# block 1

### Clock distribution, block 1

Scale bar: 20 um.
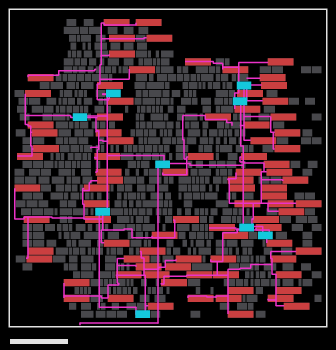

--- src/rtl/mod_pkg.sv ---
// Shared definitions for the streaming modular accumulator.
//   DEFAULT_FIELD_WIDTH : default width of the modulus and field elements
//   DEFAULT_CNT_WIDTH   : default width of the per-group beat counter
//   state_t             : control FSM states (also exported as a debug port)
//   wide_sum_t          : one-bit-wider sum of two default-width field elements
package mod_pkg;

   localparam int DEFAULT_FIELD_WIDTH = 16;
   localparam int DEFAULT_CNT_WIDTH   = 8;

   typedef enum logic [1:0] {
      IDLE  = 2'd0,
      ACCUM = 2'd1,
      DRAIN = 2'd2,
      HOLD  = 2'd3
   } state_t;

   typedef logic [DEFAULT_FIELD_WIDTH:0] wide_sum_t;

endpackage

--- src/rtl/mod_acc_if.sv ---
// Product-in / result-out handshake bundle of mod_acc.
//   in_valid/in_ready/in_data/in_last          : product beat stream
//   out_valid/out_ready/out_sum/out_count/out_sat : one result per group
// Handshake: a beat moves on a rising edge where in_valid && in_ready, a
// result moves where out_valid && out_ready. A source holds valid and its
// payload until the transfer; ready never depends combinationally on valid.
// The slave modport is the accumulator; the master modport is its environment.
interface mod_acc_if
   import mod_pkg::*;
#(
   parameter int FIELD_WIDTH = DEFAULT_FIELD_WIDTH,
   parameter int CNT_WIDTH   = DEFAULT_CNT_WIDTH
);

   logic                   in_valid;
   logic                   in_ready;
   logic [FIELD_WIDTH-1:0] in_data;
   logic                   in_last;
   logic                   out_valid;
   logic                   out_ready;
   logic [FIELD_WIDTH-1:0] out_sum;
   logic [CNT_WIDTH-1:0]   out_count;
   logic                   out_sat;

   modport slave (
      input  in_valid, in_data, in_last, out_ready,
      output in_ready, out_valid, out_sum, out_count, out_sat
   );

   modport master (
      output in_valid, in_data, in_last, out_ready,
      input  in_ready, out_valid, out_sum, out_count, out_sat
   );

endinterface

--- src/rtl/mod_add_reduce.sv ---
// Combinational (a + b) mod s with a single conditional subtraction.
//   a, b : operands; correct whenever a + b < 2s (e.g. a, b < s, or b = 0
//          and a < 2s)
//   s    : modulus
//   y    : reduced result, < s under the above condition
module mod_add_reduce #(
   parameter int FIELD_WIDTH = 16
) (
   input  logic [FIELD_WIDTH-1:0] a,
   input  logic [FIELD_WIDTH-1:0] b,
   input  logic [FIELD_WIDTH-1:0] s,
   output logic [FIELD_WIDTH-1:0] y
);

   logic [FIELD_WIDTH:0] t;

   assign t = {1'b0, a} + {1'b0, b};

   always_comb begin
      if (t >= {1'b0, s}) y = FIELD_WIDTH'(t - {1'b0, s});
      else                y = t[FIELD_WIDTH-1:0];
   end

endmodule

--- src/rtl/mod_acc.sv ---
// Streaming modular accumulator behind the Barrett multiplier.
// Each product beat (< 2s) is fully reduced (stage 1), added into the group
// accumulator mod s (stage 2), and one result is emitted per in_last group.
//   clk       : rising-edge clock
//   reset     : asynchronous, active-low
//   s         : modulus, sampled on the first beat of each group
//   bus       : slave side of mod_acc_if (beat input, result output)
//   dbg_state : current control state
module mod_acc
   import mod_pkg::*;
#(
   parameter int FIELD_WIDTH = DEFAULT_FIELD_WIDTH,
   parameter int CNT_WIDTH   = DEFAULT_CNT_WIDTH
) (
   input  logic                   clk,
   input  logic                   reset,
   input  logic [FIELD_WIDTH-1:0] s,
   mod_acc_if.slave               bus,
   output state_t                 dbg_state
);

   localparam logic [CNT_WIDTH-1:0] CNT_MAX = '1;

   state_t                 state;
   logic [FIELD_WIDTH-1:0] s_lat;
   logic [FIELD_WIDTH-1:0] s_eff;
   logic [FIELD_WIDTH-1:0] x_red;
   logic [FIELD_WIDTH-1:0] acc;
   logic [FIELD_WIDTH-1:0] acc_next;
   logic [FIELD_WIDTH-1:0] s1_x;
   logic                   s1_v;
   logic                   s1_last;
   logic                   s2_done;
   logic                   retired;
   logic [CNT_WIDTH-1:0]   count;
   logic [CNT_WIDTH-1:0]   count_inc;
   logic                   in_ready_q;
   logic                   out_valid_q;
   logic [FIELD_WIDTH-1:0] out_sum_q;
   logic [CNT_WIDTH-1:0]   out_count_q;
   logic                   out_sat_q;
   logic                   beat;
   logic                   grp_clear;

   assign beat      = bus.in_valid && in_ready_q;
   assign grp_clear = (state == HOLD) && bus.out_ready;
   assign count_inc = (count == CNT_MAX) ? count : count + 1'b1;

   // The first beat of a group is reduced before s_lat has been loaded, so it
   // uses the live modulus; every later beat uses the latched one.
   assign s_eff = (state == IDLE) ? s : s_lat;

   mod_add_reduce #(.FIELD_WIDTH(FIELD_WIDTH)) u_stage1 (
      .a (bus.in_data),
      .b ({FIELD_WIDTH{1'b0}}),
      .s (s_eff),
      .y (x_red)
   );

   mod_add_reduce #(.FIELD_WIDTH(FIELD_WIDTH)) u_stage2 (
      .a (acc),
      .b (s1_x),
      .s (s_lat),
      .y (acc_next)
   );

   // Datapath: stage 1 holds the reduced beat, stage 2 is the accumulator.
   // s2_done pulses when acc has absorbed the last beat; retired follows one
   // cycle later and is what releases the result load in DRAIN.
   always_ff @(posedge clk or negedge reset) begin
      if (!reset) begin
         s1_v    <= 1'b0;
         s1_last <= 1'b0;
         s1_x    <= '0;
         s2_done <= 1'b0;
         retired <= 1'b0;
         acc     <= '0;
      end else begin
         s1_v    <= beat;
         s2_done <= s1_v && s1_last;
         retired <= s2_done;
         if (beat) begin
            s1_x    <= x_red;
            s1_last <= bus.in_last;
         end
         if (grp_clear)  acc <= '0;
         else if (s1_v)  acc <= acc_next;
      end
   end

   // Control FSM with registered handshake and result outputs.
   always_ff @(posedge clk or negedge reset) begin
      if (!reset) begin
         state       <= IDLE;
         in_ready_q  <= 1'b0;
         out_valid_q <= 1'b0;
         out_sum_q   <= '0;
         out_count_q <= '0;
         out_sat_q   <= 1'b0;
         count       <= '0;
         s_lat       <= '0;
      end else begin
         if (beat) count <= count_inc;
         case (state)
            IDLE: begin
               // Raising in_ready here also brings it up after reset.
               in_ready_q <= 1'b1;
               if (beat) begin
                  s_lat <= s;
                  if (bus.in_last) begin
                     state      <= DRAIN;
                     in_ready_q <= 1'b0;
                  end else begin
                     state <= ACCUM;
                  end
               end
            end
            ACCUM: begin
               if (beat && bus.in_last) begin
                  state      <= DRAIN;
                  in_ready_q <= 1'b0;
               end
            end
            DRAIN: begin
               if (retired) begin
                  out_sum_q   <= acc;
                  out_count_q <= count;
                  out_sat_q   <= (count == CNT_MAX);
                  out_valid_q <= 1'b1;
                  state       <= HOLD;
               end
            end
            HOLD: begin
               if (bus.out_ready) begin
                  out_valid_q <= 1'b0;
                  count       <= '0;
                  in_ready_q  <= 1'b1;
                  state       <= IDLE;
               end
            end
            default: state <= IDLE;
         endcase
      end
   end

   assign bus.in_ready  = in_ready_q;
   assign bus.out_valid = out_valid_q;
   assign bus.out_sum   = out_sum_q;
   assign bus.out_count = out_count_q;
   assign bus.out_sat   = out_sat_q;
   assign dbg_state     = state;

endmodule
--- src/flat_wrapper.sv ---
// flat-port wrapper written by rule: the top's interface ports become plain ports
module mod_acc_flat import mod_pkg::*;
#(
   parameter int FIELD_WIDTH = DEFAULT_FIELD_WIDTH,
   parameter int CNT_WIDTH   = DEFAULT_CNT_WIDTH
)
  (clk, reset, s, dbg_state, bus_in_valid, bus_in_data, bus_in_last, bus_out_ready, bus_in_ready, bus_out_valid, bus_out_sum, bus_out_count, bus_out_sat);
  mod_acc_if #(.FIELD_WIDTH(FIELD_WIDTH), .CNT_WIDTH(CNT_WIDTH)) bus_i ();
  input  logic clk;
  input  logic reset;
  input  logic [FIELD_WIDTH-1:0] s;
  output state_t dbg_state;
  input wire logic [$bits(bus_i.in_valid)-1:0] bus_in_valid;
  input wire logic [$bits(bus_i.in_data)-1:0] bus_in_data;
  input wire logic [$bits(bus_i.in_last)-1:0] bus_in_last;
  input wire logic [$bits(bus_i.out_ready)-1:0] bus_out_ready;
  output wire logic [$bits(bus_i.in_ready)-1:0] bus_in_ready;
  output wire logic [$bits(bus_i.out_valid)-1:0] bus_out_valid;
  output wire logic [$bits(bus_i.out_sum)-1:0] bus_out_sum;
  output wire logic [$bits(bus_i.out_count)-1:0] bus_out_count;
  output wire logic [$bits(bus_i.out_sat)-1:0] bus_out_sat;
  assign bus_i.in_valid = bus_in_valid;
  assign bus_i.in_data = bus_in_data;
  assign bus_i.in_last = bus_in_last;
  assign bus_i.out_ready = bus_out_ready;
  assign bus_in_ready = bus_i.in_ready;
  assign bus_out_valid = bus_i.out_valid;
  assign bus_out_sum = bus_i.out_sum;
  assign bus_out_count = bus_i.out_count;
  assign bus_out_sat = bus_i.out_sat;
  mod_acc #(.FIELD_WIDTH(FIELD_WIDTH), .CNT_WIDTH(CNT_WIDTH)) u_core (.clk(clk), .reset(reset), .s(s), .bus(bus_i), .dbg_state(dbg_state));
endmodule
--- config.mk ---
export PLATFORM = sky130hd
export DESIGN_NAME = mod_acc_flat
export DESIGN_NICKNAME = d
export VERILOG_FILES = /design/src/rtl/mod_pkg.sv /design/src/rtl/mod_acc_if.sv /design/src/rtl/mod_add_reduce.sv /design/src/rtl/mod_acc.sv /design/src/flat_wrapper.sv
export SDC_FILE = /design/constraint.sdc
export NUM_CORES = 1
export LEC_CHECK = 0
export CORE_UTILIZATION = 55
export CTS_BUF_LIST = sky130_fd_sc_hd__clkbuf_8
export DETAILED_ROUTE_END_ITERATION = 7
export HOLD_SLACK_MARGIN = 0.15
export PLACE_DENSITY = 0.89
export SKIP_CTS_REPAIR_TIMING = 1
export SLEW_MARGIN = 20
export SYNTH_ARGS = -nofsm -noshare
export SYNTH_HDL_FRONTEND = slang
export SYNTH_SLANG_ARGS = --single-unit
--- constraint.sdc ---
create_clock -name clk -period 5.3 [get_ports clk]
set_clock_uncertainty 0.15 [all_clocks]
set_input_delay 1.06 -clock clk [delete_from_list [all_inputs] [get_ports clk]]
set_output_delay 1.06 -clock clk [all_outputs]
set_load 0.05 [all_outputs]
# block 2

<file path="config.mk">
export PLATFORM = sky130hd
export DESIGN_NAME = hazard_ctrl
export DESIGN_NICKNAME = d
export VERILOG_FILES = /design/src/rtl/hazard_ctrl.sv
export SDC_FILE = /design/constraint.sdc
export NUM_CORES = 1
export LEC_CHECK = 0
export CAP_MARGIN = 10
export CORE_MARGIN = 2
export CORE_UTILIZATION = 30
export CTS_BUF_LIST = sky130_fd_sc_hd__clkbuf_2 sky130_fd_sc_hd__clkbuf_4 sky130_fd_sc_hd__clkbuf_8
export CTS_CLUSTER_SIZE = 24
export DETAILED_ROUTE_END_ITERATION = 8
export PLACE_DENSITY = 0.6
export SLEW_MARGIN = 20
export SYNTH_ARGS = -nofsm -noshare
export SYNTH_HDL_FRONTEND = slang
export SYNTH_SLANG_ARGS = --single-unit
</file>
<file path="constraint.sdc">
create_clock -name clk_i -period 2.3 [get_ports clk_i]
set_input_delay 0.23 -clock clk_i [delete_from_list [all_inputs] [get_ports clk_i]]
set_output_delay 0.23 -clock clk_i [all_outputs]
set_load 0.03 [all_outputs]
</file>
<file path="src/rtl/hazard_ctrl.sv">
// Decode-side hazard controller: RAW detection against in-flight stages with
// youngest-first bypass selection, CSR interlock, redirect flush sequencing and stall statistics.
module hazard_ctrl #(
    parameter int unsigned NumStages    = 3,
    parameter int unsigned RfAddrWidth  = 5,
    parameter int unsigned CsrAddrWidth = 12,
    parameter int unsigned FwdEnable    = 1,
    parameter int unsigned FlushCycles  = 1
) (
    input  logic                                 clk_i,
    input  logic                                 rst_i,
    input  logic                                 dec_ready_i,
    input  logic [RfAddrWidth-1:0]               rs1_i,
    input  logic [RfAddrWidth-1:0]               rs2_i,
    input  logic [CsrAddrWidth-1:0]              csr_raddr_i,
    input  logic [NumStages*RfAddrWidth-1:0]     stg_rd_i,
    input  logic [NumStages-1:0]                 stg_rd_we_i,
    input  logic [NumStages-1:0]                 stg_data_ready_i,
    input  logic [NumStages-1:0]                 stg_csr_we_i,
    input  logic [NumStages*CsrAddrWidth-1:0]    stg_csr_waddr_i,
    input  logic                                 redirect_i,
    input  logic                                 mem_ready_i,
    input  logic                                 stat_clr_i,
    output logic                                 rs1_dirty_o,
    output logic                                 rs2_dirty_o,
    output logic                                 csr_dirty_o,
    output logic [$clog2(NumStages+1)-1:0]       rs1_fwd_sel_o,
    output logic [$clog2(NumStages+1)-1:0]       rs2_fwd_sel_o,
    output logic                                 softresetn_o,
    output logic                                 flush_busy_o,
    output logic [15:0]                          stall_cnt_o
);

    localparam int unsigned SelW  = $clog2(NumStages + 1);
    localparam int unsigned CntW  = 4;
    localparam int unsigned StatW = 16;

    typedef enum logic {ST_IDLE, ST_HOLD} state_e;

    state_e                    state_q, state_d;
    logic [CntW-1:0]           cnt_q, cnt_d;
    logic [RfAddrWidth-1:0]    rs1_q, rs1_d, rs2_q, rs2_d;
    logic [CsrAddrWidth-1:0]   csr_q, csr_d;
    logic [StatW-1:0]          stall_q, stall_d;

    logic                      flush_req, flush_c;
    logic                      rs1_hit, rs1_rdy, rs2_hit, rs2_rdy, csr_hit;
    logic [SelW-1:0]           rs1_sel, rs2_sel;

    // Flush sequencer: accept cycle plus FlushCycles-1 HOLD cycles
    always_comb begin
        state_d   = state_q;
        cnt_d     = cnt_q;
        flush_req = 1'b0;
        case (state_q)
            ST_IDLE: begin
                if (redirect_i && mem_ready_i) begin
                    flush_req = 1'b1;
                    if (FlushCycles > 1) begin
                        state_d = ST_HOLD;
                        cnt_d   = CntW'(FlushCycles - 1);
                    end
                end
            end
            ST_HOLD: begin
                flush_req = 1'b1;
                cnt_d     = cnt_q - CntW'(1);
                if (cnt_q == CntW'(1)) begin
                    state_d = ST_IDLE;
                end
            end
            default: state_d = ST_IDLE;
        endcase
    end

    // Reset must release the flush immediately, even before state clears on an edge
    assign flush_c      = flush_req & ~rst_i;
    assign softresetn_o = ~flush_c;
    assign flush_busy_o = flush_c;

    // Youngest matching stage wins; x0 and CSR 0 never match
    always_comb begin
        rs1_hit = 1'b0;
        rs1_rdy = 1'b0;
        rs1_sel = '0;
        rs2_hit = 1'b0;
        rs2_rdy = 1'b0;
        rs2_sel = '0;
        csr_hit = 1'b0;
        for (int k = 0; k < NumStages; k++) begin
            if (!rs1_hit && stg_rd_we_i[k] && (rs1_q != '0) &&
                (stg_rd_i[k*RfAddrWidth +: RfAddrWidth] == rs1_q)) begin
                rs1_hit = 1'b1;
                rs1_rdy = stg_data_ready_i[k];
                rs1_sel = SelW'(k + 1);
            end
            if (!rs2_hit && stg_rd_we_i[k] && (rs2_q != '0) &&
                (stg_rd_i[k*RfAddrWidth +: RfAddrWidth] == rs2_q)) begin
                rs2_hit = 1'b1;
                rs2_rdy = stg_data_ready_i[k];
                rs2_sel = SelW'(k + 1);
            end
            if (stg_csr_we_i[k] && (csr_q != '0) &&
                (stg_csr_waddr_i[k*CsrAddrWidth +: CsrAddrWidth] == csr_q)) begin
                csr_hit = 1'b1;
            end
        end
    end

    always_comb begin
        rs1_dirty_o   = 1'b0;
        rs2_dirty_o   = 1'b0;
        csr_dirty_o   = 1'b0;
        rs1_fwd_sel_o = '0;
        rs2_fwd_sel_o = '0;
        if (!flush_c) begin
            csr_dirty_o = csr_hit;
            if (FwdEnable != 0) begin
                rs1_dirty_o   = rs1_hit & ~rs1_rdy;
                rs2_dirty_o   = rs2_hit & ~rs2_rdy;
                rs1_fwd_sel_o = (rs1_hit && rs1_rdy) ? rs1_sel : '0;
                rs2_fwd_sel_o = (rs2_hit && rs2_rdy) ? rs2_sel : '0;
            end else begin
                rs1_dirty_o = rs1_hit;
                rs2_dirty_o = rs2_hit;
            end
        end
    end

    // Source capture; a flush squashes whatever decode holds
    always_comb begin
        rs1_d = rs1_q;
        rs2_d = rs2_q;
        csr_d = csr_q;
        if (flush_c) begin
            rs1_d = '0;
            rs2_d = '0;
            csr_d = '0;
        end else if (dec_ready_i) begin
            rs1_d = rs1_i;
            rs2_d = rs2_i;
            csr_d = csr_raddr_i;
        end
    end

    always_comb begin
        stall_d = stall_q;
        if (stat_clr_i) begin
            stall_d = '0;
        end else if ((rs1_dirty_o || rs2_dirty_o || csr_dirty_o) && (stall_q != '1)) begin
            stall_d = stall_q + StatW'(1);
        end
    end

    assign stall_cnt_o = stall_q;

    always_ff @(posedge clk_i or posedge rst_i) begin
        if (rst_i) begin
            state_q <= ST_IDLE;
            cnt_q   <= '0;
            rs1_q   <= '0;
            rs2_q   <= '0;
            csr_q   <= '0;
            stall_q <= '0;
        end else begin
            state_q <= state_d;
            cnt_q   <= cnt_d;
            rs1_q   <= rs1_d;
            rs2_q   <= rs2_d;
            csr_q   <= csr_d;
            stall_q <= stall_d;
        end
    end

endmodule

</file>
# block 3

$ cat config.mk
export PLATFORM = sky130hd
export DESIGN_NAME = bf_tape_ctrl
export DESIGN_NICKNAME = d
export VERILOG_FILES = /design/src/rtl/bf_tape_ctrl.sv
export SDC_FILE = /design/constraint.sdc
export NUM_CORES = 1
export LEC_CHECK = 0
export CAP_MARGIN = 10
export CORE_UTILIZATION = 49
export DETAILED_ROUTE_END_ITERATION = 10
export GPL_ROUTABILITY_DRIVEN = 1
export GPL_TIMING_DRIVEN = 0
export HOLD_SLACK_MARGIN = 0.02
export MAX_ROUTING_LAYER = met4
export PLACE_DENSITY = 0.86
export SYNTH_ARGS = -nofsm -noshare
export SYNTH_HDL_FRONTEND = slang
export SYNTH_SLANG_ARGS = --single-unit
$ cat constraint.sdc
create_clock -name clk -period 3.3 [get_ports clk]
set_clock_uncertainty 0.15 [all_clocks]
set_input_delay 0.99 -clock clk [delete_from_list [all_inputs] [get_ports clk]]
set_output_delay 0.99 -clock clk [all_outputs]
set_load 0.05 [all_outputs]
$ cat src/rtl/bf_tape_ctrl.sv
// Tape-side controller for a Brainfuck core: owns the data pointer and the cached current cell.
// Optional feature: define BF_TAPE_WRAP_EN to wrap the pointer instead of saturating it.
module bf_tape_ctrl #(
    parameter int addrSize    = 9,
    parameter int contentSize = 8
) (
    input  logic                   clk,
    input  logic                   reset,
    // Handshake: an op is taken on a rising edge where op_valid and op_ready are both high;
    // op and op_data are only looked at on that edge, and op_valid is ignored while op_ready is low.
    input  logic                   op_valid,
    input  logic [2:0]             op,
    input  logic [contentSize-1:0] op_data,
    output logic                   op_ready,
    output logic [addrSize-1:0]    addr_in,
    output logic [contentSize-1:0] dataIn,
    output logic                   write_rq,
    output logic [addrSize-1:0]    addr_out,
    input  logic [contentSize-1:0] dataOut,
    output logic [contentSize-1:0] cell_value,
    output logic                   cell_zero,
    output logic                   ptr_err,
    output logic [1:0]             fsm_state
);

    localparam logic [1:0] ST_IDLE   = 2'd0;
    localparam logic [1:0] ST_WRITE  = 2'd1;
    localparam logic [1:0] ST_SETTLE = 2'd2;
    localparam logic [1:0] ST_FETCH  = 2'd3;

    localparam logic [2:0] OP_PTR_INC  = 3'b000;
    localparam logic [2:0] OP_PTR_DEC  = 3'b001;
    localparam logic [2:0] OP_CELL_INC = 3'b010;
    localparam logic [2:0] OP_CELL_DEC = 3'b011;
    localparam logic [2:0] OP_CELL_SET = 3'b100;

    localparam logic [addrSize-1:0]    PTR_ONE = 1;
    localparam logic [addrSize-1:0]    PTR_MAX = '1;
    localparam logic [addrSize-1:0]    PTR_MIN = '0;
    localparam logic [contentSize-1:0] CUR_ONE = 1;

    logic [1:0]             state_q, state_d;
    logic [addrSize-1:0]    ptr_q, ptr_d;
    logic [contentSize-1:0] cur_q, cur_d;
    logic                   write_rq_q, write_rq_d;
    logic                   err_set;

    always_comb begin
        state_d    = state_q;
        ptr_d      = ptr_q;
        cur_d      = cur_q;
        write_rq_d = 1'b0;
        err_set    = 1'b0;
        case (state_q)
            ST_IDLE: begin
                if (op_valid) begin
                    case (op)
                        OP_PTR_INC: begin
                            state_d = ST_FETCH;
`ifdef BF_TAPE_WRAP_EN
                            ptr_d = ptr_q + PTR_ONE;
`else
                            if (ptr_q == PTR_MAX) err_set = 1'b1;
                            else                  ptr_d   = ptr_q + PTR_ONE;
`endif
                        end
                        OP_PTR_DEC: begin
                            state_d = ST_FETCH;
`ifdef BF_TAPE_WRAP_EN
                            ptr_d = ptr_q - PTR_ONE;
`else
                            if (ptr_q == PTR_MIN) err_set = 1'b1;
                            else                  ptr_d   = ptr_q - PTR_ONE;
`endif
                        end
                        OP_CELL_INC: begin
                            cur_d      = cur_q + CUR_ONE;
                            state_d    = ST_WRITE;
                            write_rq_d = 1'b1;
                        end
                        OP_CELL_DEC: begin
                            cur_d      = cur_q - CUR_ONE;
                            state_d    = ST_WRITE;
                            write_rq_d = 1'b1;
                        end
                        OP_CELL_SET: begin
                            cur_d      = op_data;
                            state_d    = ST_WRITE;
                            write_rq_d = 1'b1;
                        end
                        default: ;
                    endcase
                end
            end
            ST_WRITE:  state_d = ST_SETTLE;
            // The RAM only returns a write one edge after capture, so hold off the next op.
            ST_SETTLE: state_d = ST_IDLE;
            ST_FETCH: begin
                cur_d   = dataOut;
                state_d = ST_IDLE;
            end
            default:   state_d = ST_IDLE;
        endcase
    end

    always_ff @(posedge clk or posedge reset) begin
        if (reset) begin
            state_q    <= ST_IDLE;
            ptr_q      <= '0;
            cur_q      <= '0;
            write_rq_q <= 1'b0;
        end else begin
            state_q    <= state_d;
            ptr_q      <= ptr_d;
            cur_q      <= cur_d;
            write_rq_q <= write_rq_d;
        end
    end

`ifdef BF_TAPE_WRAP_EN
    assign ptr_err = 1'b0;
    logic unused_err;
    assign unused_err = err_set;
`else
    logic ptr_err_q, ptr_err_d;

    assign ptr_err_d = ptr_err_q | err_set;

    always_ff @(posedge clk or posedge reset) begin
        if (reset) ptr_err_q <= 1'b0;
        else       ptr_err_q <= ptr_err_d;
    end

    assign ptr_err = ptr_err_q;
`endif

    assign op_ready   = (state_q == ST_IDLE);
    assign addr_in    = ptr_q;
    assign addr_out   = ptr_q;
    assign dataIn     = cur_q;
    assign write_rq   = write_rq_q;
    assign cell_value = cur_q;
    assign cell_zero  = (cur_q == '0);
    assign fsm_state  = state_q;

endmodule

# block 4

<file path="src/rtl/lcd_spi_writer_if.sv">
// Write-side handshake between the LCD control mux and the SPI writer.
// The mux drives data/en_write; the writer reports its status back.
interface lcd_spi_writer_if;
  logic [8:0] data;
  logic       en_write;
  logic       ready;
  logic       busy;
  logic       wr_done;
  logic       overflow;

  modport master (
    output data,
    output en_write,
    input  ready,
    input  busy,
    input  wr_done,
    input  overflow
  );

  modport slave (
    input  data,
    input  en_write,
    output ready,
    output busy,
    output wr_done,
    output overflow
  );
endinterface

</file>
<file path="src/rtl/lcd_spi_writer.sv">
// 9-bit LCD word serialiser onto a 4-wire SPI bus (mode 0, MSB first).
// One-entry holding register absorbs the strobe while a word shifts out.
module lcd_spi_writer #(
  parameter int CLK_DIV = 2,
  parameter int CNT_W   = 8
) (
  input  logic            sys_clk_50MHz,
  input  logic            sys_rst,
  lcd_spi_writer_if.slave wr,
  output logic            lcd_cs,
  output logic            lcd_sclk,
  output logic            lcd_mosi,
  output logic            lcd_dc
);

  typedef enum logic [2:0] {
    IDLE,
    LOW,
    HIGH,
    HOLD,
    GAP
  } state_e;

  localparam logic [CNT_W-1:0] HC_END = CNT_W'(CLK_DIV - 1);

  state_e           state_q, state_d;
  logic [CNT_W-1:0] hc_q, hc_d;
  logic [2:0]       bit_q, bit_d;
  logic [7:0]       sh_q, sh_d;
  logic [8:0]       hold_q, hold_d;
  logic             hv_q, hv_d;
  logic             cs_q, cs_d;
  logic             sclk_q, sclk_d;
  logic             mosi_q, mosi_d;
  logic             dc_q, dc_d;
  logic             busy_q, busy_d;
  logic             done_q, done_d;
  logic             ovf_q, ovf_d;
  logic             ready_q;
  logic             hc_end;
  logic             take;

  assign hc_end = (hc_q == HC_END);

  always_comb begin
    state_d = state_q;
    hc_d    = hc_end ? '0 : hc_q + 1'b1;
    bit_d   = bit_q;
    sh_d    = sh_q;
    cs_d    = cs_q;
    sclk_d  = sclk_q;
    mosi_d  = mosi_q;
    dc_d    = dc_q;
    busy_d  = busy_q;
    done_d  = 1'b0;
    take    = 1'b0;
    unique case (state_q)
      IDLE: begin
        hc_d = '0;
        if (hv_q) begin
          take    = 1'b1;
          sh_d    = hold_q[7:0];
          dc_d    = hold_q[8];
          mosi_d  = hold_q[7];
          cs_d    = 1'b0;
          bit_d   = 3'd0;
          busy_d  = 1'b1;
          state_d = LOW;
        end
      end
      LOW: begin
        if (hc_end) begin
          sclk_d  = 1'b1;
          state_d = HIGH;
        end
      end
      HIGH: begin
        if (hc_end) begin
          sclk_d = 1'b0;
          if (bit_q == 3'd7) begin
            state_d = HOLD;
          end else begin
            bit_d   = bit_q + 3'd1;
            mosi_d  = sh_q[6];
            sh_d    = {sh_q[6:0], 1'b0};
            state_d = LOW;
          end
        end
      end
      HOLD: begin
        if (hc_end) begin
          cs_d    = 1'b1;
          done_d  = 1'b1;
          mosi_d  = 1'b0;
          state_d = GAP;
        end
      end
      GAP: begin
        if (hc_end) begin
          // a pending word keeps busy high across the IDLE cycle
          busy_d  = hv_q;
          state_d = IDLE;
        end
      end
      default: state_d = IDLE;
    endcase
  end

  always_comb begin
    hold_d = hold_q;
    hv_d   = hv_q;
    ovf_d  = ovf_q;
    if (wr.en_write) begin
      if (!hv_q || take) begin
        hold_d = wr.data;
        hv_d   = 1'b1;
      end else begin
        ovf_d  = 1'b1;
      end
    end else if (take) begin
      hv_d = 1'b0;
    end
  end

  always_ff @(posedge sys_clk_50MHz) begin
    if (sys_rst) begin
      state_q <= IDLE;
      hc_q    <= '0;
      bit_q   <= 3'd0;
      sh_q    <= 8'd0;
      hold_q  <= 9'd0;
      hv_q    <= 1'b0;
      cs_q    <= 1'b1;
      sclk_q  <= 1'b0;
      mosi_q  <= 1'b0;
      dc_q    <= 1'b0;
      busy_q  <= 1'b0;
      done_q  <= 1'b0;
      ovf_q   <= 1'b0;
      ready_q <= 1'b1;
    end else begin
      state_q <= state_d;
      hc_q    <= hc_d;
      bit_q   <= bit_d;
      sh_q    <= sh_d;
      hold_q  <= hold_d;
      hv_q    <= hv_d;
      cs_q    <= cs_d;
      sclk_q  <= sclk_d;
      mosi_q  <= mosi_d;
      dc_q    <= dc_d;
      busy_q  <= busy_d;
      done_q  <= done_d;
      ovf_q   <= ovf_d;
      ready_q <= !hv_d;
    end
  end

  assign wr.ready    = ready_q;
  assign wr.busy     = busy_q;
  assign wr.wr_done  = done_q;
  assign wr.overflow = ovf_q;
  assign lcd_cs      = cs_q;
  assign lcd_sclk    = sclk_q;
  assign lcd_mosi    = mosi_q;
  assign lcd_dc      = dc_q;

endmodule

</file>
<file path="src/flat_wrapper.sv">
// flat-port wrapper written by rule: the top's interface ports become plain ports
module lcd_spi_writer_flat 
#(
  parameter int CLK_DIV = 2,
  parameter int CNT_W   = 8
)
  (sys_clk_50MHz, sys_rst, lcd_cs, lcd_sclk, lcd_mosi, lcd_dc, wr_data, wr_en_write, wr_ready, wr_busy, wr_wr_done, wr_overflow);
  lcd_spi_writer_if wr_i ();
  input  logic sys_clk_50MHz;
  input  logic sys_rst;
  output logic lcd_cs;
  output logic lcd_sclk;
  output logic lcd_mosi;
  output logic lcd_dc;
  input wire logic [$bits(wr_i.data)-1:0] wr_data;
  input wire logic [$bits(wr_i.en_write)-1:0] wr_en_write;
  output wire logic [$bits(wr_i.ready)-1:0] wr_ready;
  output wire logic [$bits(wr_i.busy)-1:0] wr_busy;
  output wire logic [$bits(wr_i.wr_done)-1:0] wr_wr_done;
  output wire logic [$bits(wr_i.overflow)-1:0] wr_overflow;
  assign wr_i.data = wr_data;
  assign wr_i.en_write = wr_en_write;
  assign wr_ready = wr_i.ready;
  assign wr_busy = wr_i.busy;
  assign wr_wr_done = wr_i.wr_done;
  assign wr_overflow = wr_i.overflow;
  lcd_spi_writer #(.CLK_DIV(CLK_DIV), .CNT_W(CNT_W)) u_core (.sys_clk_50MHz(sys_clk_50MHz), .sys_rst(sys_rst), .wr(wr_i), .lcd_cs(lcd_cs), .lcd_sclk(lcd_sclk), .lcd_mosi(lcd_mosi), .lcd_dc(lcd_dc));
endmodule
</file>
<file path="config.mk">
export PLATFORM = sky130hd
export DESIGN_NAME = lcd_spi_writer_flat
export DESIGN_NICKNAME = d
export VERILOG_FILES = /design/src/rtl/lcd_spi_writer_if.sv /design/src/rtl/lcd_spi_writer.sv /design/src/flat_wrapper.sv
export SDC_FILE = /design/constraint.sdc
export NUM_CORES = 1
export LEC_CHECK = 0
export CORE_UTILIZATION = 54
export DETAILED_ROUTE_END_ITERATION = 10
export PLACE_DENSITY = 0.76
export SYNTH_ARGS = -nofsm -noshare
export SYNTH_HDL_FRONTEND = slang
export SYNTH_SLANG_ARGS = --single-unit
</file>
<file path="constraint.sdc">
create_clock -name sys_clk_50MHz -period 2.15 [get_ports sys_clk_50MHz]
set_input_delay 0.43 -clock sys_clk_50MHz [delete_from_list [all_inputs] [get_ports sys_clk_50MHz]]
set_output_delay 0.43 -clock sys_clk_50MHz [all_outputs]
set_load 0.005 [all_outputs]
</file>
### Sequential cells grouped by signal name, block 1

Scale bar: 20 um. Other sequential cells in the stronger gray, the rest of the logic in the fainter gray.
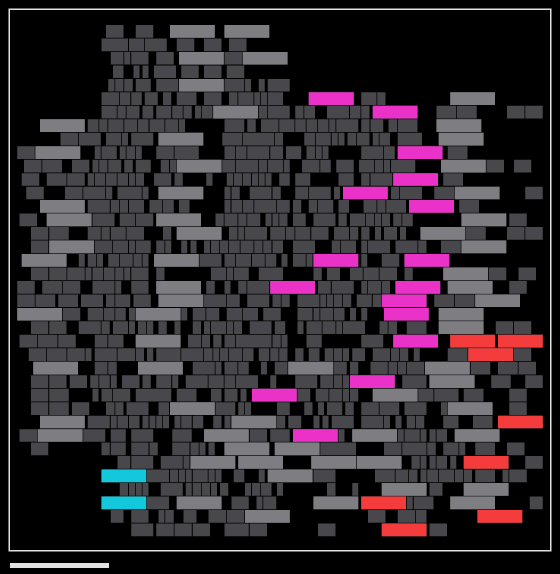
- red: u_core.bus.out_count (placed flops 8; where bottom right)
- cyan: u_core.dbg_state (placed flops 2)
- magenta: u_core.acc (placed flops 16)
- not colored: 63
sequential cell area: 2230 um^2
final core utilization: 0.660
proportion of cell area occupied by registers: 0.307

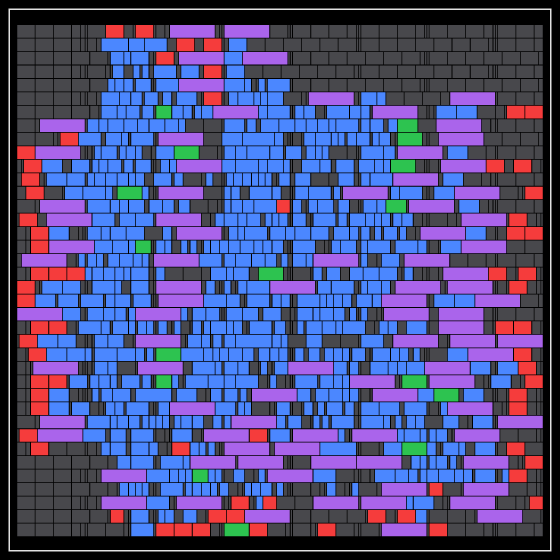
*Placed cells, one color a class, block 1*
Fill, decap, tap and diode cells in gray.
- red: remaining buffers and delay cells (cells 69)
- purple: registers (cells 89)
- blue: remaining logic cells (cells 559)
- green: clock drivers and dummy loads (cells 16)
number of rows created at floorplan: 38
post-route cell area: 7250 um^2
core outline area: 11000 um^2

About 'Clock distribution' of block 1:
- magenta: clock wires (length 1150 um)
- red: flip-flops (count 89)
- cyan: clock-net drivers (count 9)
- flops lie: spread over the die
- routed clock nets: 10
clock insertion delay at the later pin of the skew report: 390 ps

==> results.txt, block 1 <==
Results of the run.

The run finished with clean final reports. Dividing the final minimum period by the clock period gives 0.884. The synthesis run identifies the leading combinational cell family as AND-OR/OR-AND gates. Looking at the clock tree report, the maximum root-to-sink buffer count equals 2. In this run the clock root is driven by a sky130_fd_sc_hd__clkbuf_8. The sequential element share of the synthesized area is 0.354. Final hold analysis gives a worst-case slack of 199 ps. Setup slack closes at between 600 and 700 ps. The slowest stage of the critical path belongs to the cell sky130_fd_sc_hd__or2_1. The startpoint of the worst register-to-register path is u_core.s1_x[1].

The post-synthesis share of cell area spent on xor and xnor gates is 0.0487. The number of logic gates is approximately 520. The worst setup path is captured at a flop.

The highest clock rate is approximately 210 MHz. The number of non-filler instances in the completed layout is a little under 900. The length of the first detailed-routing pass in iterations is 5. The end of the worst hold path is u_core.retired. The area fraction in and, or, nand and nor cells is 0.120. The critical path is of the flop to flop type. The type of the most critical hold path is flop to flop. Yosys reported that registers with async set or reset make up 1.00. The detailed-route vias per instance is 6.18. The slew check shows that the tightest pin keeps a relative margin of 0.299. The transition time at the pin with the least slew margin is 1050 ps. The length of routed met2 wiring is between 7000 and 8000 um. The number of fill cells is between 800 and 900.

For this block, the via count after detailed routing is about 5400. Of all the cell area in the finished design, the clock network holds 0.0269. The largest single stage delay on the critical path is slightly below 600 ps.

The cell taking the most area after synthesis is sky130_fd_sc_hd__dfrtp_1. The final critical delay including setup and external delays is roughly 4700 ps. The fraction of standard cell area in multi-input logic is 0.528. Total global-route track usage over all layers is 0.273. The commonest cells after synthesis are 89 x sky130_fd_sc_hd__dfrtp_1, 57 x sky130_fd_sc_hd__o21ai_0, 55 x sky130_fd_sc_hd__ha_1.
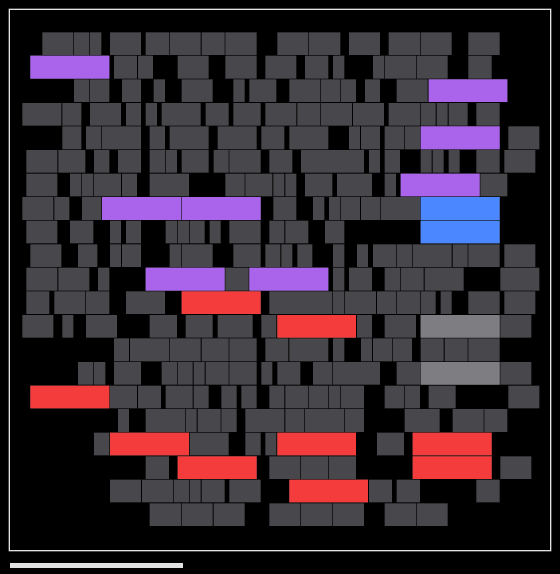
*Sequential cells grouped by signal name, block 3*
Scale bar: 20 um. Other sequential cells in the stronger gray, the rest of the logic in the fainter gray.
- blue: fsm_state (placed flops 2)
- purple: cell_value (placed flops 8)
- red: addr_in (placed flops 9)
sequential cell area: 526 um^2
proportion of cell area occupied by registers: 0.210
final core utilization: 0.734

==> results.txt, block 3 <==
Results of the run.

The average cell area after synthesis is slightly below 9 um^2. As reported, the later end of the worst-skew pair has a clock insertion delay of 310 ps. The total half-perimeter wirelength after legalization and detailed placement is roughly 3300 um. The number of placed instances, taps included is around 310. The fraction of the mapped netlist area in adder cells is 0.135. The worst-case hold slack is roughly 330 ps. The count of input and output buffers is between 60 and 70.

TritonCTS built the clock tree. The number of tap cells added at floorplan is about 46. The run finished with clean final reports. The path length in cells of the critical path is 3.

Sorting the synthesized cells by how often they occur yields 21 x sky130_fd_sc_hd__dfrtp_1, 20 x sky130_fd_sc_hd__nand2_1, 18 x sky130_fd_sc_hd__a21oi_1, 18 x sky130_fd_sc_hd__buf_4, 17 x sky130_fd_sc_hd__o21ai_0. The die width is between 60 and 70 um. The final antenna-violating net count is 0. The number of cells on the worst reg-to-reg path is 7. Per the detailed-route log, wirelength across all metal layers totals 4350 um. The number of logic gates is approximately 150. Post-synth the commonest register cell is sky130_fd_sc_hd__dfrtp_1. The flip-flop count of the largest register, all copies and words added is 9. STA classifies the critical path endpoint as an output pin. After synthesis, the chip area reported by Yosys is between 1500 and 2000 um^2. STA classifies the critical path startpoint as a flop. The depth of the worst hold-timing path is 1.

Timing would allow up to approximately 320 MHz. Counting the warning lines in the Yosys log gives 0. The post-synthesis cell area is between 1500 and 2000 um^2.

The timing report shows that the slowest cell on the worst path is sky130_fd_sc_hd__clkdlybuf4s50_1. The start-to-end type of the worst setup path is flop to output pin. The final instance area is between 2000 and 3000 um^2. The busiest layer in global routing is met2. The CTS clock-pin slew for the worst setup and hold paths is approximately 120 ps. The critical path startpoint is fsm_state[1].

Looking at the hold checks, the worst path lands on ptr_err. The clock tree cell share of total cell area is 0.0105. The floorplan-stage core utilization is 0.523. The starting DRC count in detailed routing is approximately 97. TritonRoute output was used to compute an average wire per cell of roughly 14 um. The sequential element share of the synthesized area is 0.294.

The total negative slack for setup checks is 0 ps.
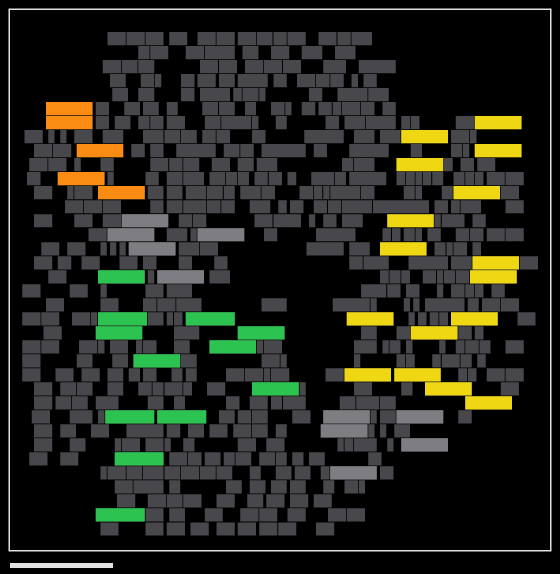
*Sequential cells grouped by signal name, block 2*
Scale bar: 20 um. Other sequential cells in the stronger gray, the rest of the logic in the fainter gray.
- yellow: stall_cnt_o (placed flops 16)
- orange: rs1_q (placed flops 5; where top left)
- green: csr_q (placed flops 12)
- not colored: 10
proportion of cell area occupied by registers: 0.205
sequential cell area: 1080 um^2

==> results.txt, block 2 <==
Results of the run.

The run finished, with violations left. For this run, asynchronously set or reset flops after synthesis account for 1.00. The layout buffer count excluding clock buffers is about 190.

The final reports fail on setup timing. Looking at the area split, the leading class of cells is multi-input combinational cells. Per the finish-stage timing summary, setup violations number 23. The number of non-clock inverters is 7.

The cell at the root of the clock tree is sky130_fd_sc_hd__clkbuf_8. By count the netlist is led by 43 x sky130_fd_sc_hd__dfrtp_1, 38 x sky130_fd_sc_hd__xnor2_1, 32 x sky130_fd_sc_hd__xor2_1. The commonest register cell is sky130_fd_sc_hd__dfrtp_1. The fraction of standard cell area in multi-input logic is 0.391.

The register with the most flip-flops in the layout has 16 of them. The maximum cell stage delay along the critical path is between 400 and 500 ps. The clock net sink count is between 40 and 50.

Buffers inserted to repair hold after CTS numbered 0. The count of input and output buffers is 112. Across all setup checks in the final design, the least slack found is -483 ps. The number of endpoints with negative hold slack in the final report is 0. The count of mapped cells out of synthesis is between 300 and 400. The area of the core region is between 9000 and 10000 um^2.

The number of placed instances, taps included is 609. The horizontal die dimension reported for this design is roughly 100 um. Entering global routing, the biggest net connects 23 pins.

The net count of the mapped netlist is 420. After detailed routing, the wire length on met1 is between 4000 and 5000 um. Of the total synthesized cell area, the portion taken by XOR and XNOR cells is 0.201. The routed layout reports a DRC error count of 0. The cell family contributing the most delay on the critical path is simple AND/OR/NAND/NOR gates. The final estimated routing congestion in global placement is 0.809. In this run the worst path has a maximum fanout of 5.

The endpoint of the worst-slack reg-to-reg timing path is stall_cnt_o[5]. The startpoint of the worst register-to-register path is rs2_q[3]. In this run the maximum-capacitance check reported violations numbering 0.

Per the detail_route log, met3 wirelength is approximately 410 um. The number of synthesized flops with an enable pin is 0. The height of the chip is between 100 and 150 um.

The design received a total of between 100 and 150 well taps at floorplan. The report lists the cells along the critical path as buf_4 > or4_4 > nor2_4 > buf_6 > nor4b_2 > a311o_1 > a21oi_4 > buf_6 > o31ai_4 > buf_6 > or4_1 > a21oi_1. Counting the buffers created by CTS gives 5. The area added between synthesis and finish is 73.7%. The final core utilization is 0.540. The detail route stage leaves a number of antenna-violating nets equal to 0. The reg2reg setup slack is -480 ps. Yosys attributes the largest share of cell area to sky130_fd_sc_hd__dfrtp_1 35%, sky130_fd_sc_hd__xnor2_1 11%, sky130_fd_sc_hd__xor2_1 9.2%.
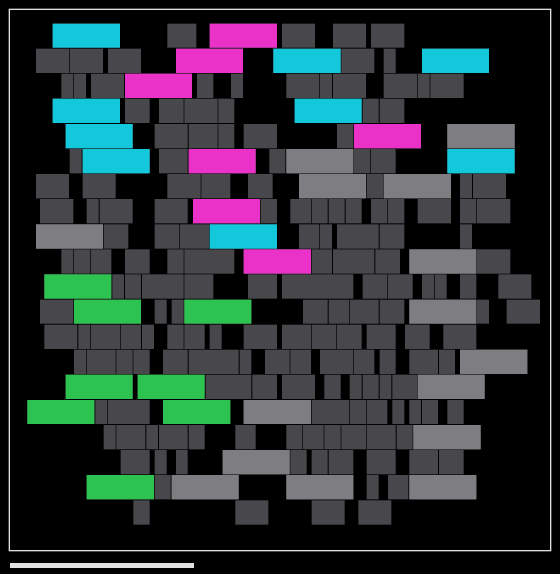
*Sequential cells grouped by signal name, block 4*
Scale bar: 20 um. Other sequential cells in the stronger gray, the rest of the logic in the fainter gray.
- green: u_core.hc_q (placed flops 8)
- magenta: u_core.sh_q (placed flops 7; where top middle)
- cyan: u_core.hold_q (placed flops 9)
proportion of cell area occupied by registers: 0.379
sequential cell area: 781 um^2

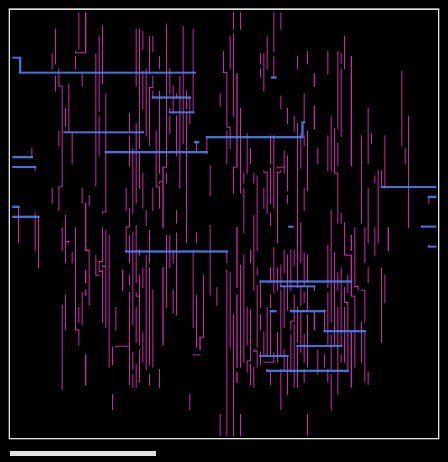
*Wiring by layer, block 4*
Scale bar: 20 um. Only two layers are drawn.
- blue: M3 (wire length 159 um)
- magenta: M2 (wire length 1620 um)
Wirelength per Cell: 13.4 um
global router's overall resource usage: 0.217
Post-Route WL: 3400 um
total via count in the routed design: 1399

==> results.txt, block 4 <==
Results of the run.

The run finished with clean final reports. The registers reported with the highest flop counts are u_core.hold_q: 9 flops, u_core.hc_q: 8 flops, u_core.sh_q: 7 flops. The startpoint of the worst register-to-register path is u_core.hc_q[0]. The number of cells on the worst reg-to-reg path is 6. From synthesis to final layout, the design area changed by 19.3%. Looking at the clock tree report, the root buffer type is sky130_fd_sc_hd__clkbuf_4. The endpoint of the worst-slack reg-to-reg timing path is u_core.sh_q[1]. The relative slew slack is 0.692. After floorplanning, the core was divided into 20 placement rows. The post-route worst setup slack is between 100 and 150 ps.

For flop-to-flop paths, the worst setup slack is between 100 and 150 ps. The chip area estimate from yosys synthesis is roughly 1700 um^2. The die width is ~60 um. Per STA, the startpoint of the critical path is u_core.hc_q[0]. The count of pins on the block boundary is 20.

The latest clock arrival within the worst-skew pair is 340 ps. CTS saw 39 sinks. STA puts the critical path data required time at roughly 2400 ps. The pin count of the biggest net entering global routing is 32.

The type of the most critical hold path is flop to flop. The area share of the largest cell type after synthesis is 0.452. The final estimated routing congestion in global placement is 0.833. The region available for standard cell placement spans ~3100 um^2. The report lists the number of cells resized after CTS as 0. Measured on the final layout, buffering overhead outside the clock network stands at 0.140. The net count of the mapped netlist is 197. Counting buffers and inverters, the worst setup path is 6 cells deep.

The total number of nets in the final design is ~230. For the pin with the worst max-slew slack, the measured transition is about 460 ps. Adding up every negative setup slack in the final design gives 0 ps. During placement, the flow inserted port buffers numbering 19. The met2 track demand over resource is 0.348.

For reference, the critical path cell chain is ha_1 > or4b_4 > o31ai_4 > buf_4 > a21oi_1 > a311oi_1.

The clock buffer count from CTS is 5. The area after detailed placement is 1990 um^2. For this run, the share of the core covered by cells in the final layout is 0.675. The uppermost signal routing layer after detailed routing is met4. After technology mapping, the gate count stands at about 180. Per the synthesis report, the XOR/XNOR share of the synthesized area is 0.0304. The number of OpenROAD warnings is 27. Counting only logic cells after layout, the most numerous master is sky130_fd_sc_hd__dfxtp_1. The final antenna diode count is 0. Of all the cell area in the finished design, the clock network holds 0.0255.

# block 5

### Placed cells, one color a class, block 5

Fill, decap, tap and diode cells in gray.
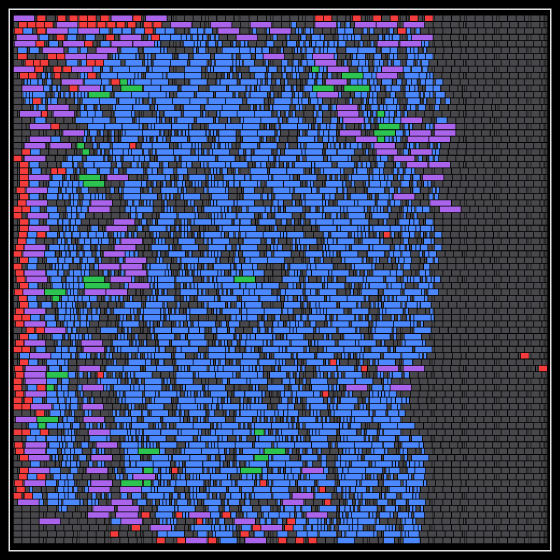

File: src/rtl/requant_unit.sv
`default_nettype none
// ============================================================================
// Module      : requant_unit
// Description : Per-channel requantizer. Fetches bias/scale for a channel,
//               then streams accumulators through a 3-stage pipeline
//               (add bias, scale, round/shift/relu/saturate) to a narrow
//               signed output stream with valid/ready handshakes.
// Revision    : 1.0 - initial release
// ============================================================================
module requant_unit #(
  parameter int ACC_WIDTH   = 32,
  parameter int BIAS_WIDTH  = 32,
  parameter int SCALE_WIDTH = 16,
  parameter int OUT_WIDTH   = 8,
  parameter int SHIFT       = 16
) (
  input  logic                   clk,
  input  logic                   rst_n,
  input  logic                   ch_start,
  input  logic [4:0]             layer_idx,
  input  logic [9:0]             ch_idx,
  input  logic                   relu_en,
  output logic                   param_rd,
  output logic [4:0]             param_layer_idx,
  output logic [9:0]             param_ch_idx,
  input  logic [BIAS_WIDTH-1:0]  bias_in,
  input  logic [SCALE_WIDTH-1:0] scale_in,
  input  logic                   param_valid,
  input  logic [ACC_WIDTH-1:0]   acc_in,
  input  logic                   acc_valid,
  input  logic                   acc_last,
  output logic                   acc_ready,
  output logic [OUT_WIDTH-1:0]   q_out,
  output logic                   q_valid,
  output logic                   q_last,
  input  logic                   q_ready,
  output logic                   busy,
  output logic                   done
);

  // Sum is one bit wider than the widest addend so it can never overflow;
  // the product carries the sum times a zero-extended (positive) scale.
  localparam int c_sum_w  = ((ACC_WIDTH > BIAS_WIDTH) ? ACC_WIDTH : BIAS_WIDTH) + 1;
  localparam int c_prod_w = c_sum_w + SCALE_WIDTH + 1;

  localparam logic signed [c_prod_w-1:0] c_one  = {{(c_prod_w-1){1'b0}}, 1'b1};
  localparam logic signed [c_prod_w-1:0] c_half = c_one << (SHIFT-1);
  localparam logic signed [c_prod_w-1:0] c_qmax = (c_one << (OUT_WIDTH-1)) - c_one;
  localparam logic signed [c_prod_w-1:0] c_qmin = ~c_qmax;

  localparam logic [2:0] c_idle  = 3'd0;
  localparam logic [2:0] c_fetch = 3'd1;
  localparam logic [2:0] c_wait  = 3'd2;
  localparam logic [2:0] c_run   = 3'd3;
  localparam logic [2:0] c_drain = 3'd4;

  logic [2:0]                   r_state;
  logic [2:0]                   w_next_state;
  logic                         r_relu;
  logic [BIAS_WIDTH-1:0]        r_bias;
  logic [SCALE_WIDTH-1:0]       r_scale;

  logic                         w_adv;
  logic                         w_acc_fire;
  logic                         w_out_fire;

  logic signed [c_sum_w-1:0]    w_acc_ext;
  logic signed [c_sum_w-1:0]    w_bias_ext;
  logic signed [c_sum_w-1:0]    w_sum;
  logic signed [c_prod_w-1:0]   w_s1_ext;
  logic signed [c_prod_w-1:0]   w_scale_ext;
  logic signed [c_prod_w-1:0]   w_prod;
  logic signed [c_prod_w-1:0]   w_rnd;
  logic signed [c_prod_w-1:0]   w_shr;
  logic signed [c_prod_w-1:0]   w_clip;
  logic [OUT_WIDTH-1:0]         w_q;

  logic                         r_s1_v;
  logic                         r_s1_last;
  logic signed [c_sum_w-1:0]    r_s1;
  logic                         r_s2_v;
  logic                         r_s2_last;
  logic signed [c_prod_w-1:0]   r_p;

  // The whole pipeline moves only when the output register can be emptied.
  assign w_adv      = ~q_valid | q_ready;
  assign w_acc_fire = acc_valid & acc_ready;
  assign w_out_fire = q_valid & q_ready;

  assign w_acc_ext   = {{(c_sum_w-ACC_WIDTH){acc_in[ACC_WIDTH-1]}}, acc_in};
  assign w_bias_ext  = {{(c_sum_w-BIAS_WIDTH){r_bias[BIAS_WIDTH-1]}}, r_bias};
  assign w_sum       = w_acc_ext + w_bias_ext;
  assign w_s1_ext    = {{(c_prod_w-c_sum_w){r_s1[c_sum_w-1]}}, r_s1};
  assign w_scale_ext = {{(c_prod_w-SCALE_WIDTH){1'b0}}, r_scale};
  assign w_prod      = w_s1_ext * w_scale_ext;
  assign w_rnd       = r_p + c_half;
  assign w_shr       = w_rnd >>> SHIFT;

  // FSM state register
  always_ff @(posedge clk or negedge rst_n) begin
    if (!rst_n) r_state <= c_idle;
    else        r_state <= w_next_state;
  end

  // FSM next-state decode
  always_comb begin
    w_next_state = r_state;
    case (r_state)
      c_idle:  if (ch_start) w_next_state = c_fetch;
      c_fetch: w_next_state = c_wait;
      c_wait:  if (param_valid) w_next_state = c_run;
      c_run:   if (w_acc_fire && acc_last) w_next_state = c_drain;
      c_drain: if (w_out_fire && q_last) w_next_state = c_idle;
      default: w_next_state = c_idle;
    endcase
  end

  // FSM outputs: memory strobe, busy flag and input-side ready
  always_comb begin
    param_rd  = 1'b0;
    busy      = 1'b1;
    acc_ready = 1'b0;
    case (r_state)
      c_idle:  busy      = 1'b0;
      c_fetch: param_rd  = 1'b1;
      c_run:   acc_ready = w_adv;
      default: ;
    endcase
  end

  // Channel context captured with the start request
  always_ff @(posedge clk or negedge rst_n) begin
    if (!rst_n) begin
      param_layer_idx <= '0;
      param_ch_idx    <= '0;
      r_relu          <= 1'b0;
    end else if (r_state == c_idle && ch_start) begin
      param_layer_idx <= layer_idx;
      param_ch_idx    <= ch_idx;
      r_relu          <= relu_en;
    end
  end

  // Per-channel bias/scale captured from the parameter memory return
  always_ff @(posedge clk or negedge rst_n) begin
    if (!rst_n) begin
      r_bias  <= '0;
      r_scale <= '0;
    end else if (r_state == c_wait && param_valid) begin
      r_bias  <= bias_in;
      r_scale <= scale_in;
    end
  end

  // Stage-3 combinational: optional relu, then clamp into the output range
  always_comb begin
    w_clip = w_shr;
    if (r_relu && w_shr[c_prod_w-1]) w_clip = '0;
    if (w_clip > c_qmax)      w_q = c_qmax[OUT_WIDTH-1:0];
    else if (w_clip < c_qmin) w_q = c_qmin[OUT_WIDTH-1:0];
    else                      w_q = w_clip[OUT_WIDTH-1:0];
  end

  // Three-stage datapath; every stage holds together when the output stalls
  always_ff @(posedge clk or negedge rst_n) begin
    if (!rst_n) begin
      r_s1_v    <= 1'b0;
      r_s1_last <= 1'b0;
      r_s1      <= '0;
      r_s2_v    <= 1'b0;
      r_s2_last <= 1'b0;
      r_p       <= '0;
      q_valid   <= 1'b0;
      q_last    <= 1'b0;
      q_out     <= '0;
    end else if (w_adv) begin
      r_s1_v    <= w_acc_fire;
      r_s1_last <= w_acc_fire & acc_last;
      r_s1      <= w_sum;
      r_s2_v    <= r_s1_v;
      r_s2_last <= r_s1_v & r_s1_last;
      r_p       <= w_prod;
      q_valid   <= r_s2_v;
      q_last    <= r_s2_v & r_s2_last;
      if (r_s2_v) q_out <= w_q;
    end
  end

  // End-of-channel pulse, raised the cycle after the last beat leaves
  always_ff @(posedge clk or negedge rst_n) begin
    if (!rst_n) done <= 1'b0;
    else        done <= (r_state == c_drain) & w_out_fire & q_last;
  end

endmodule
`default_nettype wire

File: config.mk
export PLATFORM = sky130hd
export DESIGN_NAME = requant_unit
export DESIGN_NICKNAME = d
export VERILOG_FILES = /design/src/rtl/requant_unit.sv
export SDC_FILE = /design/constraint.sdc
export NUM_CORES = 2
export LEC_CHECK = 0
export CELL_PAD_IN_SITES_DETAIL_PLACEMENT = 0
export CELL_PAD_IN_SITES_GLOBAL_PLACEMENT = 1
export CORE_UTILIZATION = 49
export CTS_CLUSTER_DIAMETER = 40
export DETAILED_ROUTE_END_ITERATION = 12
export PLACE_DENSITY = 0.92
export SLEW_MARGIN = 20
export SYNTH_ARGS = -nofsm -noshare
export SYNTH_HDL_FRONTEND = slang
export SYNTH_SLANG_ARGS = --single-unit
File: constraint.sdc
create_clock -name clk -period 8.8 [get_ports clk]
set_input_delay 1.76 -clock clk [delete_from_list [all_inputs] [get_ports clk]]
set_output_delay 1.76 -clock clk [all_outputs]
set_load 0.005 [all_outputs]
# block 6

**config.mk**
```make
export PLATFORM = sky130hd
export DESIGN_NAME = deserializer16
export DESIGN_NICKNAME = d
export VERILOG_FILES = /design/src/rtl/maxplus_pkg.sv /design/src/rtl/deserializer16.sv
export SDC_FILE = /design/constraint.sdc
export NUM_CORES = 1
export LEC_CHECK = 0
export CAP_MARGIN = 10
export CORE_AREA = 2 2 67 69
export DETAILED_ROUTE_END_ITERATION = 8
export DIE_AREA = 0 0 69 71
export PLACE_DENSITY = 0.73
export SYNTH_ARGS = -nofsm -noshare
export SYNTH_HDL_FRONTEND = slang
export SYNTH_SLANG_ARGS = --single-unit
```
**constraint.sdc**
```tcl
create_clock -name clk -period 2.26 [get_ports clk]
set_input_delay 0.226 -clock clk [delete_from_list [all_inputs] [get_ports clk]]
set_output_delay 0.226 -clock clk [all_outputs]
set_load 0.005 [all_outputs]
```
**src/rtl/maxplus_pkg.sv**
```systemverilog
// rtl/maxplus_pkg.sv - shared word type, widths and deserializer states
package maxplus_pkg;

    localparam int WORD_W = 16;
    localparam int CNT_W  = $clog2(WORD_W) + 1;

    // Word type shared with the extractor's 16-bit input.
    typedef logic [WORD_W-1:0] word_t;

    // COLLECT: shifting bits in (pend = 0).
    // HOLD:    shift register holds a complete word waiting for the output slot (pend = 1).
    typedef enum logic {
        ST_COLLECT = 1'b0,
        ST_HOLD    = 1'b1
    } state_t;

endpackage

```
**src/rtl/deserializer16.sv**
```systemverilog
// rtl/deserializer16.sv - serial bit stream to 16-bit word deserializer with one-word slack
//
// Ports:
//   clk, rst_n   - clock, asynchronous active-low reset
//   clear        - synchronous flush of partial and pending words
//   bit_in       - serial data bit, qualified by bit_valid, accepted when bit_ready
//   word_out     - registered assembled word, qualified by word_valid, consumed on word_ready
//   bit_count    - bits collected in the current partial word
module deserializer16
    import maxplus_pkg::*;
#(
    parameter int WIDTH     = WORD_W,
    parameter bit MSB_FIRST = 1'b0
) (
    input  logic             clk,
    input  logic             rst_n,
    input  logic             clear,
    input  logic             bit_in,
    input  logic             bit_valid,
    output logic             bit_ready,
    output logic [WIDTH-1:0] word_out,
    output logic             word_valid,
    input  logic             word_ready,
    output logic [4:0]       bit_count
);

    state_t             state_q, state_d;
    logic [WIDTH-1:0]   shreg_q, shreg_d;
    logic [CNT_W-1:0]   cnt_q, cnt_d;
    logic [WIDTH-1:0]   word_q, word_d;
    logic               valid_q, valid_d;

    logic               accept;
    logic               last;
    logic               slot_free;
    logic [CNT_W-1:0]   pos;
    logic [WIDTH-1:0]   mask;
    logic [WIDTH-1:0]   assembled;

    assign bit_ready = (state_q == ST_COLLECT);
    assign accept    = bit_valid && bit_ready;
    assign last      = accept && (cnt_q == CNT_W'(WIDTH - 1));
    assign slot_free = !valid_q || word_ready;

    // Write position for the incoming bit; a shifted one-hot mask avoids
    // indexing the word with a wider-than-needed counter.
    assign pos       = MSB_FIRST ? (CNT_W'(WIDTH - 1) - cnt_q) : cnt_q;
    assign mask      = {{(WIDTH-1){1'b0}}, 1'b1} << pos;
    assign assembled = bit_in ? (shreg_q | mask) : (shreg_q & ~mask);

    always_comb begin
        state_d = state_q;
        shreg_d = shreg_q;
        cnt_d   = cnt_q;
        word_d  = word_q;
        valid_d = valid_q;

        if (clear) begin
            // word_out keeps its value; only the handshake and partial state are dropped.
            state_d = ST_COLLECT;
            shreg_d = '0;
            cnt_d   = '0;
            valid_d = 1'b0;
        end else begin
            if (accept) begin
                shreg_d = assembled;
                cnt_d   = last ? '0 : cnt_q + CNT_W'(1);
            end

            if (state_q == ST_HOLD) begin
                // No bit is accepted in HOLD, so shreg_q is the complete pending word.
                if (slot_free) begin
                    word_d  = shreg_q;
                    valid_d = 1'b1;
                    state_d = ST_COLLECT;
                end
            end else if (last) begin
                if (slot_free) begin
                    // Bypass the shift register so the word appears one edge after its last bit.
                    word_d  = assembled;
                    valid_d = 1'b1;
                end else begin
                    state_d = ST_HOLD;
                end
            end else if (valid_q && word_ready) begin
                valid_d = 1'b0;
            end
        end
    end

    always_ff @(posedge clk or negedge rst_n) begin
        if (!rst_n) begin
            state_q <= ST_COLLECT;
            shreg_q <= '0;
            cnt_q   <= '0;
            word_q  <= '0;
            valid_q <= 1'b0;
        end else begin
            state_q <= state_d;
            shreg_q <= shreg_d;
            cnt_q   <= cnt_d;
            word_q  <= word_d;
            valid_q <= valid_d;
        end
    end

    assign word_out   = word_q;
    assign word_valid = valid_q;
    assign bit_count  = 5'(cnt_q);

endmodule

```
# block 7

[src/rtl/u_rca_seq_add_pkg.sv]
// Shared constants and state type for the word-serial ripple-carry adder.
package u_rca_seq_add_pkg;

    localparam int WORD_W_DEF    = 32;
    localparam int NUM_WORDS_DEF = 4;

    typedef enum logic {
        FIRST = 1'b0,
        CHAIN = 1'b1
    } state_t;

endpackage

[src/rtl/u_rca_cin.sv]
// Combinational WORD_W-bit ripple-carry adder with carry-in; one full-adder cell per bit.
module u_rca_cin
    import u_rca_seq_add_pkg::*;
#(
    parameter int WORD_W = WORD_W_DEF
) (
    input  logic [WORD_W-1:0] a,
    input  logic [WORD_W-1:0] b,
    input  logic              cin,
    output logic [WORD_W-1:0] sum,
    output logic              cout
);

    logic [WORD_W:0] c;

    assign c[0] = cin;

    // Bit 0 uses a full cell too so cin enters the chain like any other carry.
    for (genvar i = 0; i < WORD_W; i++) begin : g_fa
        assign sum[i]  = a[i] ^ b[i] ^ c[i];
        assign c[i+1]  = (a[i] & b[i]) | (c[i] & (a[i] ^ b[i]));
    end

    assign cout = c[WORD_W];

endmodule

[src/rtl/u_rca_seq_add.sv]
// Word-serial multi-word unsigned adder, LS word first, one sum word per accepted beat.
// Optional transaction length check enabled by defining SEQADD_LEN_CHECK_EN.
module u_rca_seq_add
    import u_rca_seq_add_pkg::*;
#(
    parameter int WORD_W    = WORD_W_DEF,
    parameter int NUM_WORDS = NUM_WORDS_DEF
) (
    input  logic              clk,
    input  logic              rst_n,
    input  logic              s_valid,
    output logic              s_ready,
    input  logic [WORD_W-1:0] s_a,
    input  logic [WORD_W-1:0] s_b,
    input  logic              s_last,
    output logic              m_valid,
    input  logic              m_ready,
    output logic [WORD_W-1:0] m_sum,
    output logic              m_last,
    output logic              m_cout,
    output logic              m_len_err
);

    if (WORD_W < 1 || NUM_WORDS < 1) begin : g_bad_cfg
        $error("u_rca_seq_add: WORD_W and NUM_WORDS must both be >= 1");
    end

    state_t            state_q;
    logic              carry_q;
    logic              cin;
    logic              accept;
    logic [WORD_W-1:0] sum;
    logic              co;
    logic              len_err_d;

    assign s_ready = !m_valid || m_ready;
    assign accept  = s_valid && s_ready;
    assign cin     = (state_q == CHAIN) ? carry_q : 1'b0;

    u_rca_cin #(
        .WORD_W (WORD_W)
    ) u_core (
        .a    (s_a),
        .b    (s_b),
        .cin  (cin),
        .sum  (sum),
        .cout (co)
    );

`ifdef SEQADD_LEN_CHECK_EN
    localparam int CNT_W = $clog2(NUM_WORDS + 1);

    logic [CNT_W-1:0] cnt_q;

    // cnt_q counts the beats before the current one, so a good last beat sees NUM_WORDS-1;
    // saturating at NUM_WORDS still flags over-long transactions.
    assign len_err_d = s_last && (cnt_q != CNT_W'(NUM_WORDS - 1));

    always_ff @(posedge clk) begin
        if (!rst_n) begin
            cnt_q <= '0;
        end else if (accept) begin
            if (s_last)
                cnt_q <= '0;
            else if (cnt_q != CNT_W'(NUM_WORDS))
                cnt_q <= cnt_q + 1'b1;
        end
    end
`else
    assign len_err_d = 1'b0;
`endif

    always_ff @(posedge clk) begin
        if (!rst_n) begin
            state_q   <= FIRST;
            carry_q   <= 1'b0;
            m_valid   <= 1'b0;
            m_sum     <= '0;
            m_last    <= 1'b0;
            m_cout    <= 1'b0;
            m_len_err <= 1'b0;
        end else if (accept) begin
            m_valid   <= 1'b1;
            m_sum     <= sum;
            m_last    <= s_last;
            m_cout    <= s_last ? co : 1'b0;
            m_len_err <= len_err_d;
            carry_q   <= s_last ? 1'b0 : co;
            case (state_q)
                FIRST: if (!s_last) state_q <= CHAIN;
                CHAIN: if (s_last)  state_q <= FIRST;
            endcase
        end else if (m_ready) begin
            m_valid <= 1'b0;
        end
    end

endmodule

[config.mk]
export PLATFORM = sky130hd
export DESIGN_NAME = u_rca_seq_add
export DESIGN_NICKNAME = d
export VERILOG_FILES = /design/src/rtl/u_rca_seq_add_pkg.sv /design/src/rtl/u_rca_cin.sv /design/src/rtl/u_rca_seq_add.sv
export SDC_FILE = /design/constraint.sdc
export NUM_CORES = 1
export LEC_CHECK = 0
export CAP_MARGIN = 20
export CORE_MARGIN = 2
export CORE_UTILIZATION = 31
export CTS_CLUSTER_SIZE = 12
export DETAILED_ROUTE_END_ITERATION = 10
export SETUP_SLACK_MARGIN = 0.2
export SLEW_MARGIN = 10
export SYNTH_ARGS = -nofsm -noshare
export SYNTH_HDL_FRONTEND = slang
export SYNTH_SLANG_ARGS = --single-unit
export TNS_END_PERCENT = 50
[constraint.sdc]
create_clock -name clk -period 22.3 [get_ports clk]
set_input_delay 5.575 -clock clk [delete_from_list [all_inputs] [get_ports clk]]
set_output_delay 5.575 -clock clk [all_outputs]
set_load 0.03 [all_outputs]
# block 8

$ cat config.mk
export PLATFORM = sky130hd
export DESIGN_NAME = instr_fetch_unit_flat
export DESIGN_NICKNAME = d
export VERILOG_FILES = /design/src/rtl/instr_fetch_unit_if.sv /design/src/rtl/instr_fetch_unit.sv /design/src/flat_wrapper.sv
export SDC_FILE = /design/constraint.sdc
export NUM_CORES = 1
export LEC_CHECK = 0
export ABC_AREA = 1
export CAP_MARGIN = 20
export CELL_PAD_IN_SITES_DETAIL_PLACEMENT = 1
export CELL_PAD_IN_SITES_GLOBAL_PLACEMENT = 1
export CORE_MARGIN = 8
export CORE_UTILIZATION = 32
export DETAILED_ROUTE_END_ITERATION = 10
export PLACE_DENSITY_LB_ADDON = 0.1
export SYNTH_ARGS = -nofsm -noshare
export SYNTH_HDL_FRONTEND = slang
export SYNTH_SLANG_ARGS = --single-unit
$ cat constraint.sdc
create_clock -name clk -period 2.4 [get_ports clk]
set_input_delay 0.6 -clock clk [delete_from_list [all_inputs] [get_ports clk]]
set_output_delay 0.6 -clock clk [all_outputs]
set_load 0.02 [all_outputs]
$ cat src/rtl/instr_fetch_unit_if.sv
`default_nettype none
// ============================================================================
//  Module      : instr_fetch_unit_if
//  Description : Instruction-memory request/acknowledge bus between the fetch
//                unit (master) and instruction memory (slave).
//  Revision    : 1.0  initial release
// ============================================================================
interface instr_fetch_unit_if #(
    parameter int PC_W    = 8,
    parameter int INSTR_W = 8
);
    logic               imem_req;
    logic [PC_W-1:0]    imem_addr;
    logic [INSTR_W-1:0] imem_rdata;
    logic               imem_ack;

    modport master (
        output imem_req,
        output imem_addr,
        input  imem_rdata,
        input  imem_ack
    );

    modport slave (
        input  imem_req,
        input  imem_addr,
        output imem_rdata,
        output imem_ack
    );
endinterface
`default_nettype wire

$ cat src/rtl/instr_fetch_unit.sv
`default_nettype none
// ============================================================================
//  Module      : instr_fetch_unit
//  Description : Fetch/decode-front stage. Holds the PC, fetches 8-bit
//                instructions over a req/ack bus, latches them into IR and
//                splits them into op/rs/rt/rd/imm. Advances when not stalled,
//                accepts branch redirects (redirect beats stall and ack).
//  Option      : IFU_STALL_CNT_EN adds a saturating 16-bit stall_cnt output
//                counting cycles with instr_valid && stall.
//  Revision    : 1.0  initial release
// ============================================================================
module instr_fetch_unit #(
    parameter int PC_W     = 8,
    parameter int INSTR_W  = 8,
    parameter int RESET_PC = 0
) (
    input  wire logic               clk,
    input  wire logic               rst_n,
    instr_fetch_unit_if.master      imem,
    input  wire logic               stall,
    input  wire logic               br_taken,
    input  wire logic [PC_W-1:0]    br_target,
    output logic                    instr_valid,
    output logic [INSTR_W-1:0]      instr,
    output logic [1:0]              op,
    output logic [1:0]              rs,
    output logic [1:0]              rt,
    output logic [1:0]              rd,
    output logic [7:0]              imm,
    output logic [PC_W-1:0]         pc_out
`ifdef IFU_STALL_CNT_EN
    ,
    output logic [15:0]             stall_cnt
`endif
);

    typedef enum logic [1:0] {
        ST_IDLE = 2'd0,
        ST_REQ  = 2'd1,
        ST_HOLD = 2'd2
    } state_t;

    localparam logic [PC_W-1:0] C_RESET_PC = PC_W'(RESET_PC);
    localparam logic [PC_W-1:0] C_PC_ONE   = PC_W'(1);

    state_t             state_q, state_d;
    logic [PC_W-1:0]    pc_q, pc_d;
    logic [INSTR_W-1:0] ir_q, ir_d;
    logic [PC_W-1:0]    pc_out_q, pc_out_d;

    // State, PC, IR and IR-address registers
    always_ff @(posedge clk or negedge rst_n) begin
        if (!rst_n) begin
            state_q  <= ST_IDLE;
            pc_q     <= C_RESET_PC;
            ir_q     <= '0;
            pc_out_q <= '0;
        end else begin
            state_q  <= state_d;
            pc_q     <= pc_d;
            ir_q     <= ir_d;
            pc_out_q <= pc_out_d;
        end
    end

    // Next-state logic: redirect first, then ack (REQ) or advance (HOLD)
    always_comb begin
        state_d  = state_q;
        pc_d     = pc_q;
        ir_d     = ir_q;
        pc_out_d = pc_out_q;
        case (state_q)
            ST_IDLE: begin
                // Redirects and stray acks are ignored for this one cycle.
                state_d = ST_REQ;
            end
            ST_REQ: begin
                if (br_taken) begin
                    // Data returning with the redirect belongs to the
                    // abandoned path, so IR keeps its old value.
                    pc_d = br_target;
                end else if (imem.imem_ack) begin
                    ir_d     = imem.imem_rdata;
                    pc_out_d = pc_q;
                    state_d  = ST_HOLD;
                end
            end
            ST_HOLD: begin
                if (br_taken) begin
                    pc_d    = br_target;
                    state_d = ST_REQ;
                end else if (!stall) begin
                    pc_d    = pc_q + C_PC_ONE;   // wraps modulo 2^PC_W
                    state_d = ST_REQ;
                end
            end
            default: begin
                state_d = ST_IDLE;
            end
        endcase
    end

    // Bus and decode outputs are pure functions of the registered state
    always_comb begin
        imem.imem_req  = (state_q == ST_REQ);
        imem.imem_addr = pc_q;
        instr_valid    = (state_q == ST_HOLD);
        instr          = ir_q;
        op             = ir_q[7:6];
        rs             = ir_q[5:4];
        rt             = ir_q[3:2];
        rd             = ir_q[1:0];
        imm            = {{6{ir_q[1]}}, ir_q[1:0]};
        pc_out         = pc_out_q;
    end

`ifdef IFU_STALL_CNT_EN
    logic [15:0] stall_cnt_q, stall_cnt_d;

    // Saturating count of cycles where a valid instruction is held by stall
    always_comb begin
        stall_cnt_d = stall_cnt_q;
        if (instr_valid && stall && (stall_cnt_q != 16'hFFFF)) begin
            stall_cnt_d = stall_cnt_q + 16'd1;
        end
    end

    // Stall counter register, cleared only by reset
    always_ff @(posedge clk or negedge rst_n) begin
        if (!rst_n) begin
            stall_cnt_q <= 16'd0;
        end else begin
            stall_cnt_q <= stall_cnt_d;
        end
    end

    assign stall_cnt = stall_cnt_q;
`endif

endmodule
`default_nettype wire
$ cat src/flat_wrapper.sv
// flat-port wrapper written by rule: the top's interface ports become plain ports
module instr_fetch_unit_flat 
#(
    parameter int PC_W     = 8,
    parameter int INSTR_W  = 8,
    parameter int RESET_PC = 0
)
  (clk, rst_n, stall, br_taken, br_target, instr_valid, instr, op, rs, rt, rd, imm, pc_out, imem_imem_req, imem_imem_addr, imem_imem_rdata, imem_imem_ack);
  instr_fetch_unit_if #(.PC_W(PC_W), .INSTR_W(INSTR_W)) imem_i ();
  input  wire logic clk;
  input  wire logic rst_n;
  input  wire logic stall;
  input  wire logic br_taken;
  input  wire logic [PC_W-1:0] br_target;
  output logic instr_valid;
  output logic [INSTR_W-1:0] instr;
  output logic [1:0] op;
  output logic [1:0] rs;
  output logic [1:0] rt;
  output logic [1:0] rd;
  output logic [7:0] imm;
  output logic [PC_W-1:0] pc_out;
  output wire logic [$bits(imem_i.imem_req)-1:0] imem_imem_req;
  output wire logic [$bits(imem_i.imem_addr)-1:0] imem_imem_addr;
  input wire logic [$bits(imem_i.imem_rdata)-1:0] imem_imem_rdata;
  input wire logic [$bits(imem_i.imem_ack)-1:0] imem_imem_ack;
  assign imem_imem_req = imem_i.imem_req;
  assign imem_imem_addr = imem_i.imem_addr;
  assign imem_i.imem_rdata = imem_imem_rdata;
  assign imem_i.imem_ack = imem_imem_ack;
  instr_fetch_unit #(.PC_W(PC_W), .INSTR_W(INSTR_W), .RESET_PC(RESET_PC)) u_core (.clk(clk), .rst_n(rst_n), .imem(imem_i), .stall(stall), .br_taken(br_taken), .br_target(br_target), .instr_valid(instr_valid), .instr(instr), .op(op), .rs(rs), .rt(rt), .rd(rd), .imm(imm), .pc_out(pc_out));
endmodule
### Clock distribution, block 5

Scale bar: 50 um.
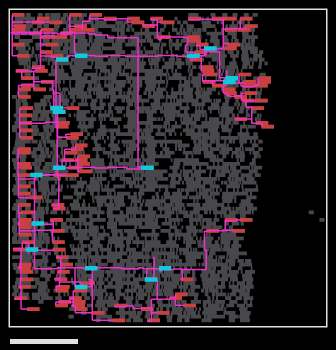
- red: flip-flops (count 150)
- magenta: clock wires (length 2360 um)
- cyan: clock-net drivers (count 17)
- flops lie: spread over the die
- routed clock nets: 18
clock insertion delay at the later pin of the skew report: 470 ps

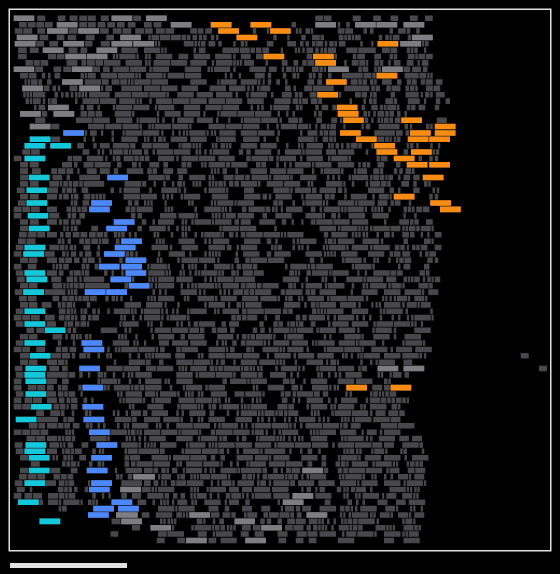
*Sequential cells grouped by signal name, block 5*
Scale bar: 50 um. Other sequential cells in the stronger gray, the rest of the logic in the fainter gray.
- cyan: r_bias (placed flops 32)
- blue: r_s1 (placed flops 33)
- orange: r_p (placed flops 35)
proportion of cell area occupied by registers: 0.134
sequential cell area: 3760 um^2

Notes on 'Placed cells, one color a class' of block 5 above:
- blue: remaining logic cells (cells 2519)
- purple: registers (cells 150)
- red: remaining buffers and delay cells (cells 147)
- green: clock drivers and dummy loads (cells 32)
post-route cell area: 28100 um^2
number of rows created at floorplan: 83

==> results.txt, block 5 <==
Results of the run.

The flow ran to the end, and the final reports show no timing, DRC or antenna violations. The net count of the mapped netlist is between 3000 and 4000. Per the synth stats, the proportion of register bits with asynchronous set or reset is 1.00.

Leaving out filler cells and counting taps, the final layout contains approximately 3500. The root buffer cell chosen for the clock tree is sky130_fd_sc_hd__clkbuf_16. Grouping stages by cell kind, the critical path spends the most delay in adder cells. The design received a total of between 600 and 700 well taps at floorplan. The average cell area after synthesis is just over 9 um^2. Of the total synthesized cell area, the portion taken by full adders, half adders and majority gates is 0.465.

Looking at the hold checks, the worst path lands on r_s1_last. Warnings raised by the tools during the run amount to 27. The beginning of the worst hold path is r_s1_last.

The maximum level of the CTS H-tree is 4. Among the non-sequential cells, adder cells take the most area. After detailed routing, the wire length on met1 is 27200 um. Summed over all failing endpoints, the final setup total negative slack is 0 ps.
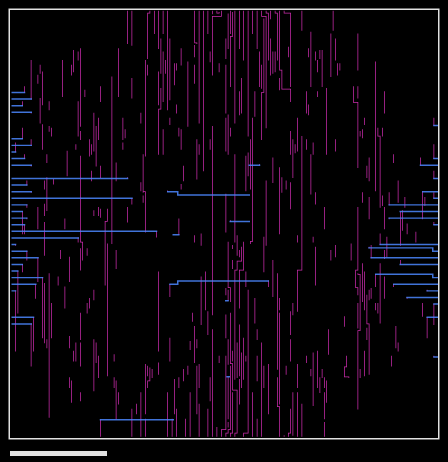
*Wiring by layer, block 7*
Scale bar: 20 um. Only two layers are drawn.
- blue: M3 (wire length 347 um)
- magenta: M2 (wire length 2390 um)
total via count in the routed design: 1657
Post-Route WL: 4670 um
Wirelength per Cell: 11.9 um

==> results.txt, block 7 <==
Results of the run.

Setup total negative slack on the finished layout was measured at 0 ps. The flip-flop and latch share of the layout cell area is 0.222. On met1, the global router reports a usage of 0.142.

The die width is 88.0 um. The total congestion overflow is 0. The clock tree has to reach 37 sinks. The total of flip-flops plus latches after synthesis is 37.

The sequential element share of the synthesized area is 0.338. Yosys shows that the main logic family after synthesis is adder cells. The count of pins on the block boundary is 106.

Ranked by total cell area, the synthesized netlist is headed by sky130_fd_sc_hd__dfxtp_1 34%, sky130_fd_sc_hd__fa_1 29%, sky130_fd_sc_hd__mux2i_1 15%. The number of hold buffers added after CTS is 0. The number of cells on the worst reg-to-reg path is 37. The critical path maximum fanout is 1.

Per the layout report, the design carries approximately 110 non-clock buffers. Registers take 741 um^2. The count of clock-net buffers in the final layout is 5.

The overall die area is slightly below 8000 um^2. The CTS tree is yes.

In the setup report, the worst path falls into the class primary input to flop. For hold timing, the worst endpoint is carry_q. Entering global routing, the biggest net connects slightly above 70 pins. According to the timing report, the data required time at the worst endpoint equals around 23000 ps. The critical path startpoint is s_a[0]. The synthesis log from Yosys contains 0 warnings. The flow ran to the end, and the final reports show no timing, DRC or antenna violations. The highest clock rate is approximately 54 MHz. Measured on the finished design, the core utilization comes to 0.488. The maximum cell stage delay along the critical path is between 400 and 500 ps. In this run the mean area of a mapped cell was ~11 um^2.

The final antenna-violating net count is 0.
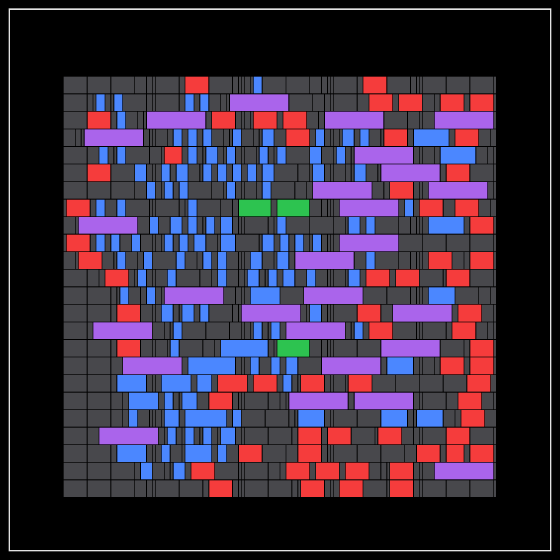
*Placed cells, one color a class, block 8*
Fill, decap, tap and diode cells in gray.
- blue: remaining logic cells (cells 123)
- green: clock-net drivers (cells 3)
- purple: registers (cells 26)
- red: remaining buffers and delay cells (cells 64)
final core utilization: 0.472
number of rows created at floorplan: 24
proportion of cell area occupied by registers: 0.314

==> results.txt, block 8 <==
Results of the run.

For reference, the top cells by area after synthesis are sky130_fd_sc_hd__dfrtp_1 44%, sky130_fd_sc_hd__nand2_1 12%, sky130_fd_sc_hd__buf_4 8.7%. The fraction of final cell area spent on clock buffers and inverters in this run is 0.0200. The final worst clock skew is approximately 2.5 ps. The area of the core region is 4380 um^2.

The count of clock-net buffers in the final layout is 3. Grouping non-sequential cells by family puts the most area in simple AND/OR/NAND/NOR gates. Looking at the clock tree report, the root buffer type is sky130_fd_sc_hd__clkbuf_8. The post-synthesis cell area is ~1500 um^2.

The global routing stage identified its most utilized layer as met2. The met3 wire length is approximately 280 um. The number of antenna violations at the first check in global routing was 0. CTS reports a maximum clock tree buffer depth of 2. The flow ran to the end, and the final reports show no timing, DRC or antenna violations. The layout has between 60 and 70 buffers outside the clock class. The total via count after detailed routing is between 1000 and 1500. The number of endpoints with negative hold slack in the final report is 0. According to the floorplan report, the die height is between 80 and 90 um. The tool flagged a number of max-cap violations equal to 0. Entering global routing, the biggest net connects 27 pins.

The maximum level of the CTS H-tree is 1. The most common library cell in the layout ignoring fill and taps is sky130_fd_sc_hd__clkdlybuf4s50_1. Looking at the critical path, the single cell with the biggest stage delay is sky130_fd_sc_hd__clkdlybuf4s50_1. Per the synthesis report, the dominant area consumer among library cells is sky130_fd_sc_hd__dfrtp_1. Counting instances in the post-synthesis netlist gives the leading cell types as 45 x sky130_fd_sc_hd__nand2_1, 26 x sky130_fd_sc_hd__dfrtp_1, 17 x sky130_fd_sc_hd__buf_4, 17 x sky130_fd_sc_hd__nor2_1, 15 x sky130_fd_sc_hd__o21ai_0. Yosys printed 0 warnings.

The depth of the worst hold-timing path is 2. The number of placed instances, taps included, is ~270.
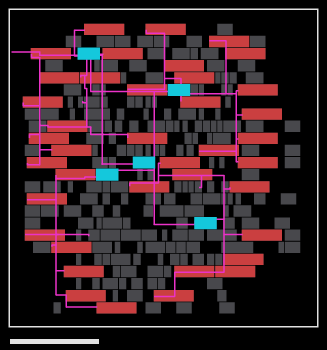
*Clock distribution, block 6*
Scale bar: 20 um.
- red: flip-flops (count 39)
- magenta: clock wires (length 482 um)
- cyan: clock-net drivers (count 5)
- flops lie: spread over the die
clock skew after layout: 5.36 ps
clock insertion delay at the later pin of the skew report: 290 ps

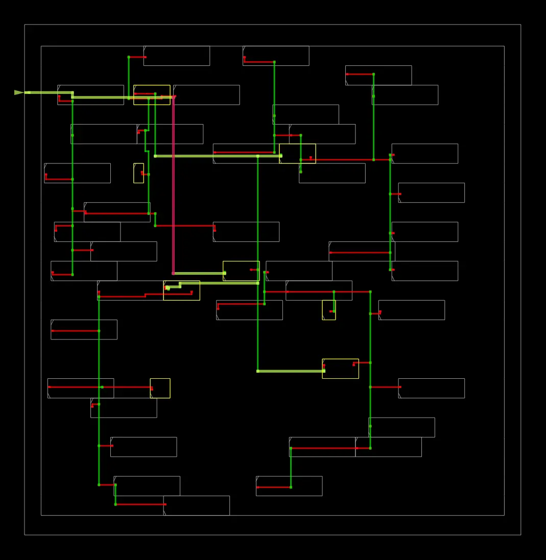
*Clock wiring as the flow saved it, block 6*
clock buffer instance count of the final layout: 6
number of buffers created by CTS: 5
flip-flop and latch count: 39
count of clock tree sinks: 39

==> results.txt, block 6 <==
Results of the run.

The starting DRC count in detailed routing is roughly 61. The first detailed-routing pass ran for 4 iterations. The area taken by sequential standard cells is reported as ~1000 um^2. After synthesis, the most frequently instantiated cells are 39 x sky130_fd_sc_hd__dfrtp_1, 32 x sky130_fd_sc_hd__mux2_2, 31 x sky130_fd_sc_hd__nand2_1. The number of global-route vias before repair is roughly 1400.

The flow ran to the end, and the final reports show no timing, DRC or antenna violations. The total of flip-flops plus latches after synthesis is 39. The fraction of the mapped netlist area in adder cells is 0.0367. The logic area is 1010 um^2. The CTS clock-pin slew for the worst setup and hold paths is approximately 80 ps. For this run, the script counts the antenna cells in the layout as 0. The number of tap cells added at floorplan is roughly 52. The pre-CTS setup slack is about 240 ps. The number of OpenROAD warnings is 30.

In the final timing run, aggregate negative setup slack is 0 ps. According to the timing report, the arrival time at the worst endpoint equals roughly 2200 ps. The maximum level of the CTS H-tree is 2. For reference, the final report shows the max-slew violation count at 0. The end-of-flow timing check tallies setup violations at 0.

# block 9

[src/rtl/inst_ram_loader.sv]
// Streams 32-bit instruction words into a byte-wide instruction RAM, four big-endian
// bytes per word, and holds the CPU until the image has been loaded.
module inst_ram_loader #(
  parameter int ADDR_W    = 8,
  parameter int DEPTH     = 256,
  parameter int BASE_ADDR = 0
) (
  input  logic              clk,
  input  logic              reset,
  input  logic              start,
  input  logic [31:0]       word_in,
  input  logic              word_valid,
  input  logic              word_last,
  output logic              word_ready,
  output logic              mem_we,
  output logic [ADDR_W-1:0] mem_addr,
  output logic [7:0]        mem_data,
  output logic              busy,
  output logic              done,
  output logic              err_full,
  output logic              cpu_hold,
  output logic [ADDR_W-2:0] word_count
);

  typedef enum logic [2:0] {
    IDLE, LOAD_WAIT, WR_B0, WR_B1, WR_B2, WR_B3, DONE, FULL
  } state_e;

  localparam logic [ADDR_W-1:0] BASE     = ADDR_W'(BASE_ADDR);
  localparam logic [ADDR_W-1:0] LAST_PTR = ADDR_W'(DEPTH - 4);

  state_e              state_q, state_d;
  logic [ADDR_W-1:0]   ptr_q, ptr_d;
  logic [31:0]         word_q, word_d;
  logic                last_q, last_d;
  logic [ADDR_W-2:0]   count_q, count_d;

  logic                word_ready_q, word_ready_d;
  logic                mem_we_q, mem_we_d;
  logic [ADDR_W-1:0]   mem_addr_q, mem_addr_d;
  logic [7:0]          mem_data_q, mem_data_d;
  logic                busy_q, busy_d;
  logic                done_q, done_d;
  logic                err_full_q, err_full_d;
  logic                cpu_hold_q, cpu_hold_d;

  always_comb begin
    // NOTE: every signal gets a default first so no path through the case leaves it unassigned (no latch).
    state_d = state_q;
    ptr_d   = ptr_q;
    word_d  = word_q;
    last_d  = last_q;
    count_d = count_q;

    unique case (state_q)
      IDLE, DONE, FULL: begin
        if (start) begin
          state_d = LOAD_WAIT;
          ptr_d   = BASE;
          count_d = '0;
        end
      end
      LOAD_WAIT: begin
        if (word_valid && word_ready_q) begin
          word_d  = word_in;
          last_d  = word_last;
          state_d = WR_B0;
        end
      end
      WR_B0: state_d = WR_B1;
      WR_B1: state_d = WR_B2;
      WR_B2: state_d = WR_B3;
      WR_B3: begin
        ptr_d   = ptr_q + ADDR_W'(4);
        count_d = count_q + 1'b1;
        // A last word that exactly fills the RAM is a clean finish, not an overflow.
        if (last_q)                  state_d = DONE;
        else if (ptr_q == LAST_PTR)  state_d = FULL;
        else                         state_d = LOAD_WAIT;
      end
      default: state_d = IDLE;
    endcase

    // Outputs are decoded from the next state so they can be registered with no extra latency.
    word_ready_d = (state_d == LOAD_WAIT);
    busy_d       = (state_d inside {LOAD_WAIT, WR_B0, WR_B1, WR_B2, WR_B3});
    done_d       = (state_d == DONE);
    err_full_d   = (state_d == FULL);
    cpu_hold_d   = (state_d != DONE);
    mem_we_d     = (state_d inside {WR_B0, WR_B1, WR_B2, WR_B3});
    mem_addr_d   = ptr_d;
    mem_data_d   = '0;
    unique case (state_d)
      WR_B0: begin mem_addr_d = ptr_d;                mem_data_d = word_d[31:24]; end
      WR_B1: begin mem_addr_d = ptr_d + ADDR_W'(1);   mem_data_d = word_d[23:16]; end
      WR_B2: begin mem_addr_d = ptr_d + ADDR_W'(2);   mem_data_d = word_d[15:8];  end
      WR_B3: begin mem_addr_d = ptr_d + ADDR_W'(3);   mem_data_d = word_d[7:0];   end
      default: ;
    endcase
  end

  always_ff @(posedge clk or posedge reset) begin
    if (reset) begin
      state_q      <= IDLE;
      ptr_q        <= BASE;
      word_q       <= '0;
      last_q       <= 1'b0;
      count_q      <= '0;
      word_ready_q <= 1'b0;
      mem_we_q     <= 1'b0;
      mem_addr_q   <= BASE;
      mem_data_q   <= '0;
      busy_q       <= 1'b0;
      done_q       <= 1'b0;
      err_full_q   <= 1'b0;
      cpu_hold_q   <= 1'b1;
    end else begin
      // NOTE: non-blocking assignments so every flop samples the pre-edge values.
      state_q      <= state_d;
      ptr_q        <= ptr_d;
      word_q       <= word_d;
      last_q       <= last_d;
      count_q      <= count_d;
      word_ready_q <= word_ready_d;
      mem_we_q     <= mem_we_d;
      mem_addr_q   <= mem_addr_d;
      mem_data_q   <= mem_data_d;
      busy_q       <= busy_d;
      done_q       <= done_d;
      err_full_q   <= err_full_d;
      cpu_hold_q   <= cpu_hold_d;
    end
  end

  assign word_ready = word_ready_q;
  assign mem_we     = mem_we_q;
  assign mem_addr   = mem_addr_q;
  assign mem_data   = mem_data_q;
  assign busy       = busy_q;
  assign done       = done_q;
  assign err_full   = err_full_q;
  assign cpu_hold   = cpu_hold_q;
  assign word_count = count_q;

endmodule

[config.mk]
export PLATFORM = sky130hd
export DESIGN_NAME = inst_ram_loader
export DESIGN_NICKNAME = d
export VERILOG_FILES = /design/src/rtl/inst_ram_loader.sv
export SDC_FILE = /design/constraint.sdc
export NUM_CORES = 1
export LEC_CHECK = 0
export ABC_AREA = 1
export CAP_MARGIN = 20
export CORE_MARGIN = 1
export CORE_UTILIZATION = 35
export CTS_CLUSTER_DIAMETER = 100
export DETAILED_ROUTE_END_ITERATION = 16
export MAX_ROUTING_LAYER = met4
export PLACE_DENSITY = 0.61
export SLEW_MARGIN = 20
export SYNTH_ARGS = -nofsm -noshare
export SYNTH_HDL_FRONTEND = slang
export SYNTH_SLANG_ARGS = --single-unit
export TNS_END_PERCENT = 20
[constraint.sdc]
create_clock -name clk -period 1.96 [get_ports clk]
set_input_delay 0.392 -clock clk [delete_from_list [all_inputs] [get_ports clk]]
set_output_delay 0.392 -clock clk [all_outputs]
set_load 0.02 [all_outputs]
# block 10

<file path="src/rtl/frame_block_mover_if.sv">
`default_nettype none
// ============================================================================
// Module   : frame_block_mover_if
// Purpose  : Pixel-plot request/acknowledge bus between the block mover
//            (master) and the VGA plotter (slave).
// Signals  : plot_req    - pixel write request (master -> slave)
//            plot_ack    - plotter accepted current pixel (slave -> master)
//            plot_x      - pixel x coordinate
//            plot_y      - pixel y coordinate
//            plot_colour - 3-bit pixel colour
// Revision : 1.0 - initial release
// ============================================================================
interface frame_block_mover_if #(
  parameter int X_W = 8,
  parameter int Y_W = 7
) ();

  logic           plot_req;
  logic           plot_ack;
  logic [X_W-1:0] plot_x;
  logic [Y_W-1:0] plot_y;
  logic [2:0]     plot_colour;

  modport master (
    output plot_req,
    output plot_x,
    output plot_y,
    output plot_colour,
    input  plot_ack
  );

  modport slave (
    input  plot_req,
    input  plot_x,
    input  plot_y,
    input  plot_colour,
    output plot_ack
  );

endinterface : frame_block_mover_if
`default_nettype wire

</file>
<file path="src/rtl/frame_block_mover.sv">
`default_nettype none
// ============================================================================
// Module   : frame_block_mover
// Purpose  : On each frame tick, erases a 1-row moving block, steps it one
//            pixel horizontally (bouncing at the screen edges) and redraws it
//            through a req/ack pixel plotter. A stop request freezes the block
//            once it is fully drawn.
// Ports    : clk         - system clock
//            reset       - asynchronous active-high reset
//            enable      - game running; gates tick acceptance and start-up
//            frame_tick  - one-cycle frame pulse
//            stop        - one-cycle player stop pulse
//            y_row       - block row, latched at the start of each pass
//            plot        - pixel plot bus (master side)
//            block_x     - current block left edge
//            stopped     - block frozen
//            overrun     - sticky: tick lost while one already pending
// Revision : 1.0 - initial release
// ============================================================================
module frame_block_mover #(
  parameter int          X_MAX   = 160,
  parameter int          BLOCK_W = 4,
  parameter int          X_W     = 8,
  parameter int          Y_W     = 7,
  parameter logic [2:0]  COLOUR  = 3'b111
) (
  input  wire logic             clk,
  input  wire logic             reset,
  input  wire logic             enable,
  input  wire logic             frame_tick,
  input  wire logic             stop,
  input  wire logic [Y_W-1:0]   y_row,
  frame_block_mover_if.master   plot,
  output logic      [X_W-1:0]   block_x,
  output logic                  stopped,
  output logic                  overrun
);

  // Pixel index must be able to hold BLOCK_W: it marks "pass finished".
  localparam int                 c_IDX_W  = $clog2(BLOCK_W + 1);
  localparam logic [c_IDX_W-1:0] c_IDX_END = c_IDX_W'(BLOCK_W);
  localparam logic [c_IDX_W-1:0] c_IDX_ONE = c_IDX_W'(1);
  localparam logic [X_W-1:0]     c_X_LAST  = X_W'(X_MAX - BLOCK_W);
  localparam logic [X_W-1:0]     c_X_ONE   = X_W'(1);

  typedef enum logic [2:0] {
    S_IDLE    = 3'd0,
    S_DRAW    = 3'd1,
    S_WAIT    = 3'd2,
    S_ERASE   = 3'd3,
    S_STEP    = 3'd4,
    S_STOPPED = 3'd5
  } state_t;

  state_t               r_state,     w_state_nx;
  logic [X_W-1:0]       r_x,         w_x_nx;
  logic                 r_dir_left,  w_dir_left_nx;
  logic                 r_pend_tick, w_pend_tick_nx;
  logic                 r_pend_stop, w_pend_stop_nx;
  logic                 r_overrun,   w_overrun_nx;
  logic                 r_req,       w_req_nx;
  logic [c_IDX_W-1:0]   r_idx,       w_idx_nx;
  logic [Y_W-1:0]       r_y,         w_y_nx;

  always_ff @(posedge clk or posedge reset) begin
    if (reset) begin
      r_state     <= S_IDLE;
      r_x         <= '0;
      r_dir_left  <= 1'b0;
      r_pend_tick <= 1'b0;
      r_pend_stop <= 1'b0;
      r_overrun   <= 1'b0;
      r_req       <= 1'b0;
      r_idx       <= '0;
      r_y         <= '0;
    end else begin
      r_state     <= w_state_nx;
      r_x         <= w_x_nx;
      r_dir_left  <= w_dir_left_nx;
      r_pend_tick <= w_pend_tick_nx;
      r_pend_stop <= w_pend_stop_nx;
      r_overrun   <= w_overrun_nx;
      r_req       <= w_req_nx;
      r_idx       <= w_idx_nx;
      r_y         <= w_y_nx;
    end
  end

  always_comb begin
    w_state_nx     = r_state;
    w_x_nx         = r_x;
    w_dir_left_nx  = r_dir_left;
    w_pend_tick_nx = r_pend_tick;
    w_pend_stop_nx = r_pend_stop;
    w_overrun_nx   = r_overrun;
    w_req_nx       = r_req;
    w_idx_nx       = r_idx;
    w_y_nx         = r_y;

    // Ticks and stops arriving while a frame update is in flight are
    // remembered and acted on once the block is back in WAIT.
    if (r_state == S_ERASE || r_state == S_STEP || r_state == S_DRAW) begin
      if (frame_tick) begin
        if (r_pend_tick) w_overrun_nx   = 1'b1;
        else             w_pend_tick_nx = 1'b1;
      end
      if (stop) w_pend_stop_nx = 1'b1;
    end

    case (r_state)
      S_IDLE: begin
        if (enable) begin
          w_state_nx = S_DRAW;
          w_req_nx   = 1'b1;
          w_idx_nx   = '0;
          w_y_nx     = y_row;
        end
      end

      // Each pixel: req high until ack, then one low cycle. The low cycle
      // after the last pixel is where the pass hands over.
      S_ERASE, S_DRAW: begin
        if (r_req) begin
          if (plot.plot_ack) begin
            w_req_nx = 1'b0;
            w_idx_nx = r_idx + c_IDX_ONE;
          end
        end else if (r_idx == c_IDX_END) begin
          w_state_nx = (r_state == S_ERASE) ? S_STEP : S_WAIT;
        end else begin
          w_req_nx = 1'b1;
        end
      end

      // Bounds are checked before moving, so the edge case reverses and
      // steps inward in the same cycle without ever wrapping.
      S_STEP: begin
        if (!r_dir_left) begin
          if (r_x == c_X_LAST) begin
            w_dir_left_nx = 1'b1;
            w_x_nx        = r_x - c_X_ONE;
          end else begin
            w_x_nx = r_x + c_X_ONE;
          end
        end else begin
          if (r_x == '0) begin
            w_dir_left_nx = 1'b0;
            w_x_nx        = r_x + c_X_ONE;
          end else begin
            w_x_nx = r_x - c_X_ONE;
          end
        end
        w_state_nx = S_DRAW;
        w_req_nx   = 1'b1;
        w_idx_nx   = '0;
        w_y_nx     = y_row;
      end

      // Stop beats a simultaneous tick; the tick is simply dropped.
      S_WAIT: begin
        if (r_pend_stop || stop) begin
          w_state_nx = S_STOPPED;
        end else if (r_pend_tick || (frame_tick && enable)) begin
          w_state_nx     = S_ERASE;
          w_pend_tick_nx = 1'b0;
          w_req_nx       = 1'b1;
          w_idx_nx       = '0;
          w_y_nx         = y_row;
        end
      end

      S_STOPPED: begin
        w_req_nx = 1'b0;
      end

      default: begin
        w_state_nx = S_IDLE;
        w_req_nx   = 1'b0;
      end
    endcase
  end

  assign plot.plot_req    = r_req;
  assign plot.plot_x      = r_x + X_W'(r_idx);
  assign plot.plot_y      = r_y;
  assign plot.plot_colour = (r_state == S_DRAW) ? COLOUR : 3'b000;

  assign block_x = r_x;
  assign stopped = (r_state == S_STOPPED);
  assign overrun = r_overrun;

endmodule : frame_block_mover
`default_nettype wire

</file>
<file path="src/flat_wrapper.sv">
// flat-port wrapper written by rule: the top's interface ports become plain ports
module frame_block_mover_flat 
#(
  parameter int          X_MAX   = 160,
  parameter int          BLOCK_W = 4,
  parameter int          X_W     = 8,
  parameter int          Y_W     = 7,
  parameter logic [2:0]  COLOUR  = 3'b111
)
  (clk, reset, enable, frame_tick, stop, y_row, block_x, stopped, overrun, plot_plot_req, plot_plot_x, plot_plot_y, plot_plot_colour, plot_plot_ack);
  frame_block_mover_if #(.X_W(X_W), .Y_W(Y_W)) plot_i ();
  input  wire logic clk;
  input  wire logic reset;
  input  wire logic enable;
  input  wire logic frame_tick;
  input  wire logic stop;
  input  wire logic [Y_W-1:0] y_row;
  output logic      [X_W-1:0] block_x;
  output logic stopped;
  output logic overrun;
  output wire logic [$bits(plot_i.plot_req)-1:0] plot_plot_req;
  output wire logic [$bits(plot_i.plot_x)-1:0] plot_plot_x;
  output wire logic [$bits(plot_i.plot_y)-1:0] plot_plot_y;
  output wire logic [$bits(plot_i.plot_colour)-1:0] plot_plot_colour;
  input wire logic [$bits(plot_i.plot_ack)-1:0] plot_plot_ack;
  assign plot_plot_req = plot_i.plot_req;
  assign plot_plot_x = plot_i.plot_x;
  assign plot_plot_y = plot_i.plot_y;
  assign plot_plot_colour = plot_i.plot_colour;
  assign plot_i.plot_ack = plot_plot_ack;
  frame_block_mover #(.X_MAX(X_MAX), .BLOCK_W(BLOCK_W), .X_W(X_W), .Y_W(Y_W), .COLOUR(COLOUR)) u_core (.clk(clk), .reset(reset), .enable(enable), .frame_tick(frame_tick), .stop(stop), .y_row(y_row), .plot(plot_i), .block_x(block_x), .stopped(stopped), .overrun(overrun));
endmodule
</file>
<file path="config.mk">
export PLATFORM = sky130hd
export DESIGN_NAME = frame_block_mover_flat
export DESIGN_NICKNAME = d
export VERILOG_FILES = /design/src/rtl/frame_block_mover_if.sv /design/src/rtl/frame_block_mover.sv /design/src/flat_wrapper.sv
export SDC_FILE = /design/constraint.sdc
export NUM_CORES = 1
export LEC_CHECK = 0
export CELL_PAD_IN_SITES_DETAIL_PLACEMENT = 0
export CELL_PAD_IN_SITES_GLOBAL_PLACEMENT = 2
export CORE_MARGIN = 3
export CORE_UTILIZATION = 27
export DETAILED_ROUTE_END_ITERATION = 10
export HOLD_SLACK_MARGIN = 0.06
export PLACE_DENSITY = 0.73
export SLEW_MARGIN = 20
export SYNTH_ARGS = -nofsm -noshare
export SYNTH_HDL_FRONTEND = slang
export SYNTH_SLANG_ARGS = --single-unit
</file>
<file path="constraint.sdc">
create_clock -name clk -period 1.91 [get_ports clk]
set_input_delay 0.382 -clock clk [delete_from_list [all_inputs] [get_ports clk]]
set_output_delay 0.382 -clock clk [all_outputs]
set_load 0.02 [all_outputs]
</file>

## Gallery

Sequential cells grouped by signal name.
Scale bar: 20 um. Other sequential cells in the stronger gray, the rest of the logic in the fainter gray.
Plate I
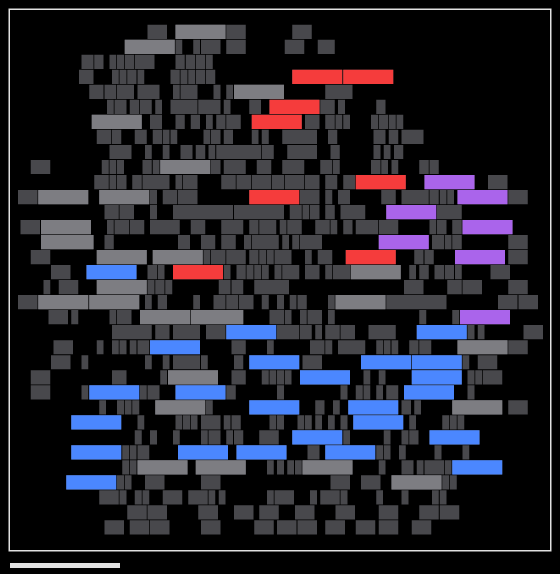
Plate II
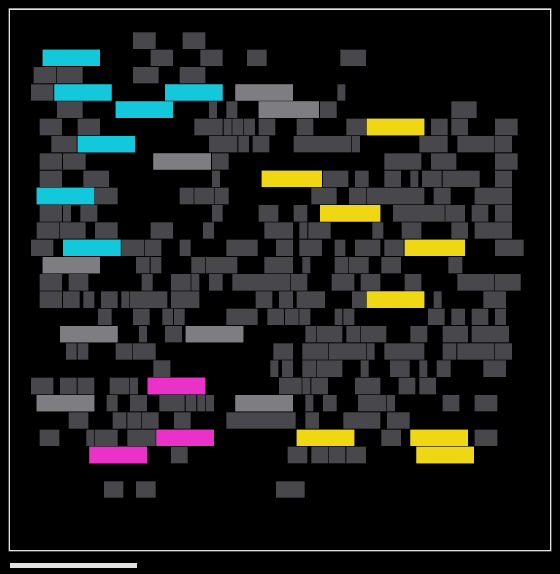
Plate I comes from block 9.
Plate II comes from block 10.
- most sequential cells: Plate I
- largest die: Plate I

### Clock wiring as the flow saved it, block 10

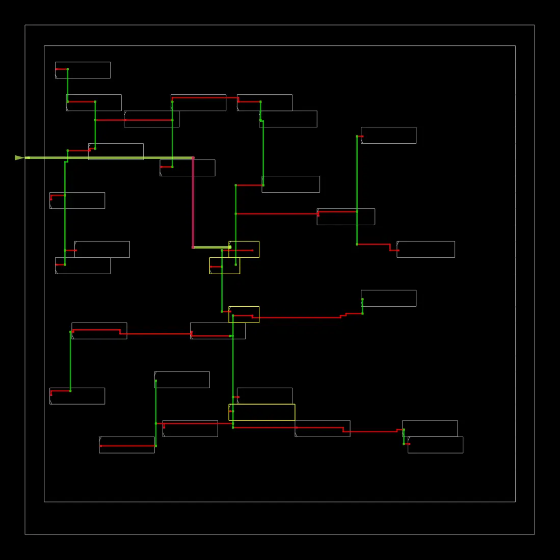
number of buffers created by CTS: 3
clock skew after layout: 3.48 ps
count of clock tree sinks: 26

==> results.txt, block 10 <==
Results of the run.

The run finished, with violations left. The checks that failed: setup timing. Relative to the synthesized area, the layout overhead comes to 60.4%. The maximum cell stage delay along the critical path is around 460 ps. The detailed-route vias per instance is between 4 and 5.

The overall die area is 7240 um^2. According to the tapcell log, the count of inserted taps is roughly 75. The number of setup buffers added after CTS is 6.

Setup repair after global routing could not meet its margin everywhere. The power per cell area is around 1300 nW/um^2. Post-synth the commonest register cell is sky130_fd_sc_hd__dfrtp_1. Global routing finished with a remaining overflow of 0.

In this run, power in the clock network comes to 468 uW. After technology mapping, the gate count stands at approximately 170. The design draws 3540 uW.

The worst-case max-slew headroom was logged as 0.666. According to the timing report, the critical path is launched from u_core.block_x[1]. For reference, the top cells by area after synthesis are sky130_fd_sc_hd__dfrtp_1 39%, sky130_fd_sc_hd__ha_1 5.9%, sky130_fd_sc_hd__xnor2_1 5.7%.

The post-route worst setup slack is -319 ps. The share of final layout cell area taken by non-clock buffers is 0.274. The worst-case hold slack is around 460 ps.

The finished layout reports a core utilization of 0.452. between 40 and 50 I/O pins were placed. Per the layout area report, the sequential fraction of cell area is 0.242.

The final estimated routing congestion in global placement is between 0.7 and 0.8. The part of the power in registers is 0.246. The leakage dissipation is 0.00120 uW. Yosys reports that the most numerous cell types are 26 x sky130_fd_sc_hd__dfrtp_1, 12 x sky130_fd_sc_hd__nor2_1, 11 x sky130_fd_sc_hd__nand2_1, 11 x sky130_fd_sc_hd__xnor2_1, 9 x sky130_fd_sc_hd__inv_1. The plain and repair buffers instantiated in the layout total 83.

For this run, asynchronously set or reset flops after synthesis account for 1.00. The core region is ~6000 um^2. Synthesis inferred 26 register bits. For the final routed database, the setup TNS stands at -2530 ps. The wire length on met1 is 2010 um.

Listed in order, past its start point the critical path passes ha_4 > a21o_1 > a21oi_4 > buf_6 > nor2_2 > xor2_2 > buf_4. The cell taking the most area after synthesis is sky130_fd_sc_hd__dfrtp_1. Per the cell usage report, the commonest logic cells after layout are 38 x sky130_fd_sc_hd__buf_4, 27 x sky130_fd_sc_hd__clkdlybuf4s50_1, 22 x sky130_fd_sc_hd__dfrtp_1, 10 x sky130_fd_sc_hd__nand2_1, 10 x sky130_fd_sc_hd__buf_6. The worst-case clock buffer depth is 2. The number of endpoints with negative hold slack in the final report is 0. The switching power is ~1400 uW. The sequential element share of the synthesized area is 0.385. The last timing report of the flow puts the setup violation total at 14. In the finished design, the share of the clock period the worst path needs comes to 1.17. The final route contains roughly 1500 vias. The number of distinct library cells after synthesis is 47.

The most common library cell in the layout ignoring fill and taps is sky130_fd_sc_hd__buf_4. Of the total power, combinational logic draws 0.622. Checking hold timing, the worst path is listed with class primary input to asynchronous set/reset pin. Looking at the critical path, the single cell with the biggest stage delay is sky130_fd_sc_hd__dfrtp_2.

The global routing usage on met3 is 0.0262. Sequential cells consume a total of approximately 870 uW.
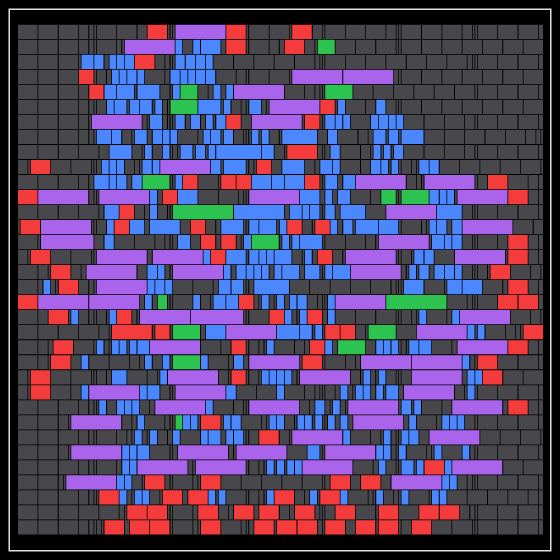
*Placed cells, one color a class, block 9*
Fill, decap, tap and diode cells in gray.
- blue: remaining logic cells (cells 310)
- red: remaining buffers and delay cells (cells 97)
- purple: registers (cells 65)
- green: clock drivers and dummy loads (cells 16)
number of rows created at floorplan: 34
proportion of cell area occupied by registers: 0.363
final core utilization: 0.510

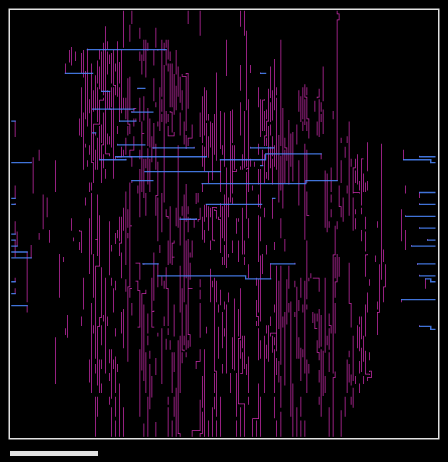
*Wiring by layer, block 9*
Scale bar: 20 um. Only two layers are drawn.
- blue: M3 (wire length 304 um)
- magenta: M2 (wire length 3930 um)
Wirelength per Cell: 13.7 um
Post-Route WL: 8150 um
total via count in the routed design: 2896
global router's overall resource usage: 0.189

==> results.txt, block 9 <==
Results of the run.

The combinational power is about 2900 uW. The register containing the most flip-flops in the final layout is word_q. The worst-case hold slack is roughly 460 ps. The power per cell area is 1390 nW/um^2. The clock network power reported by the tool is about 1300 uW. After layout, the design draws a total of about 6200 uW. Per the OpenROAD floorplan log, the height of the die is roughly 100 um. For this run, global-route usage on met3 was measured as 0.0394.

After global routing, the most crowded layer is met2. The signal on the critical path passes through o21ai_2 > nand3_4 > nand2_4 > inv_4 > ha_4 > nand3_2 > nand2_2 > nand2_4 > inv_4 > nand2_2 > o21ai_2 > nand3_1 > nand2_1. Once layout is complete, the cells apart from fillers number about 600. The area after detailed placement is roughly 4200 um^2. The cell at the root of the clock tree is sky130_fd_sc_hd__clkbuf_8. The synthesis run identifies the leading combinational cell family as simple AND/OR/NAND/NOR gates. The number of fill cells is a little over 800.

The flow ran to the end, but the final reports show violations. The number of buffer and inverter instances along the worst setup path is 2. The number of global-route vias before repair came to around 3000. The synthesis report lists the most area-consuming cells as sky130_fd_sc_hd__dfrtp_1 50%, sky130_fd_sc_hd__nand2_1 17%, sky130_fd_sc_hd__nand3_1 7.3%. The most common library cell in the layout ignoring fill and taps is sky130_fd_sc_hd__nand2_1. By count the netlist is led by 144 x sky130_fd_sc_hd__nand2_1, 64 x sky130_fd_sc_hd__dfrtp_1, 47 x sky130_fd_sc_hd__nand3_1. Post-CTS repair changed the size of 2 cells. The post-route worst setup slack is between 80 and 90 ps. The clock tree cell share of total cell area is 0.0485. After detailed placement, the design holds a cell count of 577. Looking at the cell usage after synthesis, the top flip-flop cell is sky130_fd_sc_hd__dfrtp_1.

The met2 track demand over resource is 0.295. The final reports fail on DRC. The chip area estimate from yosys synthesis is ~3200 um^2.

The share of final layout cell area taken by non-clock buffers is 0.203. In this run the post-CTS setup repair buffer count came out at 1. For the worst-skew pair, the clock arrives at the later sink with an insertion delay of 350 ps. The die width is about 98 um.

For this run, design rule violations remaining after detail routing come to 6. The mux share of post-synthesis cell area is 0.00623. The critical path's slowest stage uses the library cell sky130_fd_sc_hd__dfrtp_1. The number of antenna violations at the first check in global routing came to 0. The area added between synthesis and finish is 39.9%. Setup repair after global routing could not meet its margin everywhere. The clock arrives with about 12 ps of skew.

The endpoint of the worst-slack reg-to-reg timing path is mem_addr[5]. The register with the most flip-flops in the layout has 24 of them.

# block 11

File: src/rtl/bit_count_engine.sv
// Bit statistics engine: ones, zeros, leading-zero or trailing-zero count of a captured word, CHUNK bits per clock.
// Latency N=DATA_W/CHUNK edges after an accepted start; start is a level handshake, ignored while busy, and done holds until start drops.
module bit_count_engine #(
    parameter int DATA_W = 8,
    parameter int CHUNK  = 1,
    parameter int CNT_W  = $clog2(DATA_W + 1)
) (
    input  logic              clk,
    input  logic              reset,
    input  logic              start,
    input  logic [1:0]        mode,
    input  logic [DATA_W-1:0] data,
    output logic [CNT_W-1:0]  result,
    output logic              busy,
    output logic              done
);
    localparam int N      = DATA_W / CHUNK;
    localparam int STEP_W = $clog2(N + 1);
    localparam logic [CNT_W-1:0] ONE = CNT_W'(1);

    if (DATA_W < 2 || CHUNK < 1 || CHUNK > DATA_W || (DATA_W % CHUNK) != 0) begin : g_param_check
        $error("bit_count_engine: illegal DATA_W/CHUNK combination");
    end

    typedef enum logic [1:0] {IDLE, COUNT, DONE} state_t;

    state_t             state_q, state_d;
    logic [DATA_W-1:0]  shreg_q;
    logic [1:0]         mode_q;
    logic [CNT_W-1:0]   result_q, result_d;
    logic [STEP_W-1:0]  step_q;
    logic               stop_q, stop_d;
    logic               last_step;
    logic [CHUNK-1:0]   lo_chunk, hi_chunk;

    assign last_step = (step_q == STEP_W'(N - 1));
    assign lo_chunk  = shreg_q[CHUNK-1:0];
    assign hi_chunk  = shreg_q[DATA_W-1 -: CHUNK];
    assign result    = result_q;

    always_ff @(posedge clk or posedge reset) begin
        if (reset) state_q <= IDLE;
        else       state_q <= state_d;
    end

    always_comb begin
        state_d = state_q;
        busy    = 1'b0;
        done    = 1'b0;
        case (state_q)
            IDLE:    if (start) state_d = COUNT;
            COUNT: begin
                busy = 1'b1;
                if (last_step) state_d = DONE;
            end
            DONE: begin
                done = 1'b1;
                if (!start) state_d = IDLE;
            end
            default: state_d = IDLE;
        endcase
    end

    // Leading/trailing scans stop at the first 1, and the stop flag carries that across chunks.
    always_comb begin
        result_d = result_q;
        stop_d   = stop_q;
        case (mode_q)
            2'b00: for (int i = 0; i < CHUNK; i++)
                       if (lo_chunk[i]) result_d = result_d + ONE;
            2'b01: for (int i = 0; i < CHUNK; i++)
                       if (!lo_chunk[i]) result_d = result_d + ONE;
            2'b10: for (int i = CHUNK - 1; i >= 0; i--) begin
                       if (hi_chunk[i])  stop_d   = 1'b1;
                       else if (!stop_d) result_d = result_d + ONE;
                   end
            default: for (int i = 0; i < CHUNK; i++) begin
                       if (lo_chunk[i])  stop_d   = 1'b1;
                       else if (!stop_d) result_d = result_d + ONE;
                   end
        endcase
    end

    always_ff @(posedge clk or posedge reset) begin
        if (reset) begin
            shreg_q  <= '0;
            mode_q   <= '0;
            result_q <= '0;
            step_q   <= '0;
            stop_q   <= 1'b0;
        end else begin
            case (state_q)
                IDLE: if (start) begin
                    shreg_q  <= data;
                    mode_q   <= mode;
                    result_q <= '0;
                    step_q   <= '0;
                    stop_q   <= 1'b0;
                end
                COUNT: begin
                    result_q <= result_d;
                    stop_q   <= stop_d;
                    step_q   <= step_q + STEP_W'(1);
                    shreg_q  <= (mode_q == 2'b10) ? (shreg_q << CHUNK) : (shreg_q >> CHUNK);
                end
                default: ;
            endcase
        end
    end
endmodule
File: config.mk
export PLATFORM = sky130hd
export DESIGN_NAME = bit_count_engine
export DESIGN_NICKNAME = d
export VERILOG_FILES = /design/src/rtl/bit_count_engine.sv
export SDC_FILE = /design/constraint.sdc
export NUM_CORES = 1
export LEC_CHECK = 0
export CELL_PAD_IN_SITES_DETAIL_PLACEMENT = 0
export CELL_PAD_IN_SITES_GLOBAL_PLACEMENT = 1
export CORE_MARGIN = 1.5
export CORE_UTILIZATION = 43
export DETAILED_ROUTE_END_ITERATION = 7
export PLACE_DENSITY = 0.85
export SLEW_MARGIN = 20
export SYNTH_ARGS = -nofsm -noshare
export SYNTH_HDL_FRONTEND = slang
export SYNTH_SLANG_ARGS = --single-unit
File: constraint.sdc
create_clock -name clk -period 3.2 [get_ports clk]
set_clock_uncertainty 0.15 [all_clocks]
set_input_delay 0.64 -clock clk [delete_from_list [all_inputs] [get_ports clk]]
set_output_delay 0.64 -clock clk [all_outputs]
set_load 0.01 [all_outputs]
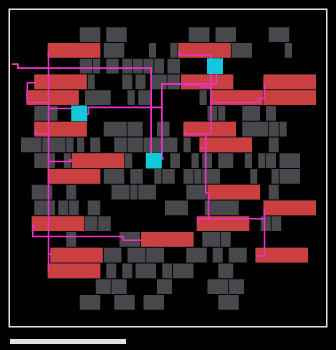
*Clock distribution, block 11*
Scale bar: 20 um.
- cyan: clock-net drivers (count 3)
- red: flip-flops (count 21)
- magenta: clock wires (length 247 um)
- routed clock nets: 4
clock power share: 0.098
clock group total power: 125 uW
clock insertion delay at the later pin of the skew report: 300 ps

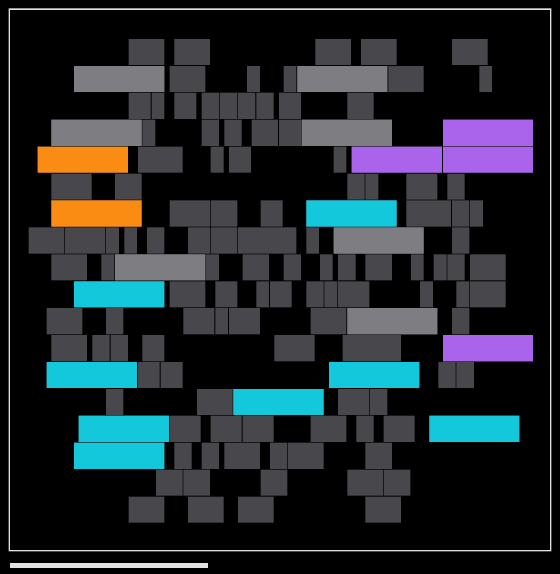
*Sequential cells grouped by signal name, block 11*
Scale bar: 20 um. Other sequential cells in the stronger gray, the rest of the logic in the fainter gray.
- cyan: shreg_q (placed flops 8)
- purple: step_q (placed flops 4)
- orange: mode_q (placed flops 2)
- not colored: 7
proportion of cell area occupied by registers: 0.384
sequential cell area: 526 um^2

==> results.txt <==
Results of the run.

The run finished with clean final reports. The timing report notes that buffer and inverter cells on the critical path total 3. Per the CTS log, the root buffer master is sky130_fd_sc_hd__clkbuf_4. For this run, the chip area from Yosys synthesis comes to about 1100 um^2.

The count of pins on the block boundary is 19. In the layout the commonest cells are 21 x sky130_fd_sc_hd__dfrtp_1, 18 x sky130_fd_sc_hd__clkdlybuf4s50_1, 15 x sky130_fd_sc_hd__a21oi_1, 9 x sky130_fd_sc_hd__inv_1, 7 x sky130_fd_sc_hd__nand2_1. The main logic family after synthesis is AND-OR/OR-AND gates. The transition time at the pin with the least slew margin is 795 ps.

Synthesis instantiated 31 different standard cells from the library. More flip-flops sit in one register than any other, and that register is shreg_q. Entering global routing, the biggest net connects 22 pins. The overall power consumption is between 1000 and 1500 uW.

The part of the power in registers is 0.413. The number of antenna violations at the first check in global routing is 0. The library cell used most frequently in the layout, excluding fill and tap cells, is sky130_fd_sc_hd__dfrtp_1. The peak fanout along the critical path is 12.

The clock tree cell share of total cell area is 0.0192. The number of placement rows is 18. The share of synthesized cell area in and-or and or-and compound cells is 0.228. The global router reports that the layer with the highest usage is met2.

The number of non-filler instances in the completed layout is 165. The start-to-end type of the worst setup path is flop to output pin. The share of the cycle needed by the critical path after routing is 0.896. Across the VDD grid, the largest voltage drop is ~570 uV. The mux share of post-synthesis cell area is 0.0919. The layout has 4 clock buffers. In this run the remaining antenna-violating nets after routing total 0. Setup repair after global routing left no endpoint under its margin. For the worst reg-to-reg path, the endpoint reported by OpenROAD is shreg_q[0]. The relative slew slack is 0.469. The worst-case hold slack is 375 ps. After technology mapping, the gate count stands at 117.

The count of input and output buffers is 18. The final estimated routing congestion in global placement is approximately 0.74. The number of placed instances, taps included, is 161. The CTS tree is yes.

The combinational power is roughly 630 uW. The biggest power consumer among the groups is combinational logic. The worst setup path is launched from a flop. The logic area is ~550 um^2. The power per cell area is just over 900 nW/um^2. The overall die area is about 3000 um^2. The fraction of registers with async set or reset after synthesis is 1.00. The mean routed wirelength per cell is approximately 13 um. The tool flagged a number of max-cap violations equal to 0. Per STA, the startpoint of the critical path is state_q[1]. The type recorded for the worst min-delay path is flop to flop.

The fraction of the mapped netlist area in adder cells is 0.0219. The global routing report lists combined usage of all routing layers as 0.174. Per the layout area report, the combinational fraction of cell area is 0.404. The sequential element share of the synthesized area is 0.460. Per the synthesis report, the XOR/XNOR share of the synthesized area is 0. The total of flip-flops plus latches after synthesis is 21. The final core utilization is 0.547. The cell area that synthesis handed to floorplanning was 1140 um^2. The pre-CTS setup slack is 622 ps. For hold timing, the worst endpoint is result[0]. Summing all non-filler instances in the final layout gives an area of roughly 1400 um^2.

The path length in cells of the critical path is 4. Logic depth along the worst register-to-register path is recorded as 5. The number of sequential cells in the layout is 21. In the global route stage, met1 resource usage came out at 0.236. The global routing usage on met3 is 0.0628.

The report lists the cells along the critical path as inv_1 > nand2_1 > clkinv_1 > clkdlybuf4s50_1. STA classifies the critical path endpoint as an output pin. Of the total power, the share spent switching nets is 0.395. The CTS clock-pin slew for the worst setup and hold paths is approximately 110 ps. The fraction of final cell area spent on non-clock buffers in this run is 0.137. Setup violations remaining at the end of the flow were counted as 0. The number of OpenROAD warnings is 26.


==> screenshots <==
Clock distribution.
Scale bar: 20 um.
image #1
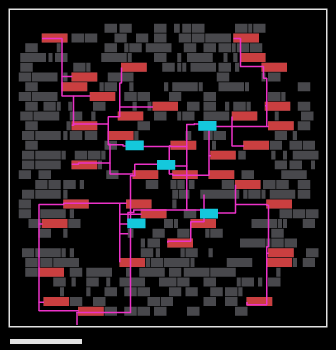
image #2
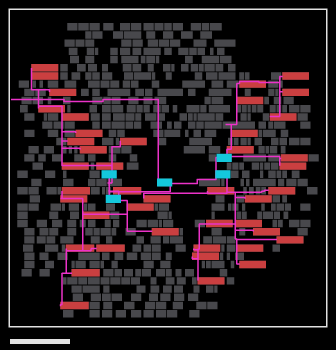
image #3
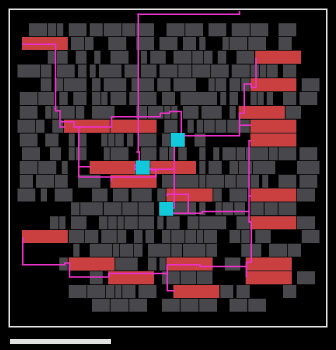
image #4
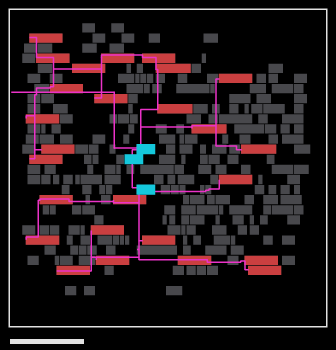
image #5
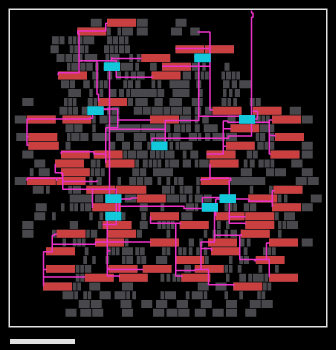
image #6
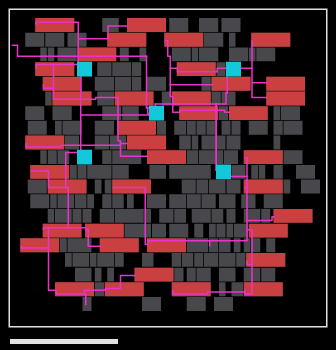
image #6: block 4
image #1: block 7
image #4: block 10
image #5: block 9
image #2: block 2
image #3: block 3
- most sequential cells: image #5


==> screenshots <==
Clock wiring as the flow saved it.
panel A
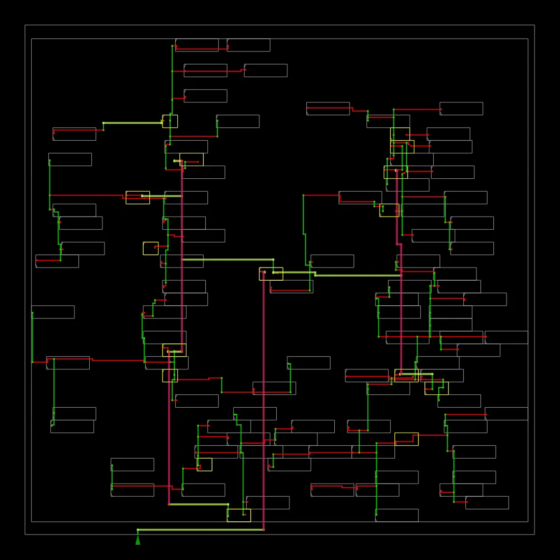
panel B
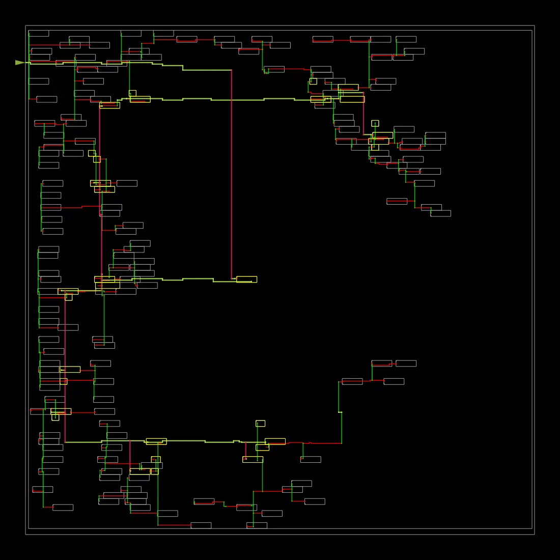
panel C
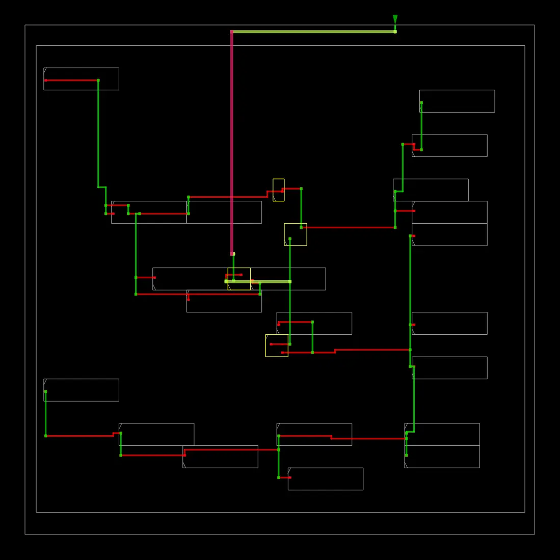
panel D
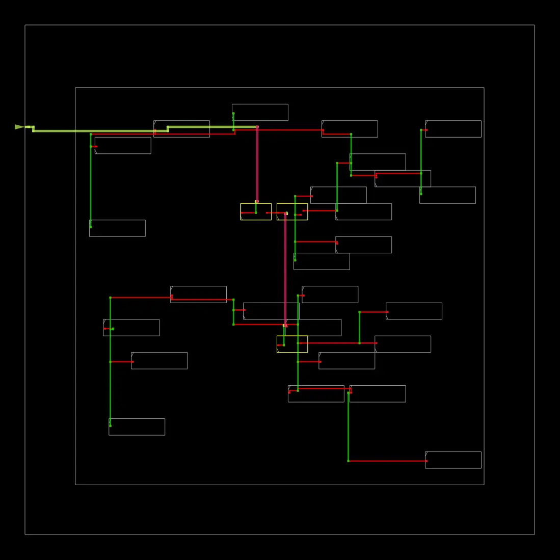
panel E
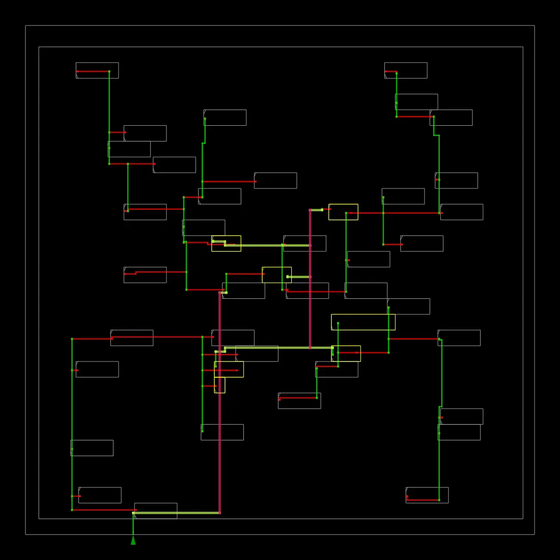
panel F
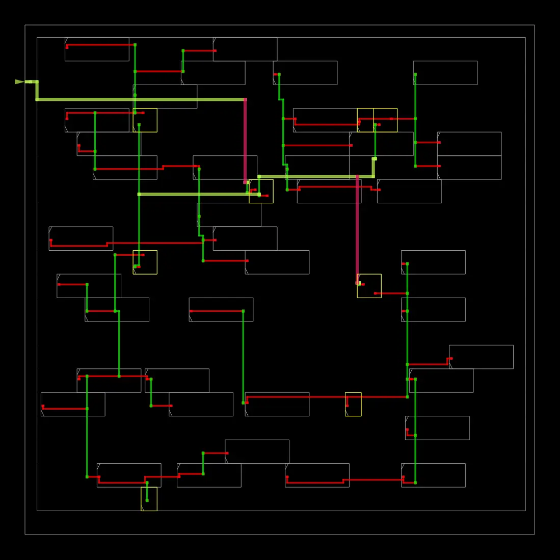
- panel C = block 3
- panel A = block 1
- panel E = block 7
- panel D = block 8
- panel B = block 5
- panel F = block 4
The one with the most sequential cells is panel B.

Power is estimated from default activity; no workload was simulated.
